# block 1

### Clock routing, block 1

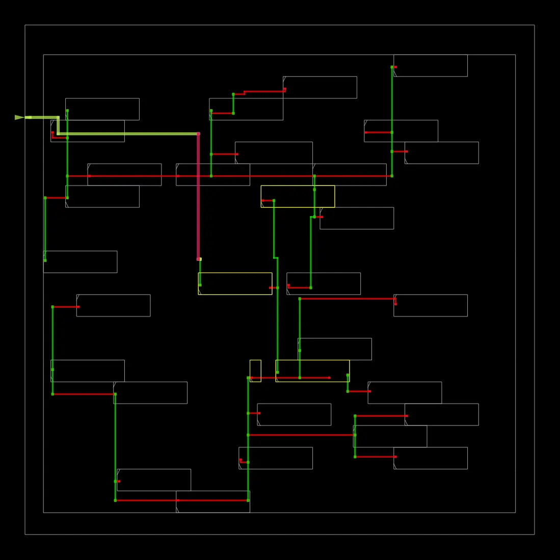
### Wire density map, block 1

The bar under the picture is 20 microns long. The die is cut into 13 by 13 equal tiles; dark blue is low, red is high, scaled to the fullest tile. Values are wire area over tile area, all layers added.
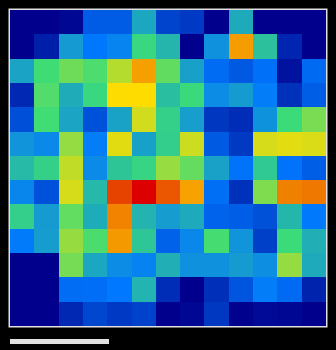
### Sequential cells colored by netlist name, block 1

The bar under the picture is 20 microns long. Other sequential cells in the stronger gray, the rest of the logic in the fainter gray.
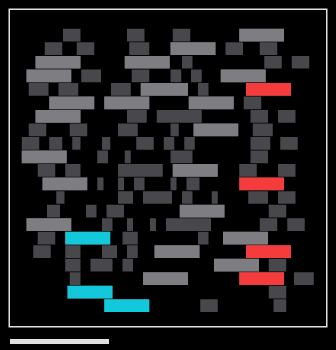
--- config.mk ---
export PLATFORM = sky130hd
export DESIGN_NAME = usr_shift_ctrl
export DESIGN_NICKNAME = d
export VERILOG_FILES = /design/src/rtl/usr_shift_ctrl.sv
export SDC_FILE = /design/constraint.sdc
export NUM_CORES = 1
export LEC_CHECK = 0
export CELL_PAD_IN_SITES_DETAIL_PLACEMENT = 2
export CELL_PAD_IN_SITES_GLOBAL_PLACEMENT = 2
export CORE_MARGIN = 2
export CORE_UTILIZATION = 32
export CTS_BUF_LIST = sky130_fd_sc_hd__clkbuf_16
export DETAILED_ROUTE_END_ITERATION = 8
export PLACE_DENSITY = 0.77
export SYNTH_ARGS = -nofsm -noshare
export SYNTH_HDL_FRONTEND = slang
export SYNTH_SLANG_ARGS = --single-unit
--- constraint.sdc ---
create_clock -name CLK -period 3.7 [get_ports CLK]
set_clock_uncertainty 0.1 [all_clocks]
set_input_delay 0.555 -clock CLK [delete_from_list [all_inputs] [get_ports CLK]]
set_output_delay 0.555 -clock CLK [all_outputs]
set_load 0.005 [all_outputs]
--- src/rtl/usr_shift_ctrl.sv ---
`default_nettype none
// ============================================================================
//  Module   : usr_shift_ctrl
//  Purpose  : Sequencing controller for a universal shift register (usr).
//             A one-cycle START launches one complete transfer:
//               transmit : CLEAR -> LOAD -> WIDTH x SHIFT -> CAPTURE -> DONE_S
//               receive  : CLEAR -> WIDTH x SHIFT -> CAPTURE -> DONE_S
//             The usr control pins are driven directly from registers.
//
//  Ports    : CLK                 system clock, rising edge
//             RST                 asynchronous reset, active low
//             START               transfer request (IDLE only)
//             MODE_RX             0 = transmit, 1 = receive (latched at START)
//             DIR                 shift direction (latched at START)
//             ABORT               synchronous abort back to IDLE
//             DATA_IN             transmit word (latched at START)
//             SERIAL_IN_EXT       external receive bit
//             USR_SERIAL_OUT      usr serial output
//             USR_PARALLEL_OUT    usr parallel output
//             USR_CLR             usr clear, active low
//             USR_PARALLEL_MODE   1 = usr parallel load, 0 = shift
//             USR_SI              usr serial input
//             USR_SR              usr shift-direction select
//             USR_PARALLEL_INPUT  usr parallel load data
//             BUSY                transfer in progress
//             DONE                one-cycle completion pulse
//             TX_BIT              current transmitted bit (= USR_SERIAL_OUT)
//             TX_VALID            TX_BIT valid this cycle
//             RX_DATA             last received word
//             RX_VALID            one-cycle pulse with DONE on receive
//
//  Revision : 1.0  initial release
// ============================================================================
module usr_shift_ctrl #(
    parameter int WIDTH = 4,
    parameter int CNT_W = $clog2(WIDTH + 1)
) (
    input  logic             CLK,
    input  logic             RST,
    input  logic             START,
    input  logic             MODE_RX,
    input  logic             DIR,
    input  logic             ABORT,
    input  logic [WIDTH-1:0] DATA_IN,
    input  logic             SERIAL_IN_EXT,
    input  logic             USR_SERIAL_OUT,
    input  logic [WIDTH-1:0] USR_PARALLEL_OUT,
    output logic             USR_CLR,
    output logic             USR_PARALLEL_MODE,
    output logic             USR_SI,
    output logic             USR_SR,
    output logic [WIDTH-1:0] USR_PARALLEL_INPUT,
    output logic             BUSY,
    output logic             DONE,
    output logic             TX_BIT,
    output logic             TX_VALID,
    output logic [WIDTH-1:0] RX_DATA,
    output logic             RX_VALID
);

    typedef enum logic [2:0] {
        S_IDLE    = 3'd0,
        S_CLEAR   = 3'd1,
        S_LOAD    = 3'd2,
        S_SHIFT   = 3'd3,
        S_CAPTURE = 3'd4,
        S_DONE    = 3'd5
    } state_t;

    localparam logic [CNT_W-1:0] c_cnt_last = CNT_W'(WIDTH - 1);
    localparam logic [CNT_W-1:0] c_cnt_zero = '0;
    localparam logic [CNT_W-1:0] c_cnt_one  = CNT_W'(1);

    state_t             r_state;
    state_t             w_state_next;
    logic [CNT_W-1:0]   r_cnt;
    logic [CNT_W-1:0]   w_cnt_next;

    // Transfer attributes captured on the accepting edge.
    logic               r_mode_rx;
    logic               r_dir;
    logic [WIDTH-1:0]   r_data;

    logic               w_accept;
    logic               w_mode_eff;
    logic               w_dir_eff;

    // A START is taken only from IDLE and loses to a simultaneous ABORT.
    assign w_accept = (r_state == S_IDLE) && START && !ABORT;

    // The output registers are decoded from the next state, so on the
    // accepting edge the attributes must come straight from the inputs
    // rather than from the (not yet updated) attribute registers.
    assign w_mode_eff = w_accept ? MODE_RX : r_mode_rx;
    assign w_dir_eff  = w_accept ? DIR     : r_dir;

    // TX_BIT is the only unregistered output.
    assign TX_BIT = USR_SERIAL_OUT;

    // ------------------------------------------------------------------
    // Next-state and bit-counter logic
    // ------------------------------------------------------------------
    always_comb begin
        w_state_next = r_state;
        w_cnt_next   = r_cnt;

        case (r_state)
            S_IDLE: begin
                w_cnt_next = c_cnt_zero;
                if (START) begin
                    w_state_next = S_CLEAR;
                end
            end
            S_CLEAR: begin
                w_cnt_next   = c_cnt_zero;
                w_state_next = r_mode_rx ? S_SHIFT : S_LOAD;
            end
            S_LOAD: begin
                w_cnt_next   = c_cnt_zero;
                w_state_next = S_SHIFT;
            end
            S_SHIFT: begin
                // Counter runs 0..WIDTH-1, giving exactly WIDTH shift cycles.
                w_cnt_next = r_cnt + c_cnt_one;
                if (r_cnt == c_cnt_last) begin
                    w_cnt_next   = c_cnt_zero;
                    w_state_next = S_CAPTURE;
                end
            end
            S_CAPTURE: begin
                w_cnt_next   = c_cnt_zero;
                w_state_next = S_DONE;
            end
            S_DONE: begin
                // START here is deliberately ignored; no request is queued.
                w_cnt_next   = c_cnt_zero;
                w_state_next = S_IDLE;
            end
            default: begin
                w_cnt_next   = c_cnt_zero;
                w_state_next = S_IDLE;
            end
        endcase

        // ABORT overrides every transition, including a START from IDLE.
        if (ABORT) begin
            w_state_next = S_IDLE;
            w_cnt_next   = c_cnt_zero;
        end
    end

    // ------------------------------------------------------------------
    // State, counter and latched transfer attributes
    // ------------------------------------------------------------------
    always_ff @(posedge CLK or negedge RST) begin
        if (!RST) begin
            r_state   <= S_IDLE;
            r_cnt     <= c_cnt_zero;
            r_mode_rx <= 1'b0;
            r_dir     <= 1'b0;
            r_data    <= '0;
        end else begin
            r_state <= w_state_next;
            r_cnt   <= w_cnt_next;
            if (w_accept) begin
                r_mode_rx <= MODE_RX;
                r_dir     <= DIR;
                r_data    <= DATA_IN;
            end
        end
    end

    // ------------------------------------------------------------------
    // Registered outputs, decoded from the state being entered so that
    // each output is valid during the cycle its state is occupied.
    // ------------------------------------------------------------------
    always_ff @(posedge CLK or negedge RST) begin
        if (!RST) begin
            USR_CLR            <= 1'b1;
            USR_PARALLEL_MODE  <= 1'b0;
            USR_SI             <= 1'b0;
            USR_SR             <= 1'b0;
            USR_PARALLEL_INPUT <= '0;
            BUSY               <= 1'b0;
            DONE               <= 1'b0;
            TX_VALID           <= 1'b0;
            RX_DATA            <= '0;
            RX_VALID           <= 1'b0;
        end else begin
            USR_CLR            <= (w_state_next != S_CLEAR);
            USR_PARALLEL_MODE  <= (w_state_next == S_LOAD);
            USR_PARALLEL_INPUT <= (w_state_next == S_LOAD) ? r_data : '0;
            USR_SR             <= (w_state_next != S_IDLE) ? w_dir_eff : 1'b0;

            // The receive bit presented to the usr in a SHIFT cycle is the
            // SERIAL_IN_EXT value sampled on the edge that starts that cycle;
            // the usr shifts it in at the end of the cycle.
            USR_SI <= ((w_state_next == S_SHIFT) && w_mode_eff) ? SERIAL_IN_EXT : 1'b0;

            BUSY     <= (w_state_next == S_CLEAR)   || (w_state_next == S_LOAD) ||
                        (w_state_next == S_SHIFT)   || (w_state_next == S_CAPTURE);
            TX_VALID <= (w_state_next == S_SHIFT) && !w_mode_eff;
            DONE     <= (w_state_next == S_DONE);
            RX_VALID <= (w_state_next == S_DONE) && r_mode_rx;

            // Leaving CAPTURE normally: the usr word now holds all WIDTH
            // shifts. An ABORT in CAPTURE suppresses the update.
            if ((w_state_next == S_DONE) && r_mode_rx) begin
                RX_DATA <= USR_PARALLEL_OUT;
            end
        end
    end

endmodule
`default_nettype wire

==> results.toml <==
# physical design summary
[sta]
worstMarginPinSlew_ns = 0.415
hold_viol = 0
holdWs_ns = 0.343
slew_headroom_pct = 72.3
drv_slew = 0

[pwr]
total_power_uw = 735
pwr-share-clk_pct = 32.6
clock_power_uw = 240
p_switching_uw = 175
p_int_uw = 559

[critical_path]
reg2reg_depth = 3
ff2ff_setup_slack_ns = 2.10
r2r-start = "r_state[1]$_DFF_PN0_"
max_stage_delay_ns = 0.59
crit_slowest_cell = "clkdlybuf4s50_1"
setup.worst_path.end = "RX_DATA[2]$_DFFE_PN0P_"
cp.required_ns = 3.74

[die]
rows = 21
taps = 46

[grt]
grt_max_degree = 29

[placed_design]
place.gp.congestion = 0.772
hpwl_microns = 1950

[clock_network]
cts_root_buf = "clkbuf_16"
cts_buffer_depth = 2
clk_pin_slew_ns = 0.06

[finish]
sh_seq_area_pct = 45.5
flops = 28
nonClockBufferCount = 31
reg_top3 = "RX_DATA (4), USR_PARALLEL_INPUT (4), r_data (4)"
logic_area_sq_um = 393

[status]
status = "finished, final reports clean"

[logic_synthesis]
avgSynthCellArea_sq_um = 13.7
synthTopCellsByArea = "dfrtp_1, mux2_2, and2_1, dfstp_2, nor4b_1"

[hold_path]
holdCritStartpoint = "r_cnt[0]$_DFF_PN0_"

[flow_run]
cap_violations = 0

[routing]
avgRoutedWirePerCell_microns = 16.0
wl_met3_microns = 139
## Picture notes: 'Clock routing' of block 1
clock sink count: 28
cts bufs inserted: 3

## Picture notes: 'Wire density map' of block 1
fullest tile: 0.29
densest ninth of the die: middle
mean over tiles: 0.098

## Picture notes: 'Sequential cells colored by netlist name' of block 1
legend:
  cyan:
    name_in_the_netlist: `r_cnt`
    flops: 3
  red:
    name_in_the_netlist: `RX_DATA`
    flops: 4
not colored: 21


# block 2

### Clock routing, block 2

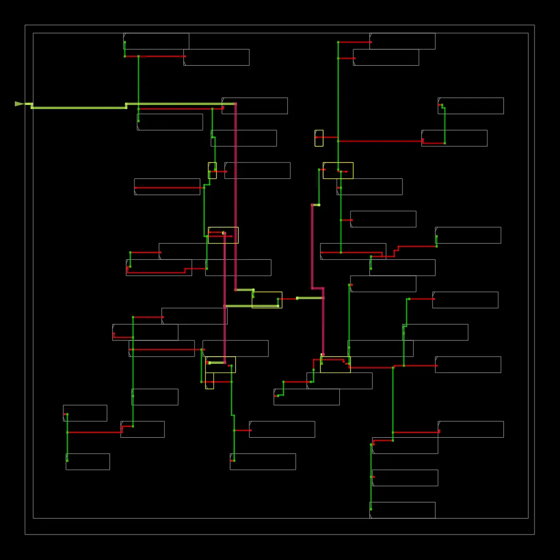
### I/O pins on the die edge, block 2

The bar under the picture is 20 microns long. Pins as bars across the die edge, other pins in gray.
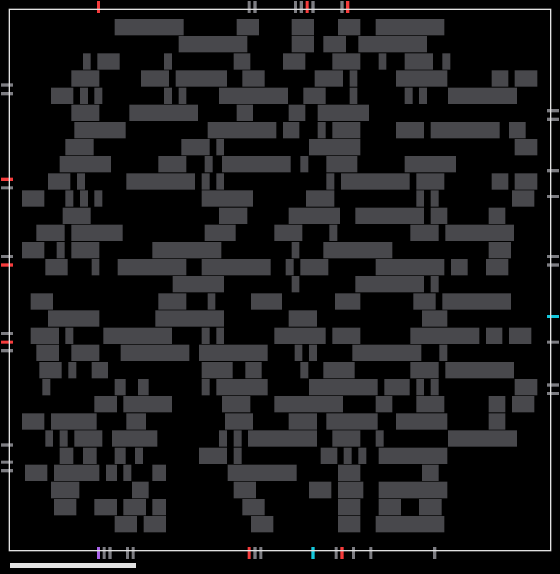
File: src/rtl/sub_chain.sv
// sub_chain: valid/ready pipeline of STAGES two-lane stages; each stage rewrites lane B with the beat's mode op, plus flush and an occupancy count
module sub_chain #(
  parameter int STAGES = 2,
  parameter int W = 8,
  parameter int CNT_W = $clog2(STAGES + 1)
) (
  input  logic             clk,
  input  logic             rst_n,
  input  logic             flush,
  input  logic             in_valid,
  output logic             in_ready,
  input  logic [W-1:0]     in_a,
  input  logic [W-1:0]     in_b,
  input  logic [1:0]       in_mode,
  output logic             out_valid,
  input  logic             out_ready,
  output logic [W-1:0]     out_a,
  output logic [W-1:0]     out_b,
  output logic [1:0]       out_mode,
  output logic [CNT_W-1:0] occupancy
);
  logic [STAGES:1] v_q, v_d;
  logic [W-1:0] a_q [1:STAGES];
  logic [W-1:0] a_d [1:STAGES];
  logic [W-1:0] b_q [1:STAGES];
  logic [W-1:0] b_d [1:STAGES];
  logic [1:0] m_q [1:STAGES];
  logic [1:0] m_d [1:STAGES];
  logic [CNT_W-1:0] occ_q, occ_d;
  logic [STAGES+1:1] rdy;
  logic [STAGES:0] sv;
  logic [W-1:0] sa [0:STAGES];
  logic [W-1:0] sb [0:STAGES];
  logic [1:0] sm [0:STAGES];
  int cnt;
  function automatic logic [W-1:0] op(input logic [1:0] m, input logic [W-1:0] a, input logic [W-1:0] b);
    return m == 2'b00 ? b : m == 2'b01 ? a & b : m == 2'b10 ? a | b : a ^ b;
  endfunction
  always_comb begin
    sv[0] = in_valid;
    sa[0] = in_a;
    sb[0] = in_b;
    sm[0] = in_mode;
    for (int k = 1; k <= STAGES; k++) begin
      sv[k] = v_q[k];
      sa[k] = a_q[k];
      sb[k] = b_q[k];
      sm[k] = m_q[k];
    end
    rdy[STAGES+1] = out_ready;
    for (int k = STAGES; k >= 1; k--) rdy[k] = ~v_q[k] | rdy[k+1];
    cnt = 0;
    for (int k = 1; k <= STAGES; k++) begin
      v_d[k] = flush ? 1'b0 : (sv[k-1] & rdy[k]) ? 1'b1 : rdy[k+1] ? 1'b0 : v_q[k];
      a_d[k] = (sv[k-1] & rdy[k]) ? sa[k-1] : a_q[k];
      b_d[k] = (sv[k-1] & rdy[k]) ? op(sm[k-1], sa[k-1], sb[k-1]) : b_q[k];
      m_d[k] = (sv[k-1] & rdy[k]) ? sm[k-1] : m_q[k];
      cnt = cnt + (v_d[k] ? 1 : 0);
    end
    occ_d = cnt > STAGES ? CNT_W'(STAGES) : CNT_W'(cnt);
  end
  always_ff @(posedge clk) begin
    if (!rst_n) begin
      v_q <= '0;
      occ_q <= '0;
    end else begin
      v_q <= v_d;
      occ_q <= occ_d;
    end
  end
  always_ff @(posedge clk) begin
    a_q <= a_d;
    b_q <= b_d;
    m_q <= m_d;
  end
  assign in_ready = rdy[1];
  assign out_valid = v_q[STAGES];
  assign out_a = a_q[STAGES];
  assign out_b = b_q[STAGES];
  assign out_mode = m_q[STAGES];
  assign occupancy = occ_q;
endmodule

File: config.mk
export PLATFORM = sky130hd
export DESIGN_NAME = sub_chain
export DESIGN_NICKNAME = d
export VERILOG_FILES = /design/src/rtl/sub_chain.sv
export SDC_FILE = /design/constraint.sdc
export NUM_CORES = 1
export LEC_CHECK = 0
export CELL_PAD_IN_SITES_DETAIL_PLACEMENT = 1
export CELL_PAD_IN_SITES_GLOBAL_PLACEMENT = 2
export CORE_MARGIN = 1
export CORE_UTILIZATION = 34
export DETAILED_ROUTE_END_ITERATION = 16
export GPL_TIMING_DRIVEN = 0
export PLACE_DENSITY_LB_ADDON = 0.1
export SLEW_MARGIN = 20
export SYNTH_ARGS = -nofsm -noshare
export SYNTH_HDL_FRONTEND = slang
export SYNTH_SLANG_ARGS = --single-unit
File: constraint.sdc
create_clock -name clk -period 1.92 [get_ports clk]
set_input_delay 0.192 -clock clk [delete_from_list [all_inputs] [get_ports clk]]
set_output_delay 0.192 -clock clk [all_outputs]
set_load 0.05 [all_outputs]
==> results.toml <==
# physical design summary
[pwr]
p_int_uw = 1440
p_per_area_nw_per_um2 = 631
pwr-share-clk_pct = 28.0
p_switching_uw = 471

[routing]
wirelength_microns = 4300
ant_nets = 0

[logic_synthesis]
edf_count = 36
flop_cell = "edfxtp_1"
yosysCellCount = 174
netlist_logic_family_top = "adder cells"

[finish]
buffer_area_share_pct = 20.5

[critical_path]
r2r-start = "v_q[2]$_SDFF_PN0_"
cp-startpoint = "out_ready"

[sta]
holdWs_ns = 0.482

[status]
status = "finished, final reports clean"

[clock_network]
cts_buffer_depth = 2

[die]
rows = 30
About 'Clock routing' of block 2:
cts bufs inserted: 5
clock sink count: 40
Worst-Skew Late Latency: 0.29 ns

About 'I/O pins on the die edge' of block 2:
legend:
  cyan:
    port: `in_mode`
    pins: 2
    direction: input
    edge: 1 right, 1 bottom
  red:
    port: `in_a`
    pins: 8
    direction: input
    edge: 3 top, 3 left, 2 bottom
  purple:
    port: `in_ready`
    pins: 1
    direction: output
    edge: bottom
all pins by edge: 14 bottom, 12 left, 10 right, 9 top


# block 3

$ cat src/rtl/brent_kung_adder16.sv
// 16-bit Brent-Kung parallel-prefix adder with carry-in, carry-out and one output register stage.
// The carry network is an explicit prefix tree: a 4-level up-sweep builds group generates at
// indices 1, 3, 7 and 15. A 3-level down-sweep then fills in every remaining prefix.
module brent_kung_adder16 #(
   parameter int unsigned WIDTH = 16  // only 16 is supported; the tree below is hard-wired
) (
   input  logic             clk,
   input  logic             rst_n,
   input  logic [WIDTH-1:0] a,
   input  logic [WIDTH-1:0] b,
   input  logic             cin,
   output logic [WIDTH-1:0] sum,
   output logic             c_out
);

   // Prefix operator: (G,P)hi o (G,P)lo = (Ghi | Phi&Glo, Phi&Plo), packed as {G, P}.
   function automatic logic [1:0] pfx_op(input logic g_hi, input logic p_hi,
                                         input logic g_lo, input logic p_lo);
      pfx_op = {g_hi | (p_hi & g_lo), p_hi & p_lo};
   endfunction

   // Bit-level generate/propagate; p_bit is kept untouched for the final sum XOR.
   logic [15:0] g_bit, p_bit;

   // Group signals after each tree level. Entry i of stage s holds (G,P) over [i:j]
   // for the widest span resolved so far at index i.
   logic [15:0] g_s0, p_s0;  // pre-processing, cin folded into bit 0
   logic [15:0] g_s1, p_s1;  // up-sweep span 1
   logic [15:0] g_s2, p_s2;  // up-sweep span 2
   logic [15:0] g_s3, p_s3;  // up-sweep span 4
   logic [15:0] g_s4, p_s4;  // up-sweep span 8
   logic [15:0] g_s5, p_s5;  // down-sweep level 3
   logic [15:0] g_s6, p_s6;  // down-sweep level 2
   logic [15:0] g_s7, p_s7;  // down-sweep level 1, every G[i:0] now complete

   logic [15:0] carry;
   logic [15:0] sum_d, sum_q;
   logic        c_out_d, c_out_q;

   // Pre-processing: bitwise generate/propagate, with cin folded into G0 so G[i:0] is the carry.
   always_comb begin
      g_bit   = a & b;
      p_bit   = a ^ b;
      g_s0    = g_bit;
      p_s0    = p_bit;
      g_s0[0] = g_bit[0] | (p_bit[0] & cin);
   end

   // Up-sweep level 1: every odd index absorbs its even neighbour.
   always_comb begin
      g_s1 = g_s0;
      p_s1 = p_s0;
      for (int i = 1; i < 16; i += 2) begin
         {g_s1[i], p_s1[i]} = pfx_op(g_s0[i], p_s0[i], g_s0[i-1], p_s0[i-1]);
      end
   end

   // Up-sweep level 2: indices 3, 7, 11, 15 combine with span 2.
   always_comb begin
      g_s2 = g_s1;
      p_s2 = p_s1;
      for (int i = 3; i < 16; i += 4) begin
         {g_s2[i], p_s2[i]} = pfx_op(g_s1[i], p_s1[i], g_s1[i-2], p_s1[i-2]);
      end
   end

   // Up-sweep level 3: indices 7 and 15 combine with span 4.
   always_comb begin
      g_s3 = g_s2;
      p_s3 = p_s2;
      for (int i = 7; i < 16; i += 8) begin
         {g_s3[i], p_s3[i]} = pfx_op(g_s2[i], p_s2[i], g_s2[i-4], p_s2[i-4]);
      end
   end

   // Up-sweep level 4: index 15 combines with span 8, giving G[15:0].
   always_comb begin
      g_s4 = g_s3;
      p_s4 = p_s3;
      {g_s4[15], p_s4[15]} = pfx_op(g_s3[15], p_s3[15], g_s3[7], p_s3[7]);
   end

   // Down-sweep level 3: [11:8] extended by [7:0] gives G[11:0].
   always_comb begin
      g_s5 = g_s4;
      p_s5 = p_s4;
      {g_s5[11], p_s5[11]} = pfx_op(g_s4[11], p_s4[11], g_s4[7], p_s4[7]);
   end

   // Down-sweep level 2: odd indices 5, 9, 13 extended by the nearest complete prefix below.
   always_comb begin
      g_s6 = g_s5;
      p_s6 = p_s5;
      {g_s6[5],  p_s6[5]}  = pfx_op(g_s5[5],  p_s5[5],  g_s5[3],  p_s5[3]);
      {g_s6[9],  p_s6[9]}  = pfx_op(g_s5[9],  p_s5[9],  g_s5[7],  p_s5[7]);
      {g_s6[13], p_s6[13]} = pfx_op(g_s5[13], p_s5[13], g_s5[11], p_s5[11]);
   end

   // Down-sweep level 1: each even index above 0 combines with the complete odd prefix below it.
   always_comb begin
      g_s7 = g_s6;
      p_s7 = p_s6;
      for (int i = 2; i < 16; i += 2) begin
         {g_s7[i], p_s7[i]} = pfx_op(g_s6[i], p_s6[i], g_s6[i-1], p_s6[i-1]);
      end
   end

   // Carries into each bit, then the sum and carry-out that feed the output register.
   always_comb begin
      carry[0]    = cin;
      carry[15:1] = g_s7[14:0];
      sum_d       = p_bit ^ carry;
      c_out_d     = g_s7[15];
   end

   // Output register with synchronous active-low clear.
   always_ff @(posedge clk) begin
      if (!rst_n) begin
         sum_q   <= 16'h0000;
         c_out_q <= 1'b0;
      end else begin
         sum_q   <= sum_d;
         c_out_q <= c_out_d;
      end
   end

   assign sum   = sum_q;
   assign c_out = c_out_q;

endmodule

$ cat config.mk
export PLATFORM = sky130hd
export DESIGN_NAME = brent_kung_adder16
export DESIGN_NICKNAME = d
export VERILOG_FILES = /design/src/rtl/brent_kung_adder16.sv
export SDC_FILE = /design/constraint.sdc
export NUM_CORES = 1
export LEC_CHECK = 0
export CORE_MARGIN = 1
export CORE_UTILIZATION = 40
export CTS_CLUSTER_SIZE = 25
export DETAILED_ROUTE_END_ITERATION = 7
export GPL_TIMING_DRIVEN = 0
export HOLD_SLACK_MARGIN = 0.05
export PLACE_DENSITY = 0.81
export SLEW_MARGIN = 20
export SYNTH_ARGS = -nofsm -noshare
export SYNTH_HDL_FRONTEND = slang
export SYNTH_SLANG_ARGS = --single-unit
$ cat constraint.sdc
create_clock -name clk -period 3.7 [get_ports clk]
set_input_delay 0.74 -clock clk [delete_from_list [all_inputs] [get_ports clk]]
set_output_delay 0.74 -clock clk [all_outputs]
set_load 0.02 [all_outputs]
### I/O pins on the die edge, block 3

The bar under the picture is 20 microns long. Pins as bars across the die edge, other pins in gray.
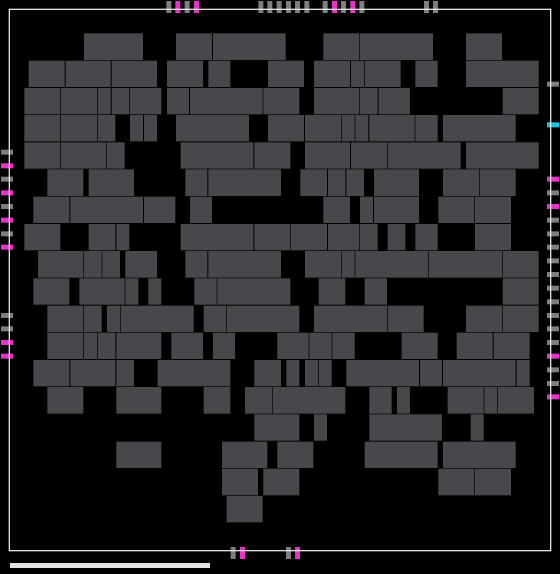
legend:
  cyan:
    port: `c_out`
    pins: 1
    direction: output
    edge: right
  magenta:
    port: `a`
    pins: 16
    direction: input
    edge: 6 left, 4 right, 4 top, 2 bottom
all pins by edge: 19 right, 17 top, 12 left, 4 bottom

### Clock distribution, block 3

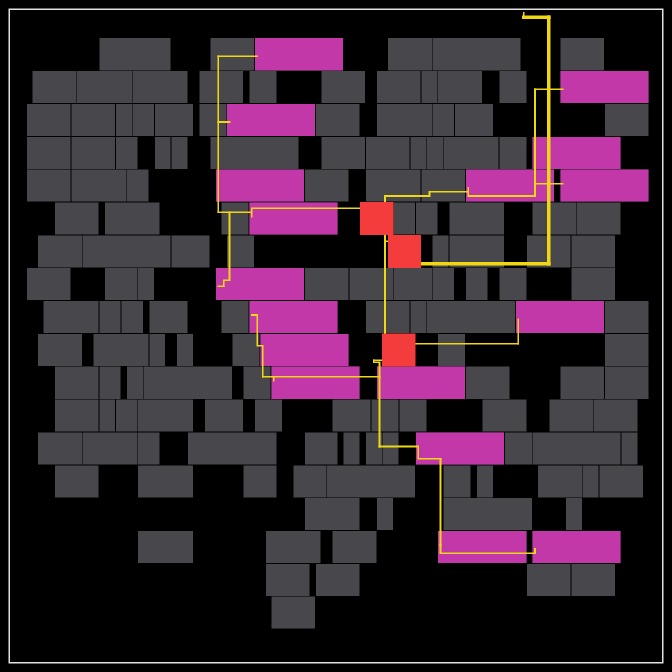
legend:
  magenta:
    item: flip-flops
    count: 17
  yellow:
    item: clock wires
    length: 176 microns
  red:
    item: clock drivers
    count: 3
routed clock nets: 4
Clock Power Share: 17.5%
clk pwr: 92.3 uW

==> results.toml <==
# physical design summary
[logic_synthesis]
avgSynthCellArea_sq_um = 10.4
synth.top_cells.by_count = "dfxtp_1, ha_1, and2_1"
synthTopCellsByArea = "dfxtp_1, fa_1, ha_1, and2_1, xor2_1"
async_flop_share_pct = 0
ys_sh_xor_pct = 5.67

[finish]
final_layout_top_logic_cell = "clkdlybuf4s50_1"
buffer_area_share_pct = 31.1
num-multi-input-gates = 75
diodes = 0
ff_latch_area_sq_um = 340
clockBufferCount = 4

[placed_design]
dp.cells = 185
hpwl_microns = 1890
portBuffers = 51

[critical_path]
max_stage_delay_ns = 0.41
path_buffers = 3
setup.worst_path.end = "sum[15]$_SDFF_PN0_"
crit_path_frequent_cell = "fa_1"

[grt]
grt_pass1_vias = 803
busiest_layer = "met2"
grtUsageMet2_pct = 27.8

[clock_network]
htreeDepth = 1
post_cts_buffers = 0
ctsHoldBuffers = 0

[routing]
vias = 895
drt-initial-drc-count = 3
dr_wl_met2_microns = 1060

[sta]
hold_viol = 0
finalClockPeriodUsage_pct = 90.7

[die]
die_w_microns = 54.0
rows = 18

[pwr]
p_seq_share_pct = 40.4
p_comb_uw = 222
power-top-group = "combinational cells"

[hold_path]
hold_depth = 4

[flow_run]
warning_count = 26
cap_violations = 0

[status]
status = "finished, final reports clean"

# block 4

### Clock routing, block 4

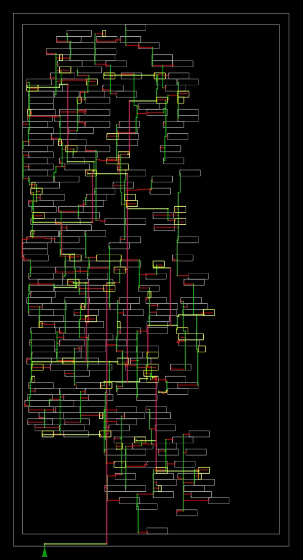
### I/O pins on the die edge, block 4

The bar under the picture is 20 microns long. Pins as bars across the die edge, other pins in gray.
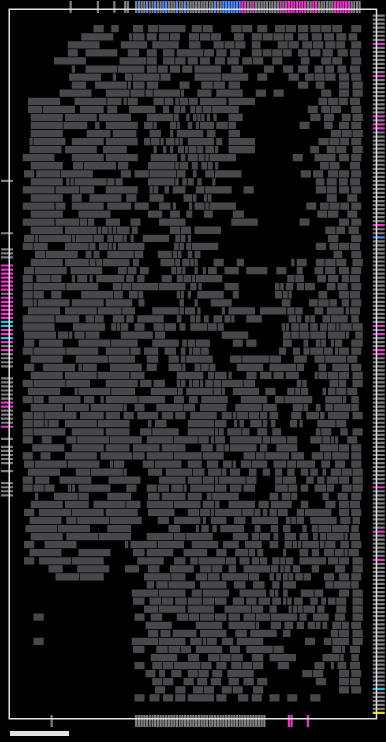
### Sequential cells colored by netlist name, block 4

The bar under the picture is 20 microns long. Other sequential cells in the stronger gray, the rest of the logic in the fainter gray.
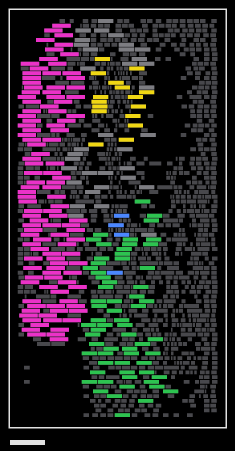
--- config.mk ---
export PLATFORM = sky130hd
export DESIGN_NAME = network_core_flat
export DESIGN_NICKNAME = d
export VERILOG_FILES = /design/src/rtl/network_core_if.sv /design/src/rtl/network_core.sv /design/src/flat_wrapper.sv
export SDC_FILE = /design/constraint.sdc
export NUM_CORES = 1
export LEC_CHECK = 0
export CAP_MARGIN = 20
export CORE_ASPECT_RATIO = 2
export CORE_MARGIN = 4
export CORE_UTILIZATION = 44
export CTS_BUF_LIST = sky130_fd_sc_hd__clkbuf_8
export CTS_CLUSTER_DIAMETER = 30
export DETAILED_ROUTE_END_ITERATION = 10
export PLACE_DENSITY = 0.83
export SETUP_SLACK_MARGIN = 0.5
export SKIP_LAST_GASP = 1
export SYNTH_ARGS = -nofsm -noshare
export SYNTH_HDL_FRONTEND = slang
export SYNTH_SLANG_ARGS = --single-unit
export TNS_END_PERCENT = 1
--- constraint.sdc ---
create_clock -name clk -period 4.2 [get_ports clk]
set_clock_uncertainty 0.05 [all_clocks]
set_input_delay 0.42 -clock clk [delete_from_list [all_inputs] [get_ports clk]]
set_output_delay 0.42 -clock clk [all_outputs]
set_load 0.05 [all_outputs]
--- src/rtl/network_core_if.sv ---
// Bus bundle for the SNN core: input events, synapse/neuron SRAM ports,
// update datapath hookup, fire-event output and run status.
interface network_core_if #(
  parameter int NR_WIDTH         = 56,
  parameter int NR_DEPTH         = 16,
  parameter int SR_SYN_WIDTH     = 4,
  parameter int SR_DEPTH         = 16384,
  parameter int MAX_NETWORK_TIME = 65536
);
  localparam int SR_WIDTH = NR_DEPTH * SR_SYN_WIDTH;
  localparam int SA       = $clog2(SR_DEPTH);
  localparam int NA       = $clog2(NR_DEPTH);
  localparam int TW       = $clog2(MAX_NETWORK_TIME);

  logic                start;
  logic                tick;
  logic                in_valid;
  logic                in_ready;
  logic [SA-1:0]       in_index;
  logic [SA-1:0]       sr_addr;
  logic [SR_WIDTH-1:0] sr_rdata;
  logic [NA-1:0]       nr_addr;
  logic                nr_we;
  logic [NR_WIDTH-1:0] nr_wdata;
  logic [NR_WIDTH-1:0] nr_rdata;
  logic [NR_WIDTH-1:0] upd_neuron;
  logic [NR_WIDTH-1:0] upd_result;
  logic                upd_fire;
  logic                out_valid;
  logic                out_ready;
  logic [NA-1:0]       out_index;
  logic [TW-1:0]       out_time;
  logic                busy;
  logic                done;
  logic [TW-1:0]       timestep;
  logic                tick_overrun;

  // Core side
  modport slave (
    input  start, tick, in_valid, in_index, sr_rdata, nr_rdata,
           upd_result, upd_fire, out_ready,
    output in_ready, sr_addr, nr_addr, nr_we, nr_wdata, upd_neuron,
           out_valid, out_index, out_time, busy, done, timestep, tick_overrun
  );

  // Environment side (event source, SRAMs, update datapath, event sink)
  modport master (
    output start, tick, in_valid, in_index, sr_rdata, nr_rdata,
           upd_result, upd_fire, out_ready,
    input  in_ready, sr_addr, nr_addr, nr_we, nr_wdata, upd_neuron,
           out_valid, out_index, out_time, busy, done, timestep, tick_overrun
  );
endinterface

--- src/rtl/network_core.sv ---
// Event-driven, time-multiplexed SNN core controller. Input events are
// queued, each one accumulates a synapse row into the neuron currents with
// saturation, and every tick sweeps all neurons through the update datapath.
module network_core #(
  parameter int NR_WIDTH         = 56,
  parameter int NR_DEPTH         = 16,
  parameter int NR_I_WIDTH       = 16,
  parameter int SR_SYN_WIDTH     = 4,
  parameter int SR_WIDTH         = NR_DEPTH * SR_SYN_WIDTH,
  parameter int SR_DEPTH         = 16384,
  parameter int IN_FIFO_DEPTH    = 8,
  parameter int MAX_NETWORK_TIME = 65536
) (
  input logic           clk,
  input logic           reset,
  network_core_if.slave bus
);
  localparam int SA = $clog2(SR_DEPTH);
  localparam int NA = $clog2(NR_DEPTH);
  localparam int TW = $clog2(MAX_NETWORK_TIME);
  localparam int FA = $clog2(IN_FIFO_DEPTH);

  typedef enum logic [2:0] {
    IDLE, ACC_WAIT, ACC_ROW, ACC_RD, ACC_WR, UPD_RD, UPD_WR, STEP_END
  } state_t;

  state_t              state_reg, state_next;
  logic [NA-1:0]       j_reg, j_next;
  logic [SR_WIDTH-1:0] row_reg, row_next;
  logic                tick_pending_reg, tick_pending_next;
  logic                tick_overrun_reg, tick_overrun_next;
  logic [TW-1:0]       timestep_reg, timestep_next;
  logic                out_valid_reg, out_valid_next;
  logic [NA-1:0]       out_index_reg, out_index_next;
  logic [TW-1:0]       out_time_reg, out_time_next;

  // Combinational strobes
  logic [SA-1:0]       sr_addr;
  logic [NA-1:0]       nr_addr;
  logic                nr_we;
  logic [NR_WIDTH-1:0] nr_wdata;
  logic                done;
  logic                pop;

  // Input event FIFO: extra pointer bit distinguishes full from empty
  logic [SA-1:0] fifo_mem [IN_FIFO_DEPTH];
  logic [FA:0]   wr_ptr_reg, rd_ptr_reg;
  logic          fifo_full, fifo_empty, push;
  logic [SA-1:0] fifo_head;

  assign fifo_empty = (wr_ptr_reg == rd_ptr_reg);
  assign fifo_full  = (wr_ptr_reg[FA] != rd_ptr_reg[FA]) &&
                      (wr_ptr_reg[FA-1:0] == rd_ptr_reg[FA-1:0]);
  assign push       = bus.in_valid && !fifo_full;
  assign fifo_head  = fifo_mem[rd_ptr_reg[FA-1:0]];

  // FIFO storage; contents need no reset since the pointers gate them
  always_ff @(posedge clk) begin
    if (push) fifo_mem[wr_ptr_reg[FA-1:0]] <= bus.in_index;
  end

  // FIFO pointers; push and pop may both happen in one cycle
  always_ff @(posedge clk or posedge reset) begin
    if (reset) begin
      wr_ptr_reg <= '0;
      rd_ptr_reg <= '0;
    end else begin
      if (push) wr_ptr_reg <= wr_ptr_reg + 1'b1;
      if (pop)  rd_ptr_reg <= rd_ptr_reg + 1'b1;
    end
  end

  // Split the latched synapse row into per-neuron weights
  logic [SR_SYN_WIDTH-1:0] weight [NR_DEPTH];
  genvar gi;
  generate
    for (gi = 0; gi < NR_DEPTH; gi++) begin : g_weight
      assign weight[gi] = row_reg[gi*SR_SYN_WIDTH +: SR_SYN_WIDTH];
    end
  endgenerate

  // Saturating add of the selected weight into the current field; the sum
  // carries one guard bit so overflow shows as guard != sign.
  logic [SR_SYN_WIDTH-1:0] w_sel;
  logic [NR_I_WIDTH-1:0]   cur_i, sat_i;
  logic [NR_I_WIDTH:0]     sum;
  assign w_sel = weight[j_reg];
  assign cur_i = bus.nr_rdata[NR_I_WIDTH-1:0];
  assign sum   = {cur_i[NR_I_WIDTH-1], cur_i} +
                 {{(NR_I_WIDTH+1-SR_SYN_WIDTH){w_sel[SR_SYN_WIDTH-1]}}, w_sel};
  assign sat_i = (sum[NR_I_WIDTH] == sum[NR_I_WIDTH-1]) ? sum[NR_I_WIDTH-1:0] :
                 sum[NR_I_WIDTH] ? {1'b1, {(NR_I_WIDTH-1){1'b0}}} :
                                   {1'b0, {(NR_I_WIDTH-1){1'b1}}};

  logic j_last, t_last, in_acc, in_upd, upd_stall;
  assign j_last    = (j_reg == NA'(NR_DEPTH - 1));
  assign t_last    = (timestep_reg == TW'(MAX_NETWORK_TIME - 1));
  assign in_acc    = state_reg inside {ACC_WAIT, ACC_ROW, ACC_RD, ACC_WR};
  assign in_upd    = state_reg inside {UPD_RD, UPD_WR, STEP_END};
  assign upd_stall = bus.upd_fire && out_valid_reg && !bus.out_ready;

  // Controller state registers
  always_ff @(posedge clk or posedge reset) begin
    if (reset) begin
      state_reg        <= IDLE;
      j_reg            <= '0;
      row_reg          <= '0;
      tick_pending_reg <= 1'b0;
      tick_overrun_reg <= 1'b0;
      timestep_reg     <= '0;
      out_valid_reg    <= 1'b0;
      out_index_reg    <= '0;
      out_time_reg     <= '0;
    end else begin
      state_reg        <= state_next;
      j_reg            <= j_next;
      row_reg          <= row_next;
      tick_pending_reg <= tick_pending_next;
      tick_overrun_reg <= tick_overrun_next;
      timestep_reg     <= timestep_next;
      out_valid_reg    <= out_valid_next;
      out_index_reg    <= out_index_next;
      out_time_reg     <= out_time_next;
    end
  end

  // Next-state logic, SRAM controls and fire-event loading
  always_comb begin
    state_next        = state_reg;
    j_next            = j_reg;
    row_next          = row_reg;
    tick_pending_next = tick_pending_reg;
    tick_overrun_next = tick_overrun_reg;
    timestep_next     = timestep_reg;
    out_valid_next    = out_valid_reg && !bus.out_ready;
    out_index_next    = out_index_reg;
    out_time_next     = out_time_reg;
    pop               = 1'b0;
    sr_addr           = '0;
    nr_addr           = '0;
    nr_we             = 1'b0;
    nr_wdata          = '0;
    done              = 1'b0;
    unique case (state_reg)
      IDLE: begin
        if (bus.start) begin
          state_next        = ACC_WAIT;
          timestep_next     = '0;
          tick_overrun_next = 1'b0;
          tick_pending_next = 1'b0;
        end
      end
      ACC_WAIT: begin
        if (tick_pending_reg) begin
          tick_pending_next = 1'b0;
          j_next            = '0;
          state_next        = UPD_RD;
        end else if (!fifo_empty) begin
          pop        = 1'b1;
          sr_addr    = fifo_head;
          state_next = ACC_ROW;
        end
      end
      ACC_ROW: begin
        row_next   = bus.sr_rdata;
        j_next     = '0;
        state_next = ACC_RD;
      end
      ACC_RD: begin
        nr_addr    = j_reg;
        state_next = ACC_WR;
      end
      ACC_WR: begin
        nr_we    = 1'b1;
        nr_addr  = j_reg;
        nr_wdata = {bus.nr_rdata[NR_WIDTH-1:NR_I_WIDTH], sat_i};
        if (j_last) begin
          state_next = ACC_WAIT;
        end else begin
          j_next     = j_reg + 1'b1;
          state_next = ACC_RD;
        end
      end
      UPD_RD: begin
        nr_addr    = j_reg;
        state_next = UPD_WR;
      end
      UPD_WR: begin
        nr_addr = j_reg;
        if (!upd_stall) begin
          nr_we    = 1'b1;
          nr_wdata = bus.upd_result;
          if (bus.upd_fire) begin
            out_valid_next = 1'b1;
            out_index_next = j_reg;
            out_time_next  = timestep_reg;
          end
          if (j_last) begin
            state_next = STEP_END;
          end else begin
            j_next     = j_reg + 1'b1;
            state_next = UPD_RD;
          end
        end
      end
      STEP_END: begin
        if (t_last) begin
          done       = 1'b1;
          state_next = IDLE;
        end else begin
          timestep_next = timestep_reg + 1'b1;
          state_next    = ACC_WAIT;
        end
      end
      default: state_next = IDLE;
    endcase
    // A tick during accumulation is deferred; during the sweep it is lost
    if (bus.tick && in_acc) tick_pending_next = 1'b1;
    if (bus.tick && in_upd) tick_overrun_next = 1'b1;
  end

  assign bus.in_ready     = !fifo_full;
  assign bus.sr_addr      = sr_addr;
  assign bus.nr_addr      = nr_addr;
  assign bus.nr_we        = nr_we;
  assign bus.nr_wdata     = nr_wdata;
  assign bus.upd_neuron   = bus.nr_rdata;
  assign bus.out_valid    = out_valid_reg;
  assign bus.out_index    = out_index_reg;
  assign bus.out_time     = out_time_reg;
  assign bus.busy         = (state_reg != IDLE);
  assign bus.done         = done;
  assign bus.timestep     = timestep_reg;
  assign bus.tick_overrun = tick_overrun_reg;
endmodule

--- src/flat_wrapper.sv ---
// flat-port wrapper written by rule: the top's interface ports become plain ports
module network_core_flat 
#(
  parameter int NR_WIDTH         = 56,
  parameter int NR_DEPTH         = 16,
  parameter int NR_I_WIDTH       = 16,
  parameter int SR_SYN_WIDTH     = 4,
  parameter int SR_WIDTH         = NR_DEPTH * SR_SYN_WIDTH,
  parameter int SR_DEPTH         = 16384,
  parameter int IN_FIFO_DEPTH    = 8,
  parameter int MAX_NETWORK_TIME = 65536
)
  (clk, reset, bus_start, bus_tick, bus_in_valid, bus_in_index, bus_sr_rdata, bus_nr_rdata, bus_upd_result, bus_upd_fire, bus_out_ready, bus_in_ready, bus_sr_addr, bus_nr_addr, bus_nr_we, bus_nr_wdata, bus_upd_neuron, bus_out_valid, bus_out_index, bus_out_time, bus_busy, bus_done, bus_timestep, bus_tick_overrun);
  network_core_if #(.NR_WIDTH(NR_WIDTH), .NR_DEPTH(NR_DEPTH), .SR_SYN_WIDTH(SR_SYN_WIDTH), .SR_DEPTH(SR_DEPTH), .MAX_NETWORK_TIME(MAX_NETWORK_TIME)) bus_i ();
  input logic clk;
  input logic reset;
  input wire logic [$bits(bus_i.start)-1:0] bus_start;
  input wire logic [$bits(bus_i.tick)-1:0] bus_tick;
  input wire logic [$bits(bus_i.in_valid)-1:0] bus_in_valid;
  input wire logic [$bits(bus_i.in_index)-1:0] bus_in_index;
  input wire logic [$bits(bus_i.sr_rdata)-1:0] bus_sr_rdata;
  input wire logic [$bits(bus_i.nr_rdata)-1:0] bus_nr_rdata;
  input wire logic [$bits(bus_i.upd_result)-1:0] bus_upd_result;
  input wire logic [$bits(bus_i.upd_fire)-1:0] bus_upd_fire;
  input wire logic [$bits(bus_i.out_ready)-1:0] bus_out_ready;
  output wire logic [$bits(bus_i.in_ready)-1:0] bus_in_ready;
  output wire logic [$bits(bus_i.sr_addr)-1:0] bus_sr_addr;
  output wire logic [$bits(bus_i.nr_addr)-1:0] bus_nr_addr;
  output wire logic [$bits(bus_i.nr_we)-1:0] bus_nr_we;
  output wire logic [$bits(bus_i.nr_wdata)-1:0] bus_nr_wdata;
  output wire logic [$bits(bus_i.upd_neuron)-1:0] bus_upd_neuron;
  output wire logic [$bits(bus_i.out_valid)-1:0] bus_out_valid;
  output wire logic [$bits(bus_i.out_index)-1:0] bus_out_index;
  output wire logic [$bits(bus_i.out_time)-1:0] bus_out_time;
  output wire logic [$bits(bus_i.busy)-1:0] bus_busy;
  output wire logic [$bits(bus_i.done)-1:0] bus_done;
  output wire logic [$bits(bus_i.timestep)-1:0] bus_timestep;
  output wire logic [$bits(bus_i.tick_overrun)-1:0] bus_tick_overrun;
  assign bus_i.start = bus_start;
  assign bus_i.tick = bus_tick;
  assign bus_i.in_valid = bus_in_valid;
  assign bus_i.in_index = bus_in_index;
  assign bus_i.sr_rdata = bus_sr_rdata;
  assign bus_i.nr_rdata = bus_nr_rdata;
  assign bus_i.upd_result = bus_upd_result;
  assign bus_i.upd_fire = bus_upd_fire;
  assign bus_i.out_ready = bus_out_ready;
  assign bus_in_ready = bus_i.in_ready;
  assign bus_sr_addr = bus_i.sr_addr;
  assign bus_nr_addr = bus_i.nr_addr;
  assign bus_nr_we = bus_i.nr_we;
  assign bus_nr_wdata = bus_i.nr_wdata;
  assign bus_upd_neuron = bus_i.upd_neuron;
  assign bus_out_valid = bus_i.out_valid;
  assign bus_out_index = bus_i.out_index;
  assign bus_out_time = bus_i.out_time;
  assign bus_busy = bus_i.busy;
  assign bus_done = bus_i.done;
  assign bus_timestep = bus_i.timestep;
  assign bus_tick_overrun = bus_i.tick_overrun;
  network_core #(.NR_WIDTH(NR_WIDTH), .NR_DEPTH(NR_DEPTH), .NR_I_WIDTH(NR_I_WIDTH), .SR_SYN_WIDTH(SR_SYN_WIDTH), .SR_WIDTH(SR_WIDTH), .SR_DEPTH(SR_DEPTH), .IN_FIFO_DEPTH(IN_FIFO_DEPTH), .MAX_NETWORK_TIME(MAX_NETWORK_TIME)) u_core (.clk(clk), .reset(reset), .bus(bus_i));
endmodule
==> results.toml <==
# physical design summary
[status]
status = "finished, violations left"
violations = "setup timing"

[sta]
finalSetupViolCount = 16
finalWorstSetupSlack_ns = -0.497
finalClockPeriodUsage_pct = 112
rsz0062_at_grt = "yes"
drv_slew = 0

[finish]
largest_register_ffs = 112
final_area_sq_um = 17100
fill_cells = 1962
syn_to_final_growth_pct = 45.6
diodes = 7
final_layout_top_logic_cell = "clkdlybuf4s50_1"
num-multi-input-gates = 561

[die]
ioPinCount = 369
rows = 84

[pwr]
ir_drop_mv = 0.424
p_leak_uw = 0.00655
pwr-share-comb_pct = 62.5
power-top-group = "combinational cells"

[clock_network]
cts_resized = 29
clk_pin_slew_ns = 0.07

[logic_synthesis]
async_flop_share_pct = 51.3
ys_warn_count = 0
netlist_logic_family_top = "multiplexers"
synth_area_sq_um = 11700
top_area_cell = "edfxtp_1"

[routing]
wl_met3_microns = 3340
drc = 0
vias = 9315

[grt]
grt_max_degree = 67
antenna_found_initial = 11

[critical_path]
max_stage_delay_ns = 0.51

[flow_run]
warning_count = 29
Notes on 'Clock routing' of block 4 above:
registers: 230
clk pwr: 1850 uW
# clk buffers: 40
Worst-Skew Late Latency: 0.52 ns

Notes on 'I/O pins on the die edge' of block 4 above:
legend:
  magenta:
    port: `bus_upd_result`
    pins: 56
    direction: input
    edge: 20 top, 20 left, 13 right, 3 bottom
  cyan:
    port: `bus_out_index`
    pins: 4
    direction: output
    edge: 3 left, 1 right
  blue:
    port: `bus_out_time`
    pins: 16
    direction: output
    edge: 15 top, 1 right
  yellow:
    port: `bus_upd_fire`
    pins: 1
    direction: input
    edge: right

Notes on 'Sequential cells colored by netlist name' of block 4 above:
legend:
  magenta:
    name_in_the_netlist: `u_core.fifo_mem`
    flops: 112
  blue:
    name_in_the_netlist: `u_core.j_reg`
    flops: 4
    where: middle
  green:
    name_in_the_netlist: `u_core.row_reg`
    flops: 64
  yellow:
    name_in_the_netlist: `u_core.bus.timestep`
    flops: 16
    where: top middle
post-layout util: 65.0%
sequential fraction of total cell area: 37.0%
register area: 6320 sq um
sequential group power: 3450 uW


# block 5

### I/O pins on the die edge, block 5

The bar under the picture is 50 microns long. Pins as bars across the die edge, other pins in gray.
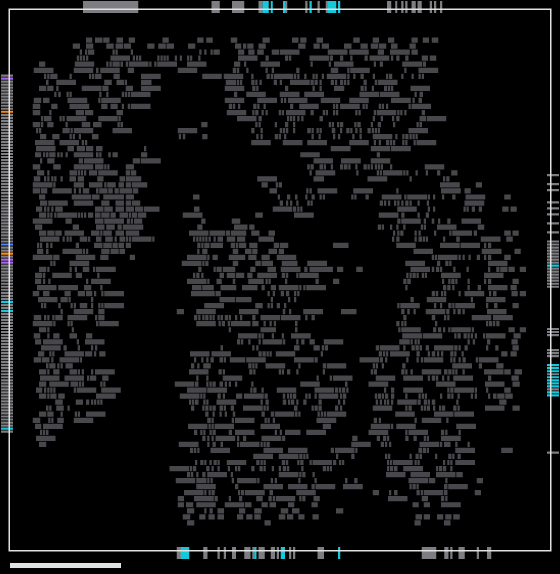
### Wire density map, block 5

The bar under the picture is 50 microns long. The die is cut into 24 by 24 equal tiles; dark blue is low, red is high, scaled to the fullest tile. Values are wire area over tile area, all layers added.
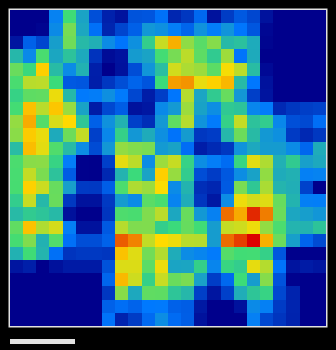
### Clock routing, block 5

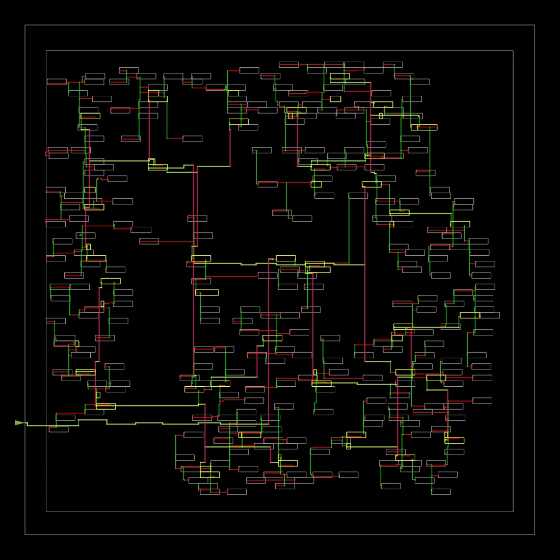
## src/rtl/dwt_lifting_ctrl_if.sv

```systemverilog
// Stream bus of the lifting-DWT sequencer: sample input and coefficient-pair output.
//
// Handshake: a transfer happens on a rising clk edge where valid && ready are
// both high. Once valid is raised the producer holds data/last/valid unchanged
// until that transfer. Ready may change freely and never depends on valid.
interface dwt_lifting_ctrl_if #(
  parameter int DATA_W = 32
);
  logic [DATA_W-1:0] in_data;
  logic              in_valid;
  logic              in_ready;
  logic              in_last;
  logic [DATA_W-1:0] out_a;
  logic [DATA_W-1:0] out_d;
  logic              out_valid;
  logic              out_ready;
  logic              out_last;

  modport slave (
    input  in_data, in_valid, in_last, out_ready,
    output in_ready, out_a, out_d, out_valid, out_last
  );

  modport master (
    output in_data, in_valid, in_last, out_ready,
    input  in_ready, out_a, out_d, out_valid, out_last
  );
endinterface

```

## src/rtl/dwt_lifting_ctrl.sv

```systemverilog
// Upstream sequencer for the single-precision lifting DWT stage.
// Fills a 3-sample window, replays it through a fixed 4-phase mux schedule
// (P0..P3, one cycle each, never stalled) and captures the resulting
// approximation/detail pair into a 1-deep output register.
module dwt_lifting_ctrl #(
  parameter int         DATA_W  = 32,   // IEEE-754 single; only 32 supported
  parameter logic [1:0] IDLE_S1 = 2'd3  // selects the idle constant
) (
  input  logic              clk,
  input  logic              rst_n,
  dwt_lifting_ctrl_if.slave bus,
  output logic [DATA_W-1:0] y2n,
  output logic [DATA_W-1:0] y2n_1,
  output logic [DATA_W-1:0] y2na,
  output logic [1:0]        s1,
  output logic              s2,
  output logic              s3,
  output logic              s4,
  output logic              s5,
  output logic              s6,
  input  logic [DATA_W-1:0] an_in,
  input  logic [DATA_W-1:0] dn_in,
  output logic [2:0]        dbg_state
);

  typedef enum logic [2:0] {
    ST_FILL = 3'd0,
    ST_P0   = 3'd1,
    ST_P1   = 3'd2,
    ST_P2   = 3'd3,
    ST_P3   = 3'd4
  } state_e;

  state_e            state_q, state_d;
  logic [1:0]        fill_q, fill_d;
  logic              last_seen_q, last_seen_d;
  logic [DATA_W-1:0] w0_q, w0_d, w1_q, w1_d, w2_q, w2_d;
  logic [DATA_W-1:0] y2n_q, y2n_d, y2n_1_q, y2n_1_d, y2na_q, y2na_d;
  logic [DATA_W-1:0] out_a_q, out_a_d, out_d_q, out_d_d;
  logic              out_valid_q, out_valid_d;
  logic              out_last_q, out_last_d;

  logic in_ready_w;
  logic in_accept;
  logic window_done;
  logic slot_free;
  logic rec_end;

  // Handshake qualifiers; in_ready is forced low while reset is held.
  always_comb begin
    in_ready_w  = rst_n && (state_q == ST_FILL) && (fill_q != 2'd3) && !last_seen_q;
    in_accept   = bus.in_valid && in_ready_w;
    window_done = (fill_q == 2'd3) || (last_seen_q && (fill_q != 2'd0));
    slot_free   = !out_valid_q || bus.out_ready;
    // A short window with last_seen means this pass is the record's final pair.
    rec_end     = last_seen_q && (fill_q != 2'd3);
  end

  // Next-state: window fill, phase sequencing, operand load, capture.
  always_comb begin
    state_d     = state_q;
    fill_d      = fill_q;
    last_seen_d = last_seen_q;
    w0_d        = w0_q;
    w1_d        = w1_q;
    w2_d        = w2_q;
    y2n_d       = y2n_q;
    y2n_1_d     = y2n_1_q;
    y2na_d      = y2na_q;
    out_a_d     = out_a_q;
    out_d_d     = out_d_q;
    out_valid_d = out_valid_q;
    out_last_d  = out_last_q;

    if (out_valid_q && bus.out_ready) begin
      out_valid_d = 1'b0;
    end

    unique case (state_q)
      ST_FILL: begin
        if (in_accept) begin
          unique case (fill_q)
            2'd0:    w0_d = bus.in_data;
            2'd1:    w1_d = bus.in_data;
            default: w2_d = bus.in_data;
          endcase
          fill_d = fill_q + 2'd1;
          if (bus.in_last) begin
            last_seen_d = 1'b1;
          end
        end
        // Accept and start are mutually exclusive: accept needs fill<3 and
        // !last_seen, start needs fill==3 or last_seen.
        if (window_done && slot_free) begin
          state_d = ST_P0;
          y2n_d   = w0_q;
          // Symmetric extension at the record end mirrors around w0.
          y2n_1_d = (fill_q == 2'd1) ? w0_q : w1_q;
          y2na_d  = (fill_q == 2'd3) ? w2_q : w0_q;
        end
      end
      ST_P0: state_d = ST_P1;
      ST_P1: state_d = ST_P2;
      ST_P2: state_d = ST_P3;
      ST_P3: begin
        out_a_d     = an_in;
        out_d_d     = dn_in;
        out_valid_d = 1'b1;
        out_last_d  = rec_end;
        if (rec_end) begin
          fill_d      = 2'd0;
          last_seen_d = 1'b0;
        end else begin
          // Window slides by two samples: the old x[2n+2] becomes the new x[2n].
          w0_d   = w2_q;
          fill_d = 2'd1;
        end
        state_d = ST_FILL;
      end
      default: state_d = ST_FILL;
    endcase
  end

  // State registers with asynchronous active-low reset.
  always_ff @(posedge clk or negedge rst_n) begin
    if (!rst_n) begin
      state_q     <= ST_FILL;
      fill_q      <= 2'd0;
      last_seen_q <= 1'b0;
      w0_q        <= '0;
      w1_q        <= '0;
      w2_q        <= '0;
      y2n_q       <= '0;
      y2n_1_q     <= '0;
      y2na_q      <= '0;
      out_a_q     <= '0;
      out_d_q     <= '0;
      out_valid_q <= 1'b0;
      out_last_q  <= 1'b0;
    end else begin
      state_q     <= state_d;
      fill_q      <= fill_d;
      last_seen_q <= last_seen_d;
      w0_q        <= w0_d;
      w1_q        <= w1_d;
      w2_q        <= w2_d;
      y2n_q       <= y2n_d;
      y2n_1_q     <= y2n_1_d;
      y2na_q      <= y2na_d;
      out_a_q     <= out_a_d;
      out_d_q     <= out_d_d;
      out_valid_q <= out_valid_d;
      out_last_q  <= out_last_d;
    end
  end

  // Mux-select schedule decoded straight from the phase register.
  always_comb begin
    {s1, s2, s3, s4, s5, s6} = {IDLE_S1, 1'b0, 1'b1, 1'b0, 1'b0, 1'b1};
    unique case (state_q)
      ST_P0:   {s1, s2, s3, s4, s5, s6} = {2'd0, 1'b0, 1'b0, 1'b0, 1'b0, 1'b1};
      ST_P1:   {s1, s2, s3, s4, s5, s6} = {2'd1, 1'b1, 1'b1, 1'b1, 1'b0, 1'b1};
      ST_P2:   {s1, s2, s3, s4, s5, s6} = {2'd2, 1'b1, 1'b1, 1'b0, 1'b1, 1'b1};
      ST_P3:   {s1, s2, s3, s4, s5, s6} = {2'd2, 1'b1, 1'b1, 1'b1, 1'b1, 1'b0};
      default: ;
    endcase
  end

  // Output drive.
  always_comb begin
    bus.in_ready  = in_ready_w;
    bus.out_a     = out_a_q;
    bus.out_d     = out_d_q;
    bus.out_valid = out_valid_q;
    bus.out_last  = out_last_q;
    y2n           = y2n_q;
    y2n_1         = y2n_1_q;
    y2na          = y2na_q;
    dbg_state     = state_q;
  end

endmodule
```

## src/flat_wrapper.sv

```systemverilog
// flat-port wrapper written by rule: the top's interface ports become plain ports
module dwt_lifting_ctrl_flat 
#(
  parameter int         DATA_W  = 32,                                        
  parameter logic [1:0] IDLE_S1 = 2'd3                              
)
  (clk, rst_n, y2n, y2n_1, y2na, s1, s2, s3, s4, s5, s6, an_in, dn_in, dbg_state, bus_in_data, bus_in_valid, bus_in_last, bus_out_ready, bus_in_ready, bus_out_a, bus_out_d, bus_out_valid, bus_out_last);
  dwt_lifting_ctrl_if #(.DATA_W(DATA_W)) bus_i ();
  input  logic clk;
  input  logic rst_n;
  output logic [DATA_W-1:0] y2n;
  output logic [DATA_W-1:0] y2n_1;
  output logic [DATA_W-1:0] y2na;
  output logic [1:0] s1;
  output logic s2;
  output logic s3;
  output logic s4;
  output logic s5;
  output logic s6;
  input  logic [DATA_W-1:0] an_in;
  input  logic [DATA_W-1:0] dn_in;
  output logic [2:0] dbg_state;
  input wire logic [$bits(bus_i.in_data)-1:0] bus_in_data;
  input wire logic [$bits(bus_i.in_valid)-1:0] bus_in_valid;
  input wire logic [$bits(bus_i.in_last)-1:0] bus_in_last;
  input wire logic [$bits(bus_i.out_ready)-1:0] bus_out_ready;
  output wire logic [$bits(bus_i.in_ready)-1:0] bus_in_ready;
  output wire logic [$bits(bus_i.out_a)-1:0] bus_out_a;
  output wire logic [$bits(bus_i.out_d)-1:0] bus_out_d;
  output wire logic [$bits(bus_i.out_valid)-1:0] bus_out_valid;
  output wire logic [$bits(bus_i.out_last)-1:0] bus_out_last;
  assign bus_i.in_data = bus_in_data;
  assign bus_i.in_valid = bus_in_valid;
  assign bus_i.in_last = bus_in_last;
  assign bus_i.out_ready = bus_out_ready;
  assign bus_in_ready = bus_i.in_ready;
  assign bus_out_a = bus_i.out_a;
  assign bus_out_d = bus_i.out_d;
  assign bus_out_valid = bus_i.out_valid;
  assign bus_out_last = bus_i.out_last;
  dwt_lifting_ctrl #(.DATA_W(DATA_W), .IDLE_S1(IDLE_S1)) u_core (.clk(clk), .rst_n(rst_n), .bus(bus_i), .y2n(y2n), .y2n_1(y2n_1), .y2na(y2na), .s1(s1), .s2(s2), .s3(s3), .s4(s4), .s5(s5), .s6(s6), .an_in(an_in), .dn_in(dn_in), .dbg_state(dbg_state));
endmodule
```

## config.mk

```make
export PLATFORM = sky130hd
export DESIGN_NAME = dwt_lifting_ctrl_flat
export DESIGN_NICKNAME = d
export VERILOG_FILES = /design/src/rtl/dwt_lifting_ctrl_if.sv /design/src/rtl/dwt_lifting_ctrl.sv /design/src/flat_wrapper.sv
export SDC_FILE = /design/constraint.sdc
export NUM_CORES = 1
export LEC_CHECK = 0
export ABC_AREA = 1
export CORE_MARGIN = 10
export CORE_UTILIZATION = 23
export DETAILED_ROUTE_END_ITERATION = 10
export MAX_ROUTING_LAYER = met4
export PLACE_DENSITY = 0.48
export SLEW_MARGIN = 20
export SYNTH_ARGS = -nofsm -noshare
export SYNTH_HDL_FRONTEND = slang
export SYNTH_SLANG_ARGS = --single-unit
```

## constraint.sdc

```tcl
create_clock -name clk -period 1.9 [get_ports clk]
set_input_delay 0.475 -clock clk [delete_from_list [all_inputs] [get_ports clk]]
set_output_delay 0.475 -clock clk [all_outputs]
set_load 0.01 [all_outputs]
```

==> results.toml <==
# physical design summary
[status]
status = "finished, violations left"
violations = "setup timing"

[finish]
most-common-layout-cells = "nand2_1, dfrtp_1, o21ai_0"
drive_gt1_share_pct = 10.7

[routing]
ant_nets = 0
drc = 0
m1WireLength_microns = 19400

[critical_path]
cp-startpoint = "u_core.dbg_state[1]$_DFFE_PN0P_"

[sta]
finalSetupViolCount = 10
finalWorstSetupSlack_ns = -0.183

[flow_run]
warning_count = 32

[clock_network]
cts_buffers = 34

[logic_synthesis]
synth.top_cells.by_count = "nand2_1, dfrtp_1, o21ai_0"

[grt]
grt_usage_pct = 14.5

[die]
die_w_microns = 243
Notes on 'I/O pins on the die edge' of block 5 above:
legend:
  blue:
    port: `s4`
    pins: 1
    direction: output
    edge: left
  orange:
    port: `s1`
    pins: 2
    direction: output
    edge: left
  cyan:
    port: `bus_in_data`
    pins: 32
    direction: input
    edge: 11 top, 10 right, 8 bottom, 3 left
  purple:
    port: `dbg_state`
    pins: 3
    direction: output
    edge: left
all pins by edge: 119 left, 66 top, 47 bottom, 42 right

Notes on 'Wire density map' of block 5 above:
tiles over half the peak: 27%
nearly empty tiles: 16%
fullest tile: 0.37
densest ninth of the die: bottom middle
mean over tiles: 0.12

Notes on 'Clock routing' of block 5 above:
clock sink count: 264
# clk buffers: 48


# block 6

$ cat config.mk
export PLATFORM = sky130hd
export DESIGN_NAME = pipe_regs
export DESIGN_NICKNAME = d
export VERILOG_FILES = /design/src/rtl/pipe_regs.sv
export SDC_FILE = /design/constraint.sdc
export NUM_CORES = 1
export LEC_CHECK = 0
export CORE_UTILIZATION = 40
export DETAILED_ROUTE_END_ITERATION = 6
export HOLD_SLACK_MARGIN = 0.05
export PLACE_DENSITY = 0.67
export SLEW_MARGIN = 20
export SYNTH_ARGS = -nofsm -noshare
export SYNTH_HDL_FRONTEND = slang
export SYNTH_SLANG_ARGS = --single-unit
$ cat constraint.sdc
create_clock -name i_clk -period 2.68 [get_ports i_clk]
set_input_delay 0.268 -clock i_clk [delete_from_list [all_inputs] [get_ports i_clk]]
set_output_delay 0.268 -clock i_clk [all_outputs]
set_load 0.03 [all_outputs]
$ cat src/rtl/pipe_regs.sv
// Four-stage pipeline register chain (IF/ID, ID/EX, EX/MEM, MEM/WB) with stall/flush/retire counters.
// Latency: one clock per stage; an instruction loaded into IF/ID reaches WB three edges later.
// Backpressure: per-stage enable holds a register; per-stage clear injects a bubble and wins over the enable.
module pipe_regs #(
    parameter logic [31:0] NOP_INSTR = 32'h0000_0013
) (
    input  logic        i_clk,
    input  logic        i_reset,
    input  logic        i_reset_if,
    input  logic        i_reset_id,
    input  logic        i_reset_ex,
    input  logic        i_reset_mem,
    input  logic        i_enable_if,
    input  logic        i_enable_id,
    input  logic        i_enable_ex,
    input  logic        i_enable_mem,
    input  logic [31:0] i_pc_if,
    input  logic [31:0] i_instr_if,
    input  logic        i_rd_wren_id,
    input  logic        i_cnt_clr,
    output logic [31:0] pc_id,
    output logic [31:0] pc_ex,
    output logic [31:0] instr_id,
    output logic [31:0] instr_ex,
    output logic [31:0] instr_mem,
    output logic [31:0] instr_wb,
    output logic        valid_id,
    output logic        valid_ex,
    output logic        valid_mem,
    output logic        valid_wb,
    output logic        rd_wren_ex,
    output logic        rd_wren_mem,
    output logic        rd_wren_wb,
    output logic [31:0] stall_count,
    output logic [31:0] flush_count,
    output logic [31:0] retired_count
);

    localparam logic [31:0] CNT_MAX = 32'hFFFF_FFFF;

    // Counters stick at all-ones rather than wrapping back to zero.
    function automatic logic [31:0] sat_inc(input logic [31:0] value);
        return (value == CNT_MAX) ? CNT_MAX : value + 32'd1;
    endfunction

    // A stall is only counted when it actually freezes a live instruction in ID.
    logic stall_evt;
    logic flush_evt;
    assign stall_evt = i_reset_if && !i_enable_if && valid_id;
    assign flush_evt = !i_reset_if;

    // IF/ID register: captures the fetched instruction; clear beats enable.
    always_ff @(posedge i_clk or negedge i_reset) begin
        if (!i_reset) begin
            instr_id <= NOP_INSTR;
            pc_id    <= 32'd0;
            valid_id <= 1'b0;
        end else if (!i_reset_if) begin
            instr_id <= NOP_INSTR;
            pc_id    <= 32'd0;
            valid_id <= 1'b0;
        end else if (i_enable_if) begin
            instr_id <= i_instr_if;
            pc_id    <= i_pc_if;
            valid_id <= 1'b1;
        end
    end

    // ID/EX register: register-write flag is qualified so bubbles never write back.
    always_ff @(posedge i_clk or negedge i_reset) begin
        if (!i_reset) begin
            instr_ex   <= NOP_INSTR;
            pc_ex      <= 32'd0;
            valid_ex   <= 1'b0;
            rd_wren_ex <= 1'b0;
        end else if (!i_reset_id) begin
            instr_ex   <= NOP_INSTR;
            pc_ex      <= 32'd0;
            valid_ex   <= 1'b0;
            rd_wren_ex <= 1'b0;
        end else if (i_enable_id) begin
            instr_ex   <= instr_id;
            pc_ex      <= pc_id;
            valid_ex   <= valid_id;
            rd_wren_ex <= i_rd_wren_id && valid_id;
        end
    end

    // EX/MEM register.
    always_ff @(posedge i_clk or negedge i_reset) begin
        if (!i_reset) begin
            instr_mem   <= NOP_INSTR;
            valid_mem   <= 1'b0;
            rd_wren_mem <= 1'b0;
        end else if (!i_reset_ex) begin
            instr_mem   <= NOP_INSTR;
            valid_mem   <= 1'b0;
            rd_wren_mem <= 1'b0;
        end else if (i_enable_ex) begin
            instr_mem   <= instr_ex;
            valid_mem   <= valid_ex;
            rd_wren_mem <= rd_wren_ex;
        end
    end

    // MEM/WB register.
    always_ff @(posedge i_clk or negedge i_reset) begin
        if (!i_reset) begin
            instr_wb   <= NOP_INSTR;
            valid_wb   <= 1'b0;
            rd_wren_wb <= 1'b0;
        end else if (!i_reset_mem) begin
            instr_wb   <= NOP_INSTR;
            valid_wb   <= 1'b0;
            rd_wren_wb <= 1'b0;
        end else if (i_enable_mem) begin
            instr_wb   <= instr_mem;
            valid_wb   <= valid_mem;
            rd_wren_wb <= rd_wren_mem;
        end
    end

    // Event counters: clear has priority over any increment in the same cycle.
    always_ff @(posedge i_clk or negedge i_reset) begin
        if (!i_reset) begin
            stall_count   <= 32'd0;
            flush_count   <= 32'd0;
            retired_count <= 32'd0;
        end else if (i_cnt_clr) begin
            stall_count   <= 32'd0;
            flush_count   <= 32'd0;
            retired_count <= 32'd0;
        end else begin
            if (stall_evt) stall_count   <= sat_inc(stall_count);
            if (flush_evt) flush_count   <= sat_inc(flush_count);
            if (valid_wb)  retired_count <= sat_inc(retired_count);
        end
    end

endmodule

### I/O pins on the die edge, block 6

The bar under the picture is 50 microns long. Pins as bars across the die edge, other pins in gray.
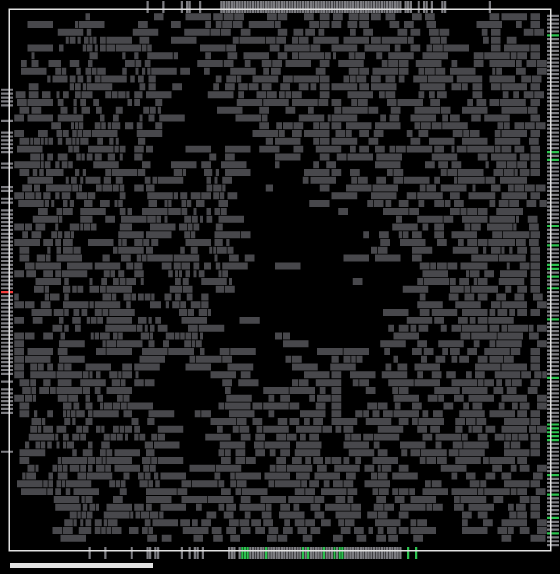
legend:
  green:
    port: `instr_wb`
    pins: 32
    direction: output
    edge: 20 right, 12 bottom
  red:
    port: `i_reset_if`
    pins: 1
    direction: input
    edge: left

### The metal 1 layer, block 6

The bar under the picture is 50 microns long.
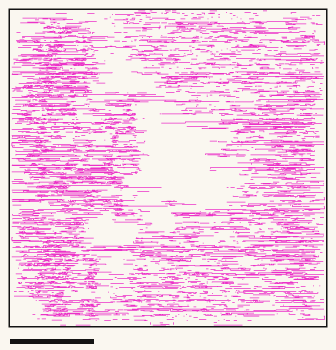
main direction: horizontal
nets with wire on the layer: 1536
share of all routed wire: 43%

==> results.toml <==
# physical design summary
[finish]
diodes = 0
buffer_area_share_pct = 20.8
final_cells = 2109
utilization_pct = 56.3
logic_area_sq_um = 6170

[critical_path]
cp.required_ns = 3.11
max_stage_delay_ns = 0.60
end_kind = "flip-flop"
path_buffers = 1
setup.worst_path.end = "flush_count[13]$_DFFE_PN0P_"
ff2ff_setup_slack_ns = 0.14
crit_slowest_cell = "or4_1"

[pwr]
p_per_area_nw_per_um2 = 541
clock_power_uw = 4720
power-top-group = "the clock network"
p_switching_uw = 2570

[logic_synthesis]
netlist_logic_family_top = "simple AND/OR/NAND/NOR gates"
ys_warn_count = 0
synthCells = 1265

[placed_design]
place_ws_ns = 0.153
postPlaceCellArea_sq_um = 18200
place.gp.congestion = 0.858

[hold_path]
min_to = "instr_ex[4]$_DFFE_PN1P_"

[grt]
grt_pass1_wl_microns = 66400
grt_max_degree = 68

[routing]
m1WireLength_microns = 18400
dr_wl_met2_microns = 20000

[clock_network]
cts_buffer_depth = 3
cts.sinks = 295
cts_resized = 0
cts_root_buf = "clkbuf_16"

[sta]
finalWorstSetupSlack_ns = 0.143
hold_viol = 0
rsz0062_at_grt = "no"
tns_ns = 0

[flow_run]
warning_count = 26

[status]
status = "finished, final reports clean"
### Wire density map, block 6

The bar under the picture is 50 microns long. The die is cut into 38 by 38 equal tiles; dark blue is low, red is high, scaled to the fullest tile. Values are wire area over tile area, all layers added.
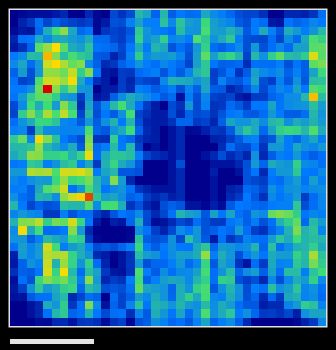
densest ninth of the die: left middle
nearly empty tiles: 6.2%
mean over tiles: 0.19
via count: 11400
GR Util All Layers: 23.5%
wire length per cell: 20.1 microns
drt total wl: 42300 microns


# block 7

`config.mk`:
```
export PLATFORM = sky130hd
export DESIGN_NAME = fifo_word_serializer
export DESIGN_NICKNAME = d
export VERILOG_FILES = /design/src/rtl/fifo_ser_pkg.sv /design/src/rtl/fifo_word_serializer_bit_tick_gen.sv /design/src/rtl/fifo_word_serializer.sv
export SDC_FILE = /design/constraint.sdc
export NUM_CORES = 1
export LEC_CHECK = 0
export ABC_CLOCK_PERIOD_IN_PS = 2900
export CORE_UTILIZATION = 45
export DETAILED_ROUTE_END_ITERATION = 12
export HOLD_SLACK_MARGIN = 0.15
export PLACE_DENSITY = 0.77
export REMOVE_ABC_BUFFERS = 1
export SLEW_MARGIN = 30
export SYNTH_ARGS = -nofsm -noshare
export SYNTH_HDL_FRONTEND = slang
export SYNTH_SLANG_ARGS = --single-unit
```
`constraint.sdc`:
```
create_clock -name Clk -period 2.9 [get_ports Clk]
set_clock_uncertainty 0.2 [all_clocks]
set_input_delay 0.29 -clock Clk [delete_from_list [all_inputs] [get_ports Clk]]
set_output_delay 0.29 -clock Clk [all_outputs]
set_load 0.01 [all_outputs]
```
`src/rtl/fifo_ser_pkg.sv`:
```
// Shared state encoding, frame levels and sizing helper for the FIFO word serializer.
package fifo_ser_pkg;

  localparam logic [2:0] ST_IDLE   = 3'd0;
  localparam logic [2:0] ST_POP    = 3'd1;
  localparam logic [2:0] ST_LOAD   = 3'd2;
  localparam logic [2:0] ST_START  = 3'd3;
  localparam logic [2:0] ST_DATA   = 3'd4;
  localparam logic [2:0] ST_PARITY = 3'd5;
  localparam logic [2:0] ST_STOP   = 3'd6;

  typedef enum logic [2:0] {
    IDLE   = ST_IDLE,
    POP    = ST_POP,
    LOAD   = ST_LOAD,
    START  = ST_START,
    DATA   = ST_DATA,
    PARITY = ST_PARITY,
    STOP   = ST_STOP
  } state_e;

  localparam logic START_BIT  = 1'b0;
  localparam logic STOP_BIT   = 1'b1;
  localparam logic IDLE_LEVEL = 1'b1;

  // Counter width able to hold 0..n-1, never narrower than one bit.
  function automatic int cnt_w(input int n);
    return (n > 1) ? $clog2(n) : 1;
  endfunction

endpackage

```
`src/rtl/fifo_word_serializer_bit_tick_gen.sv`:
```
// Baud counter: tick marks the last cycle of each bit period, preTick the one before it.
module bit_tick_gen
  import fifo_ser_pkg::*;
#(
  parameter int CLKS_PER_BIT = 4
) (
  input  logic Clk,
  input  logic Rst,
  input  logic clear,
  input  logic run,
  output logic tick,
  output logic preTick
);

  localparam int CW = cnt_w(CLKS_PER_BIT);
  localparam logic [CW-1:0] LAST = CW'(CLKS_PER_BIT - 1);
  localparam logic [CW-1:0] PRE  = (CLKS_PER_BIT > 1) ? CW'(CLKS_PER_BIT - 2) : '0;

  logic [CW-1:0] cnt_q;

  assign tick    = run && (cnt_q == LAST);
  // With one clock per bit every cycle is the last one, so there is no "next-to-last".
  assign preTick = (CLKS_PER_BIT > 1) && run && (cnt_q == PRE);

  always_ff @(posedge Clk or negedge Rst) begin
    if (!Rst)                cnt_q <= '0;
    else if (clear || tick)  cnt_q <= '0;
    else if (run)            cnt_q <= cnt_q + CW'(1);
  end

endmodule

```
`src/rtl/fifo_word_serializer.sv`:
```
// Pops words from the FIFO and sends each as start, DATA_W bits MSB-first, even parity, stop.
module fifo_word_serializer
  import fifo_ser_pkg::*;
#(
  parameter int DATA_W       = 32,
  parameter int CLKS_PER_BIT = 4
) (
  input  logic              Clk,
  input  logic              Rst,
  input  logic              enable,
  input  logic              fifoEmpty,
  input  logic [DATA_W-1:0] fifoData,
  output logic              fifoRD,
  output logic              txLine,
  output logic              txBusy,
  output logic              wordDone
);

  localparam int BW = cnt_w(DATA_W);
  localparam logic [BW-1:0] LAST_BIT = BW'(DATA_W - 1);

  state_e            state_q;
  logic [DATA_W-1:0] shift_q;
  logic [DATA_W-1:0] shl;
  logic [BW-1:0]     bitCnt_q;
  logic              parity_q;
  logic              txLine_q, fifoRD_q, txBusy_q, wordDone_q;
  logic              bitTimed, tick, preTick;

  assign bitTimed = state_q inside {START, DATA, PARITY, STOP};
  assign shl      = shift_q << 1;

  // Held clear outside bit-timed states, so every START entry begins at zero.
  bit_tick_gen #(.CLKS_PER_BIT(CLKS_PER_BIT)) u_tick (
    .Clk     (Clk),
    .Rst     (Rst),
    .clear   (!bitTimed),
    .run     (bitTimed),
    .tick    (tick),
    .preTick (preTick)
  );

  // Outputs are loaded with the value they must carry in the state being entered.
  always_ff @(posedge Clk or negedge Rst) begin
    if (!Rst) begin
      state_q    <= IDLE;
      shift_q    <= '0;
      bitCnt_q   <= '0;
      parity_q   <= 1'b0;
      txLine_q   <= IDLE_LEVEL;
      fifoRD_q   <= 1'b0;
      txBusy_q   <= 1'b0;
      wordDone_q <= 1'b0;
    end else begin
      fifoRD_q   <= 1'b0;
      wordDone_q <= 1'b0;
      case (state_q)
        IDLE: if (enable && !fifoEmpty) begin
          state_q  <= POP;
          fifoRD_q <= 1'b1;
          txBusy_q <= 1'b1;
        end
        POP: state_q <= LOAD;
        LOAD: begin
          shift_q  <= fifoData;
          parity_q <= ^fifoData;
          txLine_q <= START_BIT;
          state_q  <= START;
        end
        START: if (tick) begin
          bitCnt_q <= '0;
          txLine_q <= shift_q[DATA_W-1];
          state_q  <= DATA;
        end
        DATA: if (tick) begin
          if (bitCnt_q == LAST_BIT) begin
            txLine_q <= parity_q;
            state_q  <= PARITY;
          end else begin
            bitCnt_q <= bitCnt_q + BW'(1);
            shift_q  <= shl;
            txLine_q <= shl[DATA_W-1];
          end
        end
        PARITY: if (tick) begin
          txLine_q   <= STOP_BIT;
          wordDone_q <= (CLKS_PER_BIT == 1);
          state_q    <= STOP;
        end
        STOP: begin
          if (tick) begin
            txLine_q <= IDLE_LEVEL;
            txBusy_q <= 1'b0;
            state_q  <= IDLE;
          end else begin
            wordDone_q <= preTick;
          end
        end
        default: state_q <= IDLE;
      endcase
    end
  end

  assign fifoRD   = fifoRD_q;
  assign txLine   = txLine_q;
  assign txBusy   = txBusy_q;
  assign wordDone = wordDone_q;

endmodule

```
### Close-up of the layout, block 7

The bar under the picture is 20 microns long. Region (13, 27) to (63, 77) microns. Cells in gray, sequential cells in the stronger gray; small squares are vias.
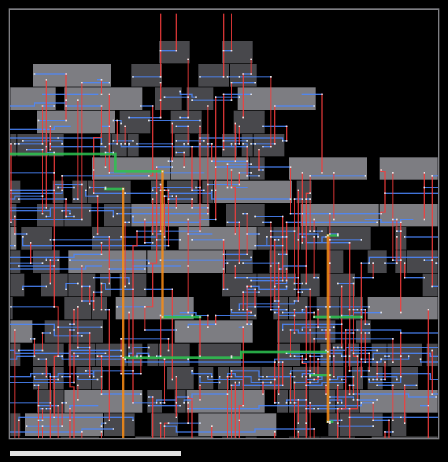
legend:
  orange:
    layer: metal 4
  blue:
    layer: metal 1
  green:
    layer: metal 3
  red:
    layer: metal 2
netlist names of flops here include: `shift_q` (14), `bitCnt_q` (5), `u_tick.cnt_q` (2)
cells with their middle in the window: 136
sequential cells in the window: 24
most frequent: dfrtp_1 (23), nor2_1 (21)

==> results.toml <==
# physical design summary
[clock_network]
post_cts_buffers = 0
cts_resized = 0
cts_buffers = 5

[critical_path]
path_cells = "ha_1 -> and3_1 -> ha_1 -> nand2b_1 -> nor2_1 -> mux2i_1 -> nor2_4 -> buf_12 -> nor2_1 -> a21oi_1"
cp.required_ns = 2.92
setup.worst_path.end = "shift_q[24]$_DFFE_PN0P_"
cp.depth = 10
worstPathArrival_ns = 2.45
end_kind = "flip-flop"

[logic_synthesis]
yosys_area_sq_um = 2520
ys_warn_count = 0
ys_sh_adder_pct = 1.98
flop_cell = "dfrtp_1"
synthTopCellsByArea = "dfrtp_1, mux2i_1, xnor2_1, a21oi_1, nor2_1"
yosys.stat.seqShare_pct = 46.6

[finish]
num-nets-final = 325
diodes = 0
most-common-layout-cells = "dfrtp_1, nor2_1, clkdlybuf4s50_1"
inv_count = 1
syn_to_final_growth_pct = 21.2
num-multi-input-gates = 188

[grt]
met1_usage_pct = 19.6
busiest_layer = "met2"

[sta]
slew_headroom_pct = 61.5
finalSetupViolCount = 0
tns_ns = 0

[routing]
vias = 1806

[placed_design]
postPlaceCellArea_sq_um = 2970
portBuffers = 39

[die]
coreArea_sq_um = 5270
die_y_microns = 76.9

[status]
status = "finished, final reports clean"

[hold_path]
holdCritStartpoint = "u_tick.cnt_q[0]$_DFFE_PN0P_"
### I/O pins on the die edge, block 7

The bar under the picture is 20 microns long. Pins as bars across the die edge, other pins in gray.
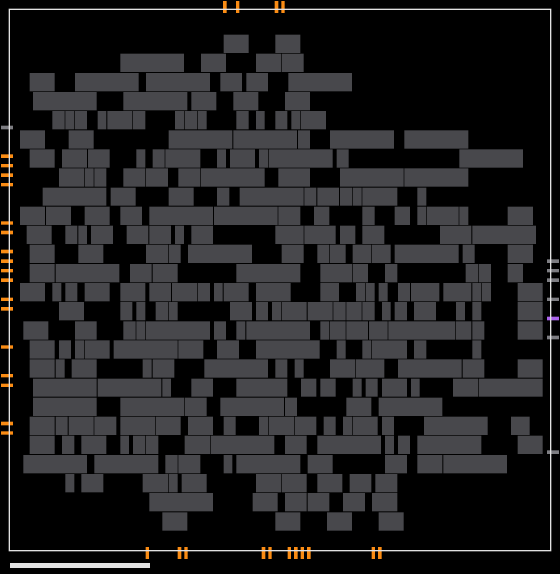
legend:
  orange:
    port: `fifoData`
    pins: 32
    direction: input
    edge: 17 left, 11 bottom, 4 top
  purple:
    port: `txLine`
    pins: 1
    direction: output
    edge: right
all pins by edge: 18 left, 11 bottom, 7 right, 4 top


# block 8

### Clock distribution, block 8

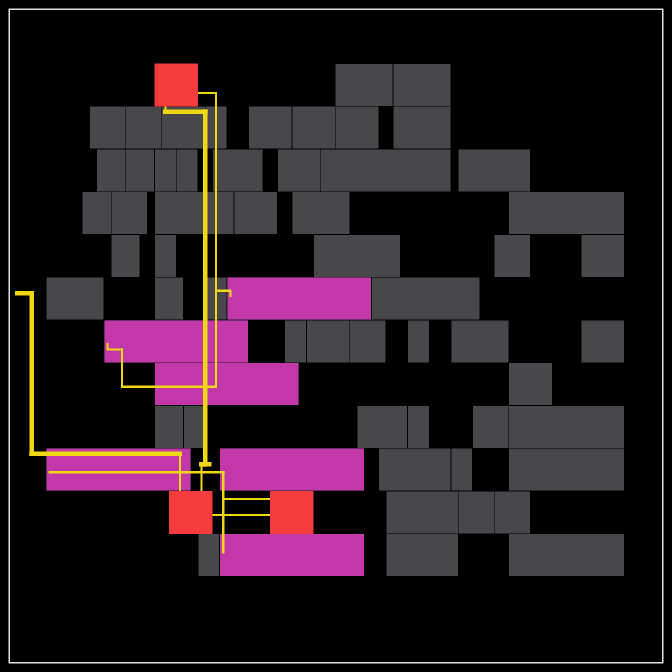
### Clock routing, block 8

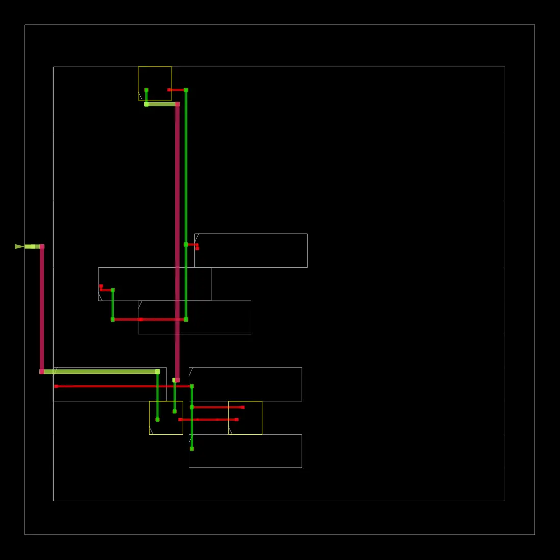
===== config.mk =====
export PLATFORM = sky130hd
export DESIGN_NAME = rr_arbiter_4_flat
export DESIGN_NICKNAME = d
export VERILOG_FILES = /design/src/rtl/arb_pkg.sv /design/src/rtl/rr_arbiter_4_if.sv /design/src/rtl/decoder_2_to_4.sv /design/src/rtl/rr_arbiter_4_pick.sv /design/src/rtl/rr_arbiter_4.sv /design/src/flat_wrapper.sv
export SDC_FILE = /design/constraint.sdc
export NUM_CORES = 1
export LEC_CHECK = 0
export CAP_MARGIN = 20
export CORE_MARGIN = 2
export CORE_UTILIZATION = 30
export CTS_BUF_LIST = sky130_fd_sc_hd__clkbuf_4
export DETAILED_ROUTE_END_ITERATION = 12
export RECOVER_POWER = 25
export SLEW_MARGIN = 25
export SYNTH_ARGS = -nofsm -noshare
export SYNTH_HDL_FRONTEND = slang
export SYNTH_SLANG_ARGS = --single-unit

===== constraint.sdc =====
create_clock -name clk -period 2.1 [get_ports clk]
set_input_delay 0.525 -clock clk [delete_from_list [all_inputs] [get_ports clk]]
set_output_delay 0.525 -clock clk [all_outputs]
set_load 0.05 [all_outputs]

===== src/rtl/arb_pkg.sv =====
// Shared types for the 4-way round-robin arbiter.
// Optional hold limit: define ARB_HOLD_LIMIT_EN.
package arb_pkg;

    localparam int ARB_N = 4;

    typedef logic [1:0] arb_idx_t;

    typedef enum logic [1:0] {
        ARB_IDLE,
        ARB_BUSY,
        ARB_GAP
    } arb_state_t;

endpackage


===== src/rtl/rr_arbiter_4_if.sv =====
// Requester/arbiter handshake bundle.
// Master drives requests; slave (arbiter) drives grants.
interface rr_arbiter_4_if;
    import arb_pkg::*;

    logic             ena;
    logic [ARB_N-1:0] req;
    logic [ARB_N-1:0] grant;
    arb_idx_t         grant_idx;
    logic             busy;
    logic             hold_expired;

    modport master (
        output ena,
        output req,
        input  grant,
        input  grant_idx,
        input  busy,
        input  hold_expired
    );

    modport slave (
        input  ena,
        input  req,
        output grant,
        output grant_idx,
        output busy,
        output hold_expired
    );

endinterface


===== src/rtl/decoder_2_to_4.sv =====
// 2-to-4 one-hot decoder with enable.
// All outputs are zero while ena is low.
module decoder_2_to_4 (
    input  logic       ena,
    input  logic [1:0] in,
    output logic [3:0] out
);

    always_comb begin
        out = 4'b0000;
        if (ena) begin
            out[in] = 1'b1;
        end
    end

endmodule


===== src/rtl/rr_arbiter_4_pick.sv =====
// Rotating-priority pick: first requester at or after ptr.
// Combinational; pick is don't-care when any is low.
module rr_pick4
    import arb_pkg::*;
(
    input  logic [ARB_N-1:0] req,
    input  arb_idx_t         ptr,
    output arb_idx_t         pick,
    output logic             any
);

    arb_idx_t idx;

    // Walk from farthest to nearest so the nearest hit wins.
    always_comb begin
        pick = ptr;
        idx  = ptr;
        any  = |req;
        for (int k = ARB_N - 1; k >= 0; k--) begin
            idx = arb_idx_t'(ptr + arb_idx_t'(k));
            if (req[idx]) begin
                pick = idx;
            end
        end
    end

endmodule


===== src/rtl/rr_arbiter_4.sv =====
// Round-robin arbiter, 4 requesters, one-cycle gap between owners.
// Define ARB_HOLD_LIMIT_EN to revoke grants after MAX_HOLD cycles.
module rr_arbiter_4
    import arb_pkg::*;
#(
    parameter int MAX_HOLD = 16
) (
    input  logic            clk,
    input  logic            rst_n,
    rr_arbiter_4_if.slave   bus
);

    arb_state_t state_q, state_d;
    arb_idx_t   ptr_q, ptr_d;
    arb_idx_t   idx_q, idx_d;
    arb_idx_t   pick;
    logic       any;
    logic       release_owner;
    logic       expire;

    rr_pick4 u_pick (
        .req  (bus.req),
        .ptr  (ptr_q),
        .pick (pick),
        .any  (any)
    );

    decoder_2_to_4 u_dec (
        .ena (state_q == ARB_BUSY),
        .in  (idx_q),
        .out (bus.grant)
    );

    assign bus.grant_idx = idx_q;
    assign bus.busy      = (state_q == ARB_BUSY);
    assign release_owner = !bus.req[idx_q];

`ifdef ARB_HOLD_LIMIT_EN
    localparam int HW = $clog2(MAX_HOLD + 1);

    logic [HW-1:0] hold_cnt_q;
    logic          he_q;

    assign expire = bus.req[idx_q]
                 && (hold_cnt_q == HW'(MAX_HOLD - 1));

    // Zero on every non-BUSY cycle, so it reads 0 on entry.
    always_ff @(posedge clk or negedge rst_n) begin
        if (!rst_n) begin
            hold_cnt_q <= '0;
            he_q       <= 1'b0;
        end else begin
            hold_cnt_q <= (state_q == ARB_BUSY) ? hold_cnt_q + HW'(1) : '0;
            he_q       <= (state_q == ARB_BUSY) && expire;
        end
    end

    assign bus.hold_expired = he_q;
`else
    assign expire           = 1'b0;
    assign bus.hold_expired = 1'b0;
`endif

    always_ff @(posedge clk or negedge rst_n) begin
        if (!rst_n) begin
            state_q <= ARB_IDLE;
            ptr_q   <= '0;
            idx_q   <= '0;
        end else begin
            state_q <= state_d;
            ptr_q   <= ptr_d;
            idx_q   <= idx_d;
        end
    end

    always_comb begin
        state_d = state_q;
        ptr_d   = ptr_q;
        idx_d   = idx_q;
        unique case (state_q)
            ARB_IDLE: begin
                if (bus.ena && any) begin
                    idx_d   = pick;
                    state_d = ARB_BUSY;
                end
            end
            ARB_BUSY: begin
                // Releasing owner drops to lowest priority.
                if (release_owner || expire) begin
                    ptr_d   = arb_idx_t'(idx_q + 2'd1);
                    state_d = ARB_GAP;
                end
            end
            ARB_GAP: begin
                if (bus.ena && any) begin
                    idx_d   = pick;
                    state_d = ARB_BUSY;
                end else begin
                    state_d = ARB_IDLE;
                end
            end
            default: begin
                state_d = ARB_IDLE;
            end
        endcase
    end

endmodule


===== src/flat_wrapper.sv =====
// flat-port wrapper written by rule: the top's interface ports become plain ports
module rr_arbiter_4_flat import arb_pkg::*;
#(
    parameter int MAX_HOLD = 16
)
  (clk, rst_n, bus_ena, bus_req, bus_grant, bus_grant_idx, bus_busy, bus_hold_expired);
  rr_arbiter_4_if bus_i ();
  input  logic clk;
  input  logic rst_n;
  input wire logic [$bits(bus_i.ena)-1:0] bus_ena;
  input wire logic [$bits(bus_i.req)-1:0] bus_req;
  output wire logic [$bits(bus_i.grant)-1:0] bus_grant;
  output wire logic [$bits(bus_i.grant_idx)-1:0] bus_grant_idx;
  output wire logic [$bits(bus_i.busy)-1:0] bus_busy;
  output wire logic [$bits(bus_i.hold_expired)-1:0] bus_hold_expired;
  assign bus_i.ena = bus_ena;
  assign bus_i.req = bus_req;
  assign bus_grant = bus_i.grant;
  assign bus_grant_idx = bus_i.grant_idx;
  assign bus_busy = bus_i.busy;
  assign bus_hold_expired = bus_i.hold_expired;
  rr_arbiter_4 #(.MAX_HOLD(MAX_HOLD)) u_core (.clk(clk), .rst_n(rst_n), .bus(bus_i));
endmodule

==> results.toml <==
# physical design summary
[routing]
via_per_inst = 4.75
drc = 0
drt-initial-drc-count = 0
drt_first_pass_iters = 1
m1WireLength_microns = 419

[sta]
holdWs_ns = 0.584
drv_slew = 0

[logic_synthesis]
ys_sh_aoi_pct = 13.1
synth.top_cells.by_count = "dfrtp_1, nor2b_1, and2_1, ha_1, nand2_1"
async_flop_share_pct = 100
yosys.stat.seqShare_pct = 35.6
ys_warn_count = 0
mux_share_pct = 8.90
top_area_cell = "dfrtp_1"
synth_area_sq_um = 422
yosys_area_sq_um = 422
synthTopCellsByArea = "dfrtp_1, ha_1, nor2b_1, and2_1, mux4_2"
synthSimpleGateAreaFrac_pct = 25.2
netlist.area_leader.share_pct = 35.6
synthCells = 44

[pwr]
p_seq_uw = 251
p_comb_uw = 630

[critical_path]
worstPathArrival_ns = 2.02
max_stage_delay_ns = 0.52

[die]
taps = 15
die_w_microns = 41.5
fp_util_pct = 32.4

[finish]
num-multi-input-gates = 34
final_cells = 80
clkCellAreaFrac_pct = 3.38
sh_seq_area_pct = 22.6
sh_comb_area_pct = 38.3
nonClockBufferCount = 19
utilization_pct = 51.2

[status]
status = "finished, final reports clean"

[hold_path]
hp-class = "input port to async pin"

[grt]
grt_usage_pct = 12.6
grt_max_degree = 8
grt-ovfl-total = 0

[clock_network]
cts_root_buf = "clkbuf_4"
About 'Clock distribution' of block 8:
legend:
  red:
    item: clock drivers
    count: 3
  magenta:
    item: flip-flops
    count: 6
  yellow:
    item: clock wires
    length: 109 microns
routed clock nets: 4
Clock Power Share: 10.8%
clk pwr: 107 uW
Worst-Skew Late Latency: 0.25 ns

About 'Clock routing' of block 8:
cts bufs inserted: 3
clock sink count: 6


# block 9

File: config.mk
export PLATFORM = sky130hd
export DESIGN_NAME = moore_seq_gen
export DESIGN_NICKNAME = d
export VERILOG_FILES = /design/src/rtl/moore_gen_pkg.sv /design/src/rtl/moore_seq_gen_piso_shift_reg.sv /design/src/rtl/moore_seq_gen.sv
export SDC_FILE = /design/constraint.sdc
export NUM_CORES = 1
export LEC_CHECK = 0
export CELL_PAD_IN_SITES_DETAIL_PLACEMENT = 0
export CELL_PAD_IN_SITES_GLOBAL_PLACEMENT = 1
export CORE_MARGIN = 2
export CORE_UTILIZATION = 47
export CTS_BUF_LIST = sky130_fd_sc_hd__clkbuf_2
export DETAILED_ROUTE_END_ITERATION = 16
export MAX_ROUTING_LAYER = met4
export PLACE_DENSITY = 0.95
export SLEW_MARGIN = 5
export SYNTH_ARGS = -nofsm -noshare
export SYNTH_HDL_FRONTEND = slang
export SYNTH_SLANG_ARGS = --single-unit
export TNS_END_PERCENT = 20
File: constraint.sdc
create_clock -name clk -period 3.3 [get_ports clk]
set_clock_uncertainty 0.2 [all_clocks]
set_input_delay 0.66 -clock clk [delete_from_list [all_inputs] [get_ports clk]]
set_output_delay 0.66 -clock clk [all_outputs]
set_load 0.01 [all_outputs]
File: src/rtl/moore_gen_pkg.sv
// Shared state encoding, default parameters and width helper for the serial
// Moore pattern generator.
package moore_gen_pkg;

  typedef enum logic [1:0] {
    IDLE = 2'b00,
    SEND = 2'b01,
    GAP  = 2'b10,
    DONE = 2'b11
  } state_e;

  localparam int DEF_WIDTH      = 8;
  localparam int DEF_GAP_CYCLES = 2;
  localparam int DEF_REP_W      = 4;

  // ceil(log2(n)), never less than 1 so counters always have at least one bit
  function automatic int clog2w(input int n);
    int r;
    r = 0;
    while ((1 << r) < n) r++;
    return (r < 1) ? 1 : r;
  endfunction

endpackage

File: src/rtl/moore_seq_gen_piso_shift_reg.sv
// Parallel-in serial-out shift register: load wins over shift, shifts left
// with zero fill, MSB is the serial output.
module piso_shift_reg #(
  parameter int WIDTH = 8
) (
  input  logic             clk,
  input  logic             rst,
  input  logic             en,
  input  logic             load,
  input  logic             shift,
  input  logic [WIDTH-1:0] load_data,
  output logic             msb
);

  logic [WIDTH-1:0] shreg_q, shreg_d;

  always_comb begin
    shreg_d = shreg_q;
    if (en) begin
      if (load)       shreg_d = load_data;
      else if (shift) shreg_d = {shreg_q[WIDTH-2:0], 1'b0};
    end
  end

  always_ff @(posedge clk or negedge rst) begin
    if (!rst) shreg_q <= '0;
    else      shreg_q <= shreg_d;
  end

  assign msb = shreg_q[WIDTH-1];

endmodule

File: src/rtl/moore_seq_gen.sv
// Serial pattern transmitter: sends a captured pattern MSB-first, repeated
// in_repeat extra times with an idle gap between copies. Outputs decode from state only.
module moore_seq_gen
  import moore_gen_pkg::*;
#(
  parameter int WIDTH      = DEF_WIDTH,
  parameter int GAP_CYCLES = DEF_GAP_CYCLES,
  parameter int REP_W      = DEF_REP_W
) (
  input  logic             clk,
  input  logic             rst,
  input  logic             en,
  input  logic             in_valid,
  input  logic [WIDTH-1:0] in_data,
  input  logic [REP_W-1:0] in_repeat,
  output logic             in_ready,
  output logic             out,
  output logic             out_valid,
  output logic             busy,
  output logic             done
);

  localparam int BW         = clog2w(WIDTH);
  localparam int GW         = clog2w(GAP_CYCLES + 1);
  localparam int GAP_LOAD_I = (GAP_CYCLES > 0) ? GAP_CYCLES - 1 : 0;

  localparam logic [BW-1:0] BIT_LOAD = BW'(WIDTH - 1);
  localparam logic [GW-1:0] GAP_LOAD = GW'(GAP_LOAD_I);

  state_e           state_q, state_d;
  logic [WIDTH-1:0] hold_q, hold_d;
  logic [BW-1:0]    bit_cnt_q, bit_cnt_d;
  logic [GW-1:0]    gap_cnt_q, gap_cnt_d;
  logic [REP_W-1:0] rep_cnt_q, rep_cnt_d;
  logic             sr_load, sr_shift, sr_msb;
  logic [WIDTH-1:0] sr_load_data;

  always_comb begin
    state_d      = state_q;
    hold_d       = hold_q;
    bit_cnt_d    = bit_cnt_q;
    gap_cnt_d    = gap_cnt_q;
    rep_cnt_d    = rep_cnt_q;
    sr_load      = 1'b0;
    sr_shift     = 1'b0;
    sr_load_data = hold_q;
    if (en) begin
      unique case (state_q)
        IDLE: begin
          if (in_valid) begin
            hold_d       = in_data;
            sr_load      = 1'b1;
            sr_load_data = in_data;
            rep_cnt_d    = in_repeat;
            bit_cnt_d    = BIT_LOAD;
            state_d      = SEND;
          end
        end
        SEND: begin
          sr_shift = 1'b1;
          if (bit_cnt_q == '0) begin
            if (rep_cnt_q == '0) begin
              state_d = DONE;
            end else begin
              rep_cnt_d = rep_cnt_q - REP_W'(1);
              if (GAP_CYCLES > 0) begin
                state_d   = GAP;
                gap_cnt_d = GAP_LOAD;
              end else begin
                // back-to-back repeat: reload takes priority over the shift
                sr_load   = 1'b1;
                bit_cnt_d = BIT_LOAD;
              end
            end
          end else begin
            bit_cnt_d = bit_cnt_q - BW'(1);
          end
        end
        GAP: begin
          if (gap_cnt_q == '0) begin
            state_d   = SEND;
            sr_load   = 1'b1;
            bit_cnt_d = BIT_LOAD;
          end else begin
            gap_cnt_d = gap_cnt_q - GW'(1);
          end
        end
        DONE:    state_d = IDLE;
        default: state_d = IDLE;
      endcase
    end
  end

  always_ff @(posedge clk or negedge rst) begin
    if (!rst) begin
      state_q   <= IDLE;
      hold_q    <= '0;
      bit_cnt_q <= '0;
      gap_cnt_q <= '0;
      rep_cnt_q <= '0;
    end else begin
      state_q   <= state_d;
      hold_q    <= hold_d;
      bit_cnt_q <= bit_cnt_d;
      gap_cnt_q <= gap_cnt_d;
      rep_cnt_q <= rep_cnt_d;
    end
  end

  piso_shift_reg #(.WIDTH(WIDTH)) u_piso (
    .clk       (clk),
    .rst       (rst),
    .en        (en),
    .load      (sr_load),
    .shift     (sr_shift),
    .load_data (sr_load_data),
    .msb       (sr_msb)
  );

  assign in_ready  = (state_q == IDLE);
  assign out_valid = (state_q == SEND);
  assign out       = (state_q == SEND) & sr_msb;
  assign busy      = (state_q != IDLE);
  assign done      = (state_q == DONE);

endmodule

==> results.toml <==
# physical design summary
[status]
status = "finished, final reports clean"

[die]
coreArea_sq_um = 3080
fp_util_pct = 49.7

[sta]
slew_headroom_pct = 62.6
finalWorstSetupSlack_ns = 0.247
fin_crit_ns = 3.05

[clock_network]
cts_tree = "yes"
clk_pin_slew_ns = 0.26
ctsHoldBuffers = 0
cts_resized = 0
clock_latency_ns = 0.37

[pwr]
p_int_uw = 830

[logic_synthesis]
synthSimpleGateAreaFrac_pct = 20.3
netlist_logic_family_top = "simple AND/OR/NAND/NOR gates"
yosysCellCount = 154
ys.flops = 27
ys_sh_xor_pct = 0
top_area_cell = "dfrtp_1"
netlist.area_leader.share_pct = 44.2
synthTopCellsByArea = "dfrtp_1, mux2_1, mux2i_1, ha_1, nand2_1"

[placed_design]
portBuffers = 20

[finish]
sh_seq_area_pct = 38.3
inv_count = 10
final_cells = 217
utilization_pct = 57.3
most-common-layout-cells = "dfrtp_1, clkdlybuf4s50_1, nor2_1, nand2_1, inv_1"

[critical_path]
cp_top_family = "flip-flops"
path_cells = "nor2b_2 -> and2_1 -> clkdlybuf4s50_1"
reg2reg_depth = 4

[flow_run]
warning_count = 27
cap_violations = 0

[routing]
drt_first_pass_iters = 4

[grt]
grt_max_degree = 28
antenna_found_initial = 0
grt_pass1_wl_microns = 5160
### Sequential cells colored by netlist name, block 9

The bar under the picture is 20 microns long. Other sequential cells in the stronger gray, the rest of the logic in the fainter gray.
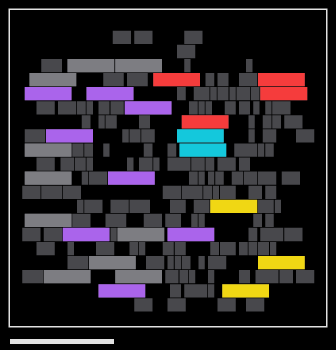
legend:
  yellow:
    name_in_the_netlist: `bit_cnt_q`
    flops: 3
  red:
    name_in_the_netlist: `rep_cnt_q`
    flops: 4
  purple:
    name_in_the_netlist: `u_piso.shreg_q`
    flops: 8
  cyan:
    name_in_the_netlist: `state_q`
    flops: 2

### Wire density map, block 9

The bar under the picture is 20 microns long. The die is cut into 12 by 12 equal tiles; dark blue is low, red is high, scaled to the fullest tile. Values are wire area over tile area, all layers added.
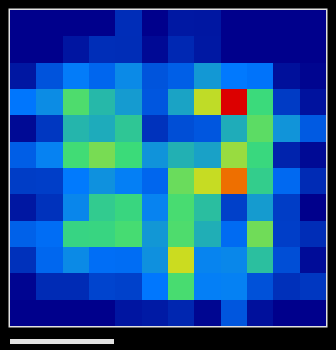
nearly empty tiles: 18%
tiles over half the peak: 11%
mean over tiles: 0.13
densest ninth of the die: middle
fullest tile: 0.58
GR Util All Layers: 19.1%
via count: 1205
drt total wl: 3080 microns
wire length per cell: 14.2 microns

### The metal 1 layer, block 9

The bar under the picture is 20 microns long.
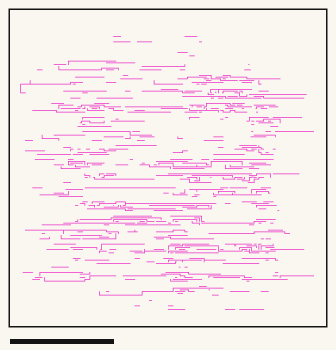
nets with wire on the layer: 168
main direction: horizontal


# block 10

### Clock routing, block 10

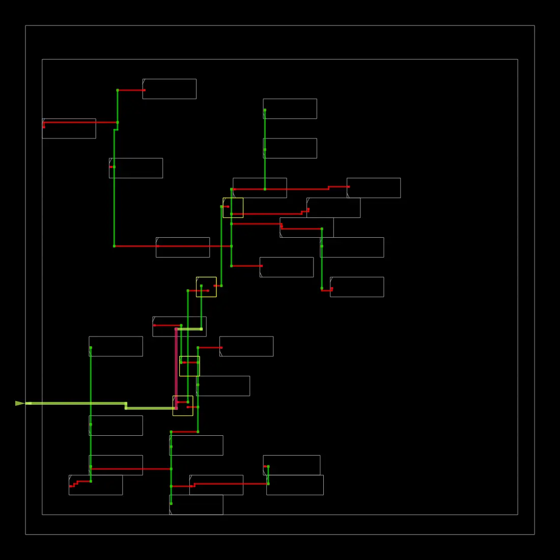
### Sequential cells colored by netlist name, block 10

The bar under the picture is 20 microns long. Other sequential cells in the stronger gray, the rest of the logic in the fainter gray.
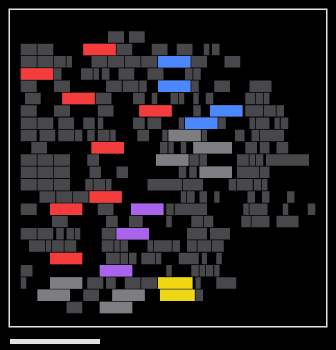
===== src/rtl/dlatch_wr_arbiter.sv =====
// dlatch_wr_arbiter: round-robin arbiter and write sequencer for a shared
// level-sensitive D-latch bank. A granted write is driven as a timed
// SETUP -> ENABLE -> HOLD sequence, so latch setup/hold hold by construction,
// followed by a one-cycle ack in DONE.
// Optional feature: define DLATCH_ARB_VERIFY_EN to add the lat_q readback port
// and a sticky err flag that reports a readback mismatch in the last HOLD cycle.
// Without the macro there is no lat_q port and err is tied to 0.
module dlatch_wr_arbiter #(
  parameter int NREQ      = 4,
  parameter int WIDTH     = 8,
  parameter int SETUP_CYC = 1,
  parameter int EN_CYC    = 2,
  parameter int HOLD_CYC  = 1
) (
  input  logic                  clk,
  input  logic                  rst,
  input  logic [NREQ-1:0]       req,
  input  logic [NREQ*WIDTH-1:0] wdata,
  output logic [NREQ-1:0]       gnt,
  output logic                  ack,
  output logic                  busy,
  output logic [WIDTH-1:0]      lat_d,
  output logic                  lat_en,
  output logic                  lat_clr,
`ifdef DLATCH_ARB_VERIFY_EN
  input  logic [WIDTH-1:0]      lat_q,
`endif
  output logic                  err
);

  localparam int MAX_SE  = (SETUP_CYC > EN_CYC) ? SETUP_CYC : EN_CYC;
  localparam int MAX_CYC = (MAX_SE > HOLD_CYC) ? MAX_SE : HOLD_CYC;
  localparam int CNT_W   = $clog2(MAX_CYC + 1);
  localparam int IDX_W   = (NREQ > 1) ? $clog2(NREQ) : 1;

  localparam logic [CNT_W-1:0] SETUP_LAST = CNT_W'(SETUP_CYC - 1);
  localparam logic [CNT_W-1:0] EN_LAST    = CNT_W'(EN_CYC - 1);
  localparam logic [CNT_W-1:0] HOLD_LAST  = CNT_W'(HOLD_CYC - 1);
  localparam logic [IDX_W-1:0] IDX_MAX    = IDX_W'(NREQ - 1);

  typedef enum logic [2:0] {IDLE, SETUP, ENABLE, HOLD, DONE} state_t;

  state_t            state_q, state_d;
  logic [CNT_W-1:0]  cnt_q, cnt_d;
  logic [IDX_W-1:0]  rr_q, rr_d;
  logic [IDX_W-1:0]  win_q, win_d;
  logic [NREQ-1:0]   gnt_q, gnt_d;
  logic              ack_q, ack_d;
  logic              busy_q, busy_d;
  logic [WIDTH-1:0]  lat_d_q, lat_d_d;
  logic              lat_en_q, lat_en_d;
  logic              lat_clr_q, lat_clr_d;
`ifdef DLATCH_ARB_VERIFY_EN
  logic              err_q, err_d;
`endif

  logic              found;
  logic [IDX_W-1:0]  sel;
  logic [NREQ-1:0]   sel_oh;
  logic [WIDTH-1:0]  sel_data;

  // Round-robin pick: first asserted request scanning from rr_q upward (mod NREQ).
  always_comb begin
    // NOTE: every variable gets a default before any branch, so no latch is inferred.
    found    = 1'b0;
    sel      = '0;
    sel_oh   = '0;
    sel_data = '0;
    for (int i = 0; i < NREQ; i++) begin
      if (!found && req[(int'(rr_q) + i) % NREQ]) begin
        found = 1'b1;
        sel   = IDX_W'((int'(rr_q) + i) % NREQ);
      end
    end
    for (int i = 0; i < NREQ; i++) begin
      if (found && (sel == IDX_W'(i))) begin
        sel_oh[i] = 1'b1;
        sel_data  = wdata[i*WIDTH +: WIDTH];
      end
    end
  end

  // Next-state and next-output logic of the write sequencer.
  always_comb begin
    state_d   = state_q;
    cnt_d     = cnt_q;
    rr_d      = rr_q;
    win_d     = win_q;
    gnt_d     = gnt_q;
    ack_d     = 1'b0;
    lat_d_d   = lat_d_q;
    lat_en_d  = 1'b0;
    lat_clr_d = rst;
`ifdef DLATCH_ARB_VERIFY_EN
    err_d     = err_q;
`endif
    unique case (state_q)
      IDLE: begin
        if (found) begin
          state_d = SETUP;
          cnt_d   = '0;
          win_d   = sel;
          gnt_d   = sel_oh;
          lat_d_d = sel_data;   // data captured only here; later wdata changes ignored
        end
      end
      SETUP: begin
        if (cnt_q == SETUP_LAST) begin
          state_d  = ENABLE;
          cnt_d    = '0;
          lat_en_d = 1'b1;
        end else begin
          cnt_d = cnt_q + CNT_W'(1);
        end
      end
      ENABLE: begin
        if (cnt_q == EN_LAST) begin
          state_d = HOLD;
          cnt_d   = '0;
        end else begin
          cnt_d    = cnt_q + CNT_W'(1);
          lat_en_d = 1'b1;
        end
      end
      HOLD: begin
        if (cnt_q == HOLD_LAST) begin
          state_d = DONE;
          cnt_d   = '0;
          ack_d   = 1'b1;
`ifdef DLATCH_ARB_VERIFY_EN
          if (lat_q != lat_d_q) err_d = 1'b1;
`endif
        end else begin
          cnt_d = cnt_q + CNT_W'(1);
        end
      end
      DONE: begin
        state_d = IDLE;
        gnt_d   = '0;
        rr_d    = (win_q == IDX_MAX) ? '0 : win_q + IDX_W'(1);
      end
      default: state_d = IDLE;
    endcase
    busy_d = (state_d != IDLE);
  end

  // State and registered outputs; synchronous active-high reset.
  always_ff @(posedge clk) begin
    // NOTE: sequential state uses non-blocking assignments so all flops update together.
    if (rst) begin
      state_q  <= IDLE;
      cnt_q    <= '0;
      rr_q     <= '0;
      win_q    <= '0;
      gnt_q    <= '0;
      ack_q    <= 1'b0;
      busy_q   <= 1'b0;
      lat_d_q  <= '0;
      lat_en_q <= 1'b0;
`ifdef DLATCH_ARB_VERIFY_EN
      err_q    <= 1'b0;
`endif
    end else begin
      state_q  <= state_d;
      cnt_q    <= cnt_d;
      rr_q     <= rr_d;
      win_q    <= win_d;
      gnt_q    <= gnt_d;
      ack_q    <= ack_d;
      busy_q   <= busy_d;
      lat_d_q  <= lat_d_d;
      lat_en_q <= lat_en_d;
`ifdef DLATCH_ARB_VERIFY_EN
      err_q    <= err_d;
`endif
    end
    lat_clr_q <= lat_clr_d;   // follows rst, so it clears on the first edge with rst low
  end

  assign gnt     = gnt_q;
  assign ack     = ack_q;
  assign busy    = busy_q;
  assign lat_d   = lat_d_q;
  assign lat_en  = lat_en_q;
  assign lat_clr = lat_clr_q;
`ifdef DLATCH_ARB_VERIFY_EN
  assign err     = err_q;
`else
  assign err     = 1'b0;
`endif

endmodule


===== config.mk =====
export PLATFORM = sky130hd
export DESIGN_NAME = dlatch_wr_arbiter
export DESIGN_NICKNAME = d
export VERILOG_FILES = /design/src/rtl/dlatch_wr_arbiter.sv
export SDC_FILE = /design/constraint.sdc
export NUM_CORES = 1
export LEC_CHECK = 0
export ABC_CLOCK_PERIOD_IN_PS = 1600
export CORE_MARGIN = 2
export CORE_UTILIZATION = 30
export CTS_BUF_LIST = sky130_fd_sc_hd__clkbuf_4
export DETAILED_ROUTE_END_ITERATION = 10
export GPL_TIMING_DRIVEN = 0
export PLACE_DENSITY_LB_ADDON = 0.12
export SLEW_MARGIN = 40
export SYNTH_ARGS = -nofsm -noshare
export SYNTH_HDL_FRONTEND = slang
export SYNTH_SLANG_ARGS = --single-unit

===== constraint.sdc =====
create_clock -name clk -period 1.6 [get_ports clk]
set_input_delay 0.32 -clock clk [delete_from_list [all_inputs] [get_ports clk]]
set_output_delay 0.32 -clock clk [all_outputs]
set_load 0.005 [all_outputs]

==> results.toml <==
# physical design summary
[status]
status = "finished, violations left"
violations = "setup timing"

[critical_path]
timing.rr.end = "lat_d[0]$_SDFFE_PP0P_"
r2r-start = "rr_q[0]$_SDFFE_PP0P_"
max_stage_delay_ns = 0.41
ff2ff_setup_slack_ns = -0.05
worstPathArrival_ns = 1.84
path_buffers = 0
cp-startpoint = "rr_q[0]$_SDFFE_PP0P_"

[sta]
finalSetupViolCount = 8
fmax_mhz = 605
finalWorstSetupSlack_ns = -0.0527

[finish]
syn_to_final_growth_pct = 53.7
diodes = 0
largest_class = "combinational gates"
flops = 25
ff_latch_area_sq_um = 507

[die]
rows = 23
fp_util_pct = 31.9

[pwr]
p_leak_uw = 0.000767
clock_power_uw = 298
p_switching_uw = 868
pwr-share-clk_pct = 12.3

[logic_synthesis]
avgSynthCellArea_sq_um = 8.15
flop_cell = "dfxtp_1"
yosys.stat.seqShare_pct = 38.4
async_flop_share_pct = 0
ys_sh_adder_pct = 4.80
netlist_logic_family_top = "AND-OR/OR-AND gates"
synth.top_cells.by_count = "dfxtp_1, a21oi_1, nor2_1"

[clock_network]
post_cts_buffers = 0
ctsHoldBuffers = 0
clk_pin_slew_ns = 0.14
cts_buffer_depth = 2

[grt]
busiest_layer = "met2"
grt_pass1_wl_microns = 6290
grt_max_degree = 14
antenna_found_initial = 0

[routing]
drt-initial-drc-count = 60
dr_wl_met2_microns = 1930
wl_met3_microns = 264
drc = 0

[hold_path]
hold_depth = 2

[flow_run]
cap_violations = 0
## Picture notes: 'Clock routing' of block 10
# clk buffers: 4
clock skew: 0.0142 ns
Worst-Skew Late Latency: 0.32 ns
cts bufs inserted: 3

## Picture notes: 'Sequential cells colored by netlist name' of block 10
legend:
  red:
    name_in_the_netlist: `lat_d`
    flops: 8
  purple:
    name_in_the_netlist: `state_q`
    flops: 3
  yellow:
    name_in_the_netlist: `cnt_q`
    flops: 2
  blue:
    name_in_the_netlist: `gnt`
    flops: 4
    where: top middle
post-layout util: 49.1%
sequential group power: 935 uW


# block 11

### src/rtl/pipeline_hazard_ctrl.sv
// Stall/flush sequencer for the 5-stage pipeline: load-use bubbles, taken-branch flushes,
// data-RAM wait freezing with timeout error, and a saturating stall-cycle counter.
module pipeline_hazard_ctrl #(
    parameter int unsigned REG_W       = 5,
    parameter int unsigned MEM_TIMEOUT = 15,
    parameter int unsigned CNT_W       = 16
) (
    input  logic             clk,
    input  logic             rst_n,
    input  logic [REG_W-1:0] i_id_rs,
    input  logic [REG_W-1:0] i_id_rt,
    input  logic             i_id_uses_rt,
    input  logic             i_ex_memRead,
    input  logic [REG_W-1:0] i_ex_write_addr,
    input  logic             i_ex_branch_tkn,
    input  logic             i_mem_req,
    input  logic             i_mem_ready,
    output logic             o_pc_en,
    output logic             o_ifid_en,
    output logic             o_ifid_flush,
    output logic             o_idex_en,
    output logic             o_idex_flush,
    output logic             o_exmem_en,
    output logic             o_memwb_bubble,
    output logic             o_mem_err,
    output logic [CNT_W-1:0] o_stall_cnt
);

    typedef enum logic [1:0] {StRun, StMemWait, StErr} state_e;

    localparam logic [7:0] WaitLast = 8'(MEM_TIMEOUT - 1);

    state_e           r_state;
    state_e           w_state_d;
    logic [7:0]       r_wait_cnt;
    logic [7:0]       w_wait_cnt_d;
    logic [CNT_W-1:0] r_stall_cnt;
    logic             w_mem_stall;
    logic             w_hazard;

    assign w_hazard = i_ex_memRead && (i_ex_write_addr != '0) &&
                      ((i_ex_write_addr == i_id_rs) ||
                       (i_id_uses_rt && (i_ex_write_addr == i_id_rt)));

    always_comb begin
        w_state_d    = r_state;
        w_wait_cnt_d = r_wait_cnt;
        w_mem_stall  = 1'b0;
        unique case (r_state)
            StRun: begin
                if (i_mem_req && !i_mem_ready) begin
                    w_mem_stall  = 1'b1;
                    w_state_d    = StMemWait;
                    w_wait_cnt_d = r_wait_cnt + 8'd1;
                end
            end
            StMemWait: begin
                if (i_mem_ready) begin
                    w_state_d    = StRun;
                    w_wait_cnt_d = '0;
                end else if (r_wait_cnt >= WaitLast) begin
                    w_mem_stall = 1'b1;
                    w_state_d   = StErr;
                end else begin
                    w_mem_stall  = 1'b1;
                    w_wait_cnt_d = r_wait_cnt + 8'd1;
                end
            end
            StErr: begin
                w_mem_stall = 1'b1;
            end
            default: begin
                w_mem_stall = 1'b1;
                w_state_d   = StErr;
            end
        endcase
    end

    always_comb begin
        o_pc_en        = 1'b1;
        o_ifid_en      = 1'b1;
        o_ifid_flush   = 1'b0;
        o_idex_en      = 1'b1;
        o_idex_flush   = 1'b0;
        o_exmem_en     = 1'b1;
        o_memwb_bubble = 1'b0;
        if (!rst_n) begin
            o_pc_en        = 1'b0;
            o_ifid_en      = 1'b0;
            o_idex_en      = 1'b0;
            o_exmem_en     = 1'b0;
            o_ifid_flush   = 1'b1;
            o_idex_flush   = 1'b1;
            o_memwb_bubble = 1'b1;
        end else if (w_mem_stall) begin
            // Freeze everything upstream of MEM; a pending branch waits in EX.
            o_pc_en        = 1'b0;
            o_ifid_en      = 1'b0;
            o_idex_en      = 1'b0;
            o_exmem_en     = 1'b0;
            o_memwb_bubble = 1'b1;
        end else if (i_ex_branch_tkn) begin
            o_ifid_flush = 1'b1;
            o_idex_flush = 1'b1;
        end else if (w_hazard) begin
            o_pc_en      = 1'b0;
            o_ifid_en    = 1'b0;
            o_idex_flush = 1'b1;
        end
    end

    always_ff @(posedge clk) begin
        if (!rst_n) begin
            r_state     <= StRun;
            r_wait_cnt  <= '0;
            r_stall_cnt <= '0;
        end else begin
            r_state    <= w_state_d;
            r_wait_cnt <= w_wait_cnt_d;
            if (!o_pc_en && (r_stall_cnt != '1)) begin
                r_stall_cnt <= r_stall_cnt + 1'b1;
            end
        end
    end

    assign o_mem_err   = (r_state == StErr);
    assign o_stall_cnt = r_stall_cnt;

endmodule
### config.mk
export PLATFORM = sky130hd
export DESIGN_NAME = pipeline_hazard_ctrl
export DESIGN_NICKNAME = d
export VERILOG_FILES = /design/src/rtl/pipeline_hazard_ctrl.sv
export SDC_FILE = /design/constraint.sdc
export NUM_CORES = 1
export LEC_CHECK = 0
export CAP_MARGIN = 20
export CORE_UTILIZATION = 47
export DETAILED_ROUTE_END_ITERATION = 8
export PLACE_DENSITY = 0.8
export SYNTH_ARGS = -nofsm -noshare
export SYNTH_HDL_FRONTEND = slang
export SYNTH_SLANG_ARGS = --single-unit
### constraint.sdc
create_clock -name clk -period 2.5 [get_ports clk]
set_clock_uncertainty 0.1 [all_clocks]
set_input_delay 0.5 -clock clk [delete_from_list [all_inputs] [get_ports clk]]
set_output_delay 0.5 -clock clk [all_outputs]
set_load 0.03 [all_outputs]
### The metal 1 layer, block 11

The bar under the picture is 20 microns long.
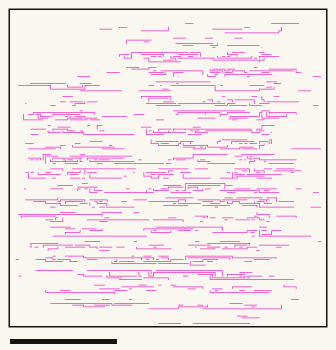
main direction: horizontal
share of all routed wire: 47%
longest straight run: 17.5 microns
wire length on this layer: 1720 microns
nets with wire on the layer: 255
via count: 1568
met1 GRT Util: 31.0%
drt total wl: 3680 microns

### I/O pins on the die edge, block 11

The bar under the picture is 20 microns long. Pins as bars across the die edge, other pins in gray.
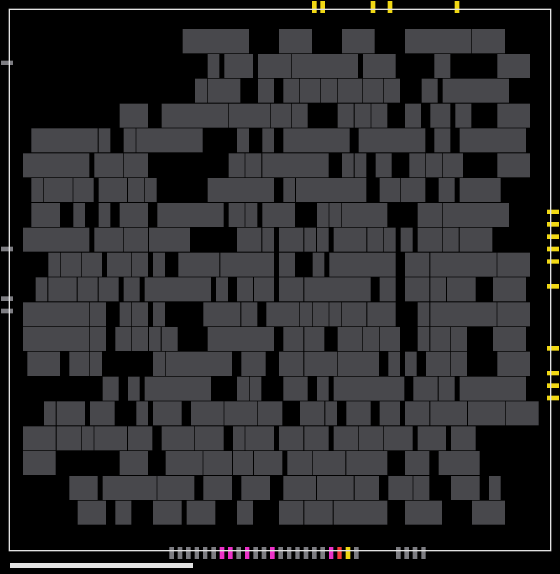
legend:
  magenta:
    port: `i_id_rt`
    pins: 5
    direction: input
    edge: bottom
  red:
    port: `i_id_uses_rt`
    pins: 1
    direction: input
    edge: bottom
  yellow:
    port: `o_stall_cnt`
    pins: 16
    direction: output
    edge: 10 right, 5 top, 1 bottom

### Wire density map, block 11

The bar under the picture is 20 microns long. The die is cut into 12 by 12 equal tiles; dark blue is low, red is high, scaled to the fullest tile. Values are wire area over tile area, all layers added.
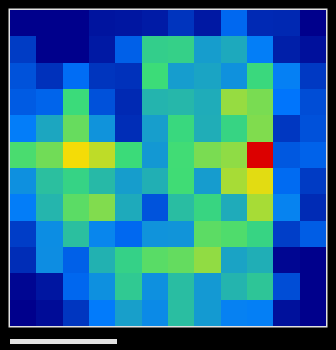
tiles over half the peak: 17%
fullest tile: 0.54
nearly empty tiles: 8.3%
emptiest ninth of the die: top left
wire length per cell: 12.4 microns
GR Util All Layers: 23.5%

==> results.toml <==
# physical design summary
[critical_path]
end_kind = "output port"
r2r-start = "o_stall_cnt[6]$_SDFFE_PN0P_"
reg2reg_depth = 7
setup.worst_path.end = "o_ifid_en"

[routing]
wl_met3_microns = 123
dr_wl_met2_microns = 1800
drc = 0

[finish]
num-multi-input-gates = 149
logic_area_sq_um = 978
flops = 26
num-nets-final = 278
utilization_pct = 71.6
syn_to_final_growth_pct = 43.4

[placed_design]
hpwl_microns = 2690
place.gp.congestion = 0.882
dp.cells = 284

[sta]
hold_viol = 0
finalWorstSetupSlack_ns = 0.0605
tns_ns = 0
fin_crit_ns = 2.44
holdWs_ns = 0.419
drv_slew = 0

[clock_network]
ctsHoldBuffers = 0
cts_root_buf = "clkbuf_4"

[status]
status = "finished, final reports clean"

[pwr]
p_leak_uw = 0.000853
netSwitchingFraction_pct = 28.6

[logic_synthesis]
syn_nets = 216
flop_cell = "dfxtp_1"
netlist.area_leader.share_pct = 33.9
yosys_area_sq_um = 1540
synth.top_cells.by_count = "dfxtp_1, nand2_1, nor2_1"

[die]
taps = 44
die_area_sq_um = 3500

[flow_run]
cap_violations = 0

[grt]
grtUsageMet2_pct = 39.1


## Gallery

The metal 1 layer.
shot_01.png
The bar under the picture is 50 microns long.
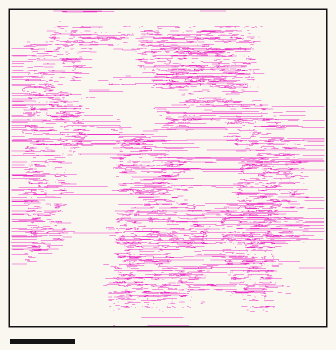
shot_02.png
The bar under the picture is 20 microns long.
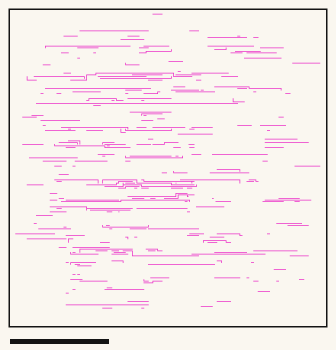
shot_03.png
The bar under the picture is 20 microns long.
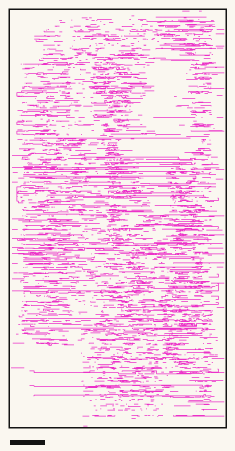
shot_04.png
The bar under the picture is 10 microns long.
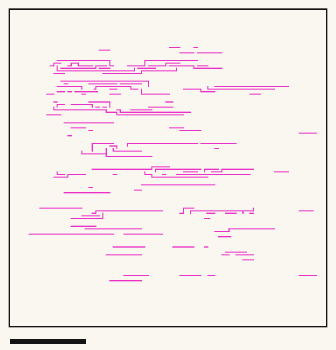
shot_05.png
The bar under the picture is 20 microns long.
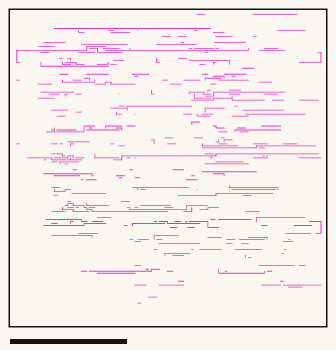
shot_06.png
The bar under the picture is 20 microns long.
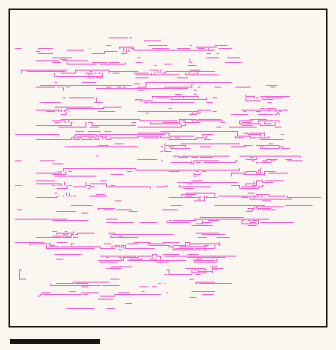
Of these, smallest die: shot_04.png
| from | picture |
|---|---|
| block 4 | shot_03.png |
| block 10 | shot_06.png |
| block 1 | shot_02.png |
| block 5 | shot_01.png |
| block 3 | shot_05.png |
| block 8 | shot_04.png |


==> notes/layouts.md <==
Pictures saved along the way, in no particular order.

Close-up of the layout.
Plate I
The bar under the picture is 20 microns long. Region (37, 142) to (87, 192) microns. Cells in gray, sequential cells in the stronger gray; small squares are vias.
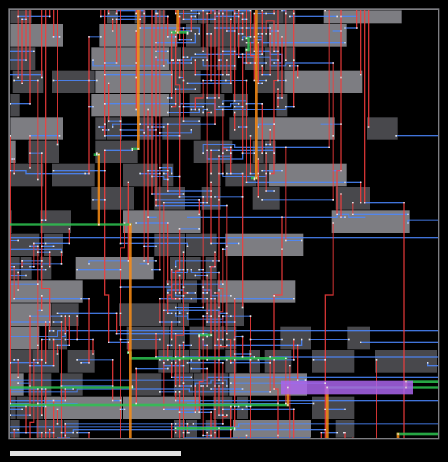
Plate II
The bar under the picture is 20 microns long. Region (69, 107) to (119, 157) microns. Cells in gray, sequential cells in the stronger gray; small squares are vias.
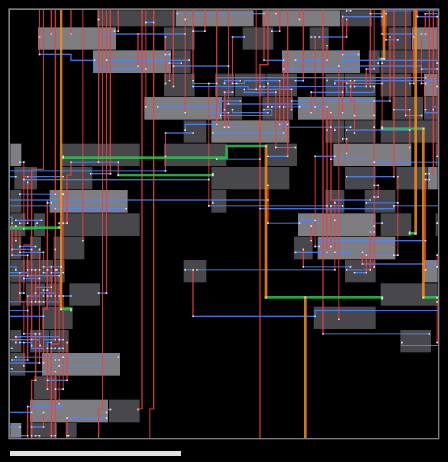
Plate III
The bar under the picture is 20 microns long. Region (18, 35) to (68, 85) microns. Cells in gray, sequential cells in the stronger gray; small squares are vias.
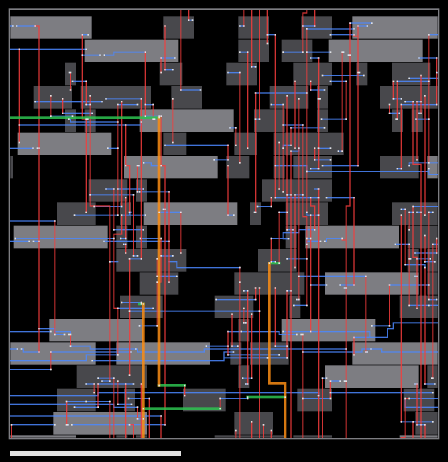
Plate IV
The bar under the picture is 20 microns long. Region (97, 145) to (147, 195) microns. Cells in gray, sequential cells in the stronger gray; small squares are vias.
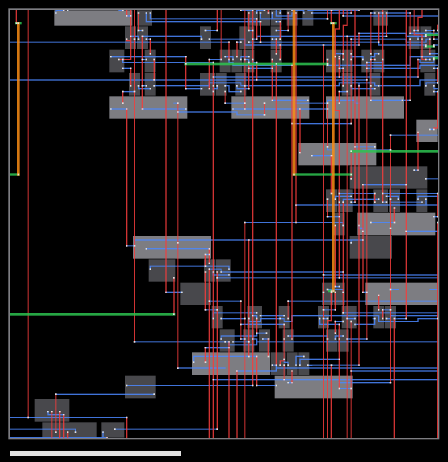
| from | picture |
|---|---|
| block 4 | Plate I |
| block 2 | Plate III |
| block 6 | Plate II |
| block 5 | Plate IV |
Of these, smallest die: Plate III

Key to Plate III:
legend:
  blue:
    layer: metal 1
  green:
    layer: metal 3
  orange:
    layer: metal 4
  red:
    layer: metal 2
cells with their middle in the window: 83
netlist names of flops here include: `a_q` (5), `b_q` (5), `out_a` (4)
most frequent: inv_1 (21), edfxtp_1 (18), ha_1 (16)
sequential cells in the window: 18

Power figures rest on the tool's default switching activity, not on a simulated workload.
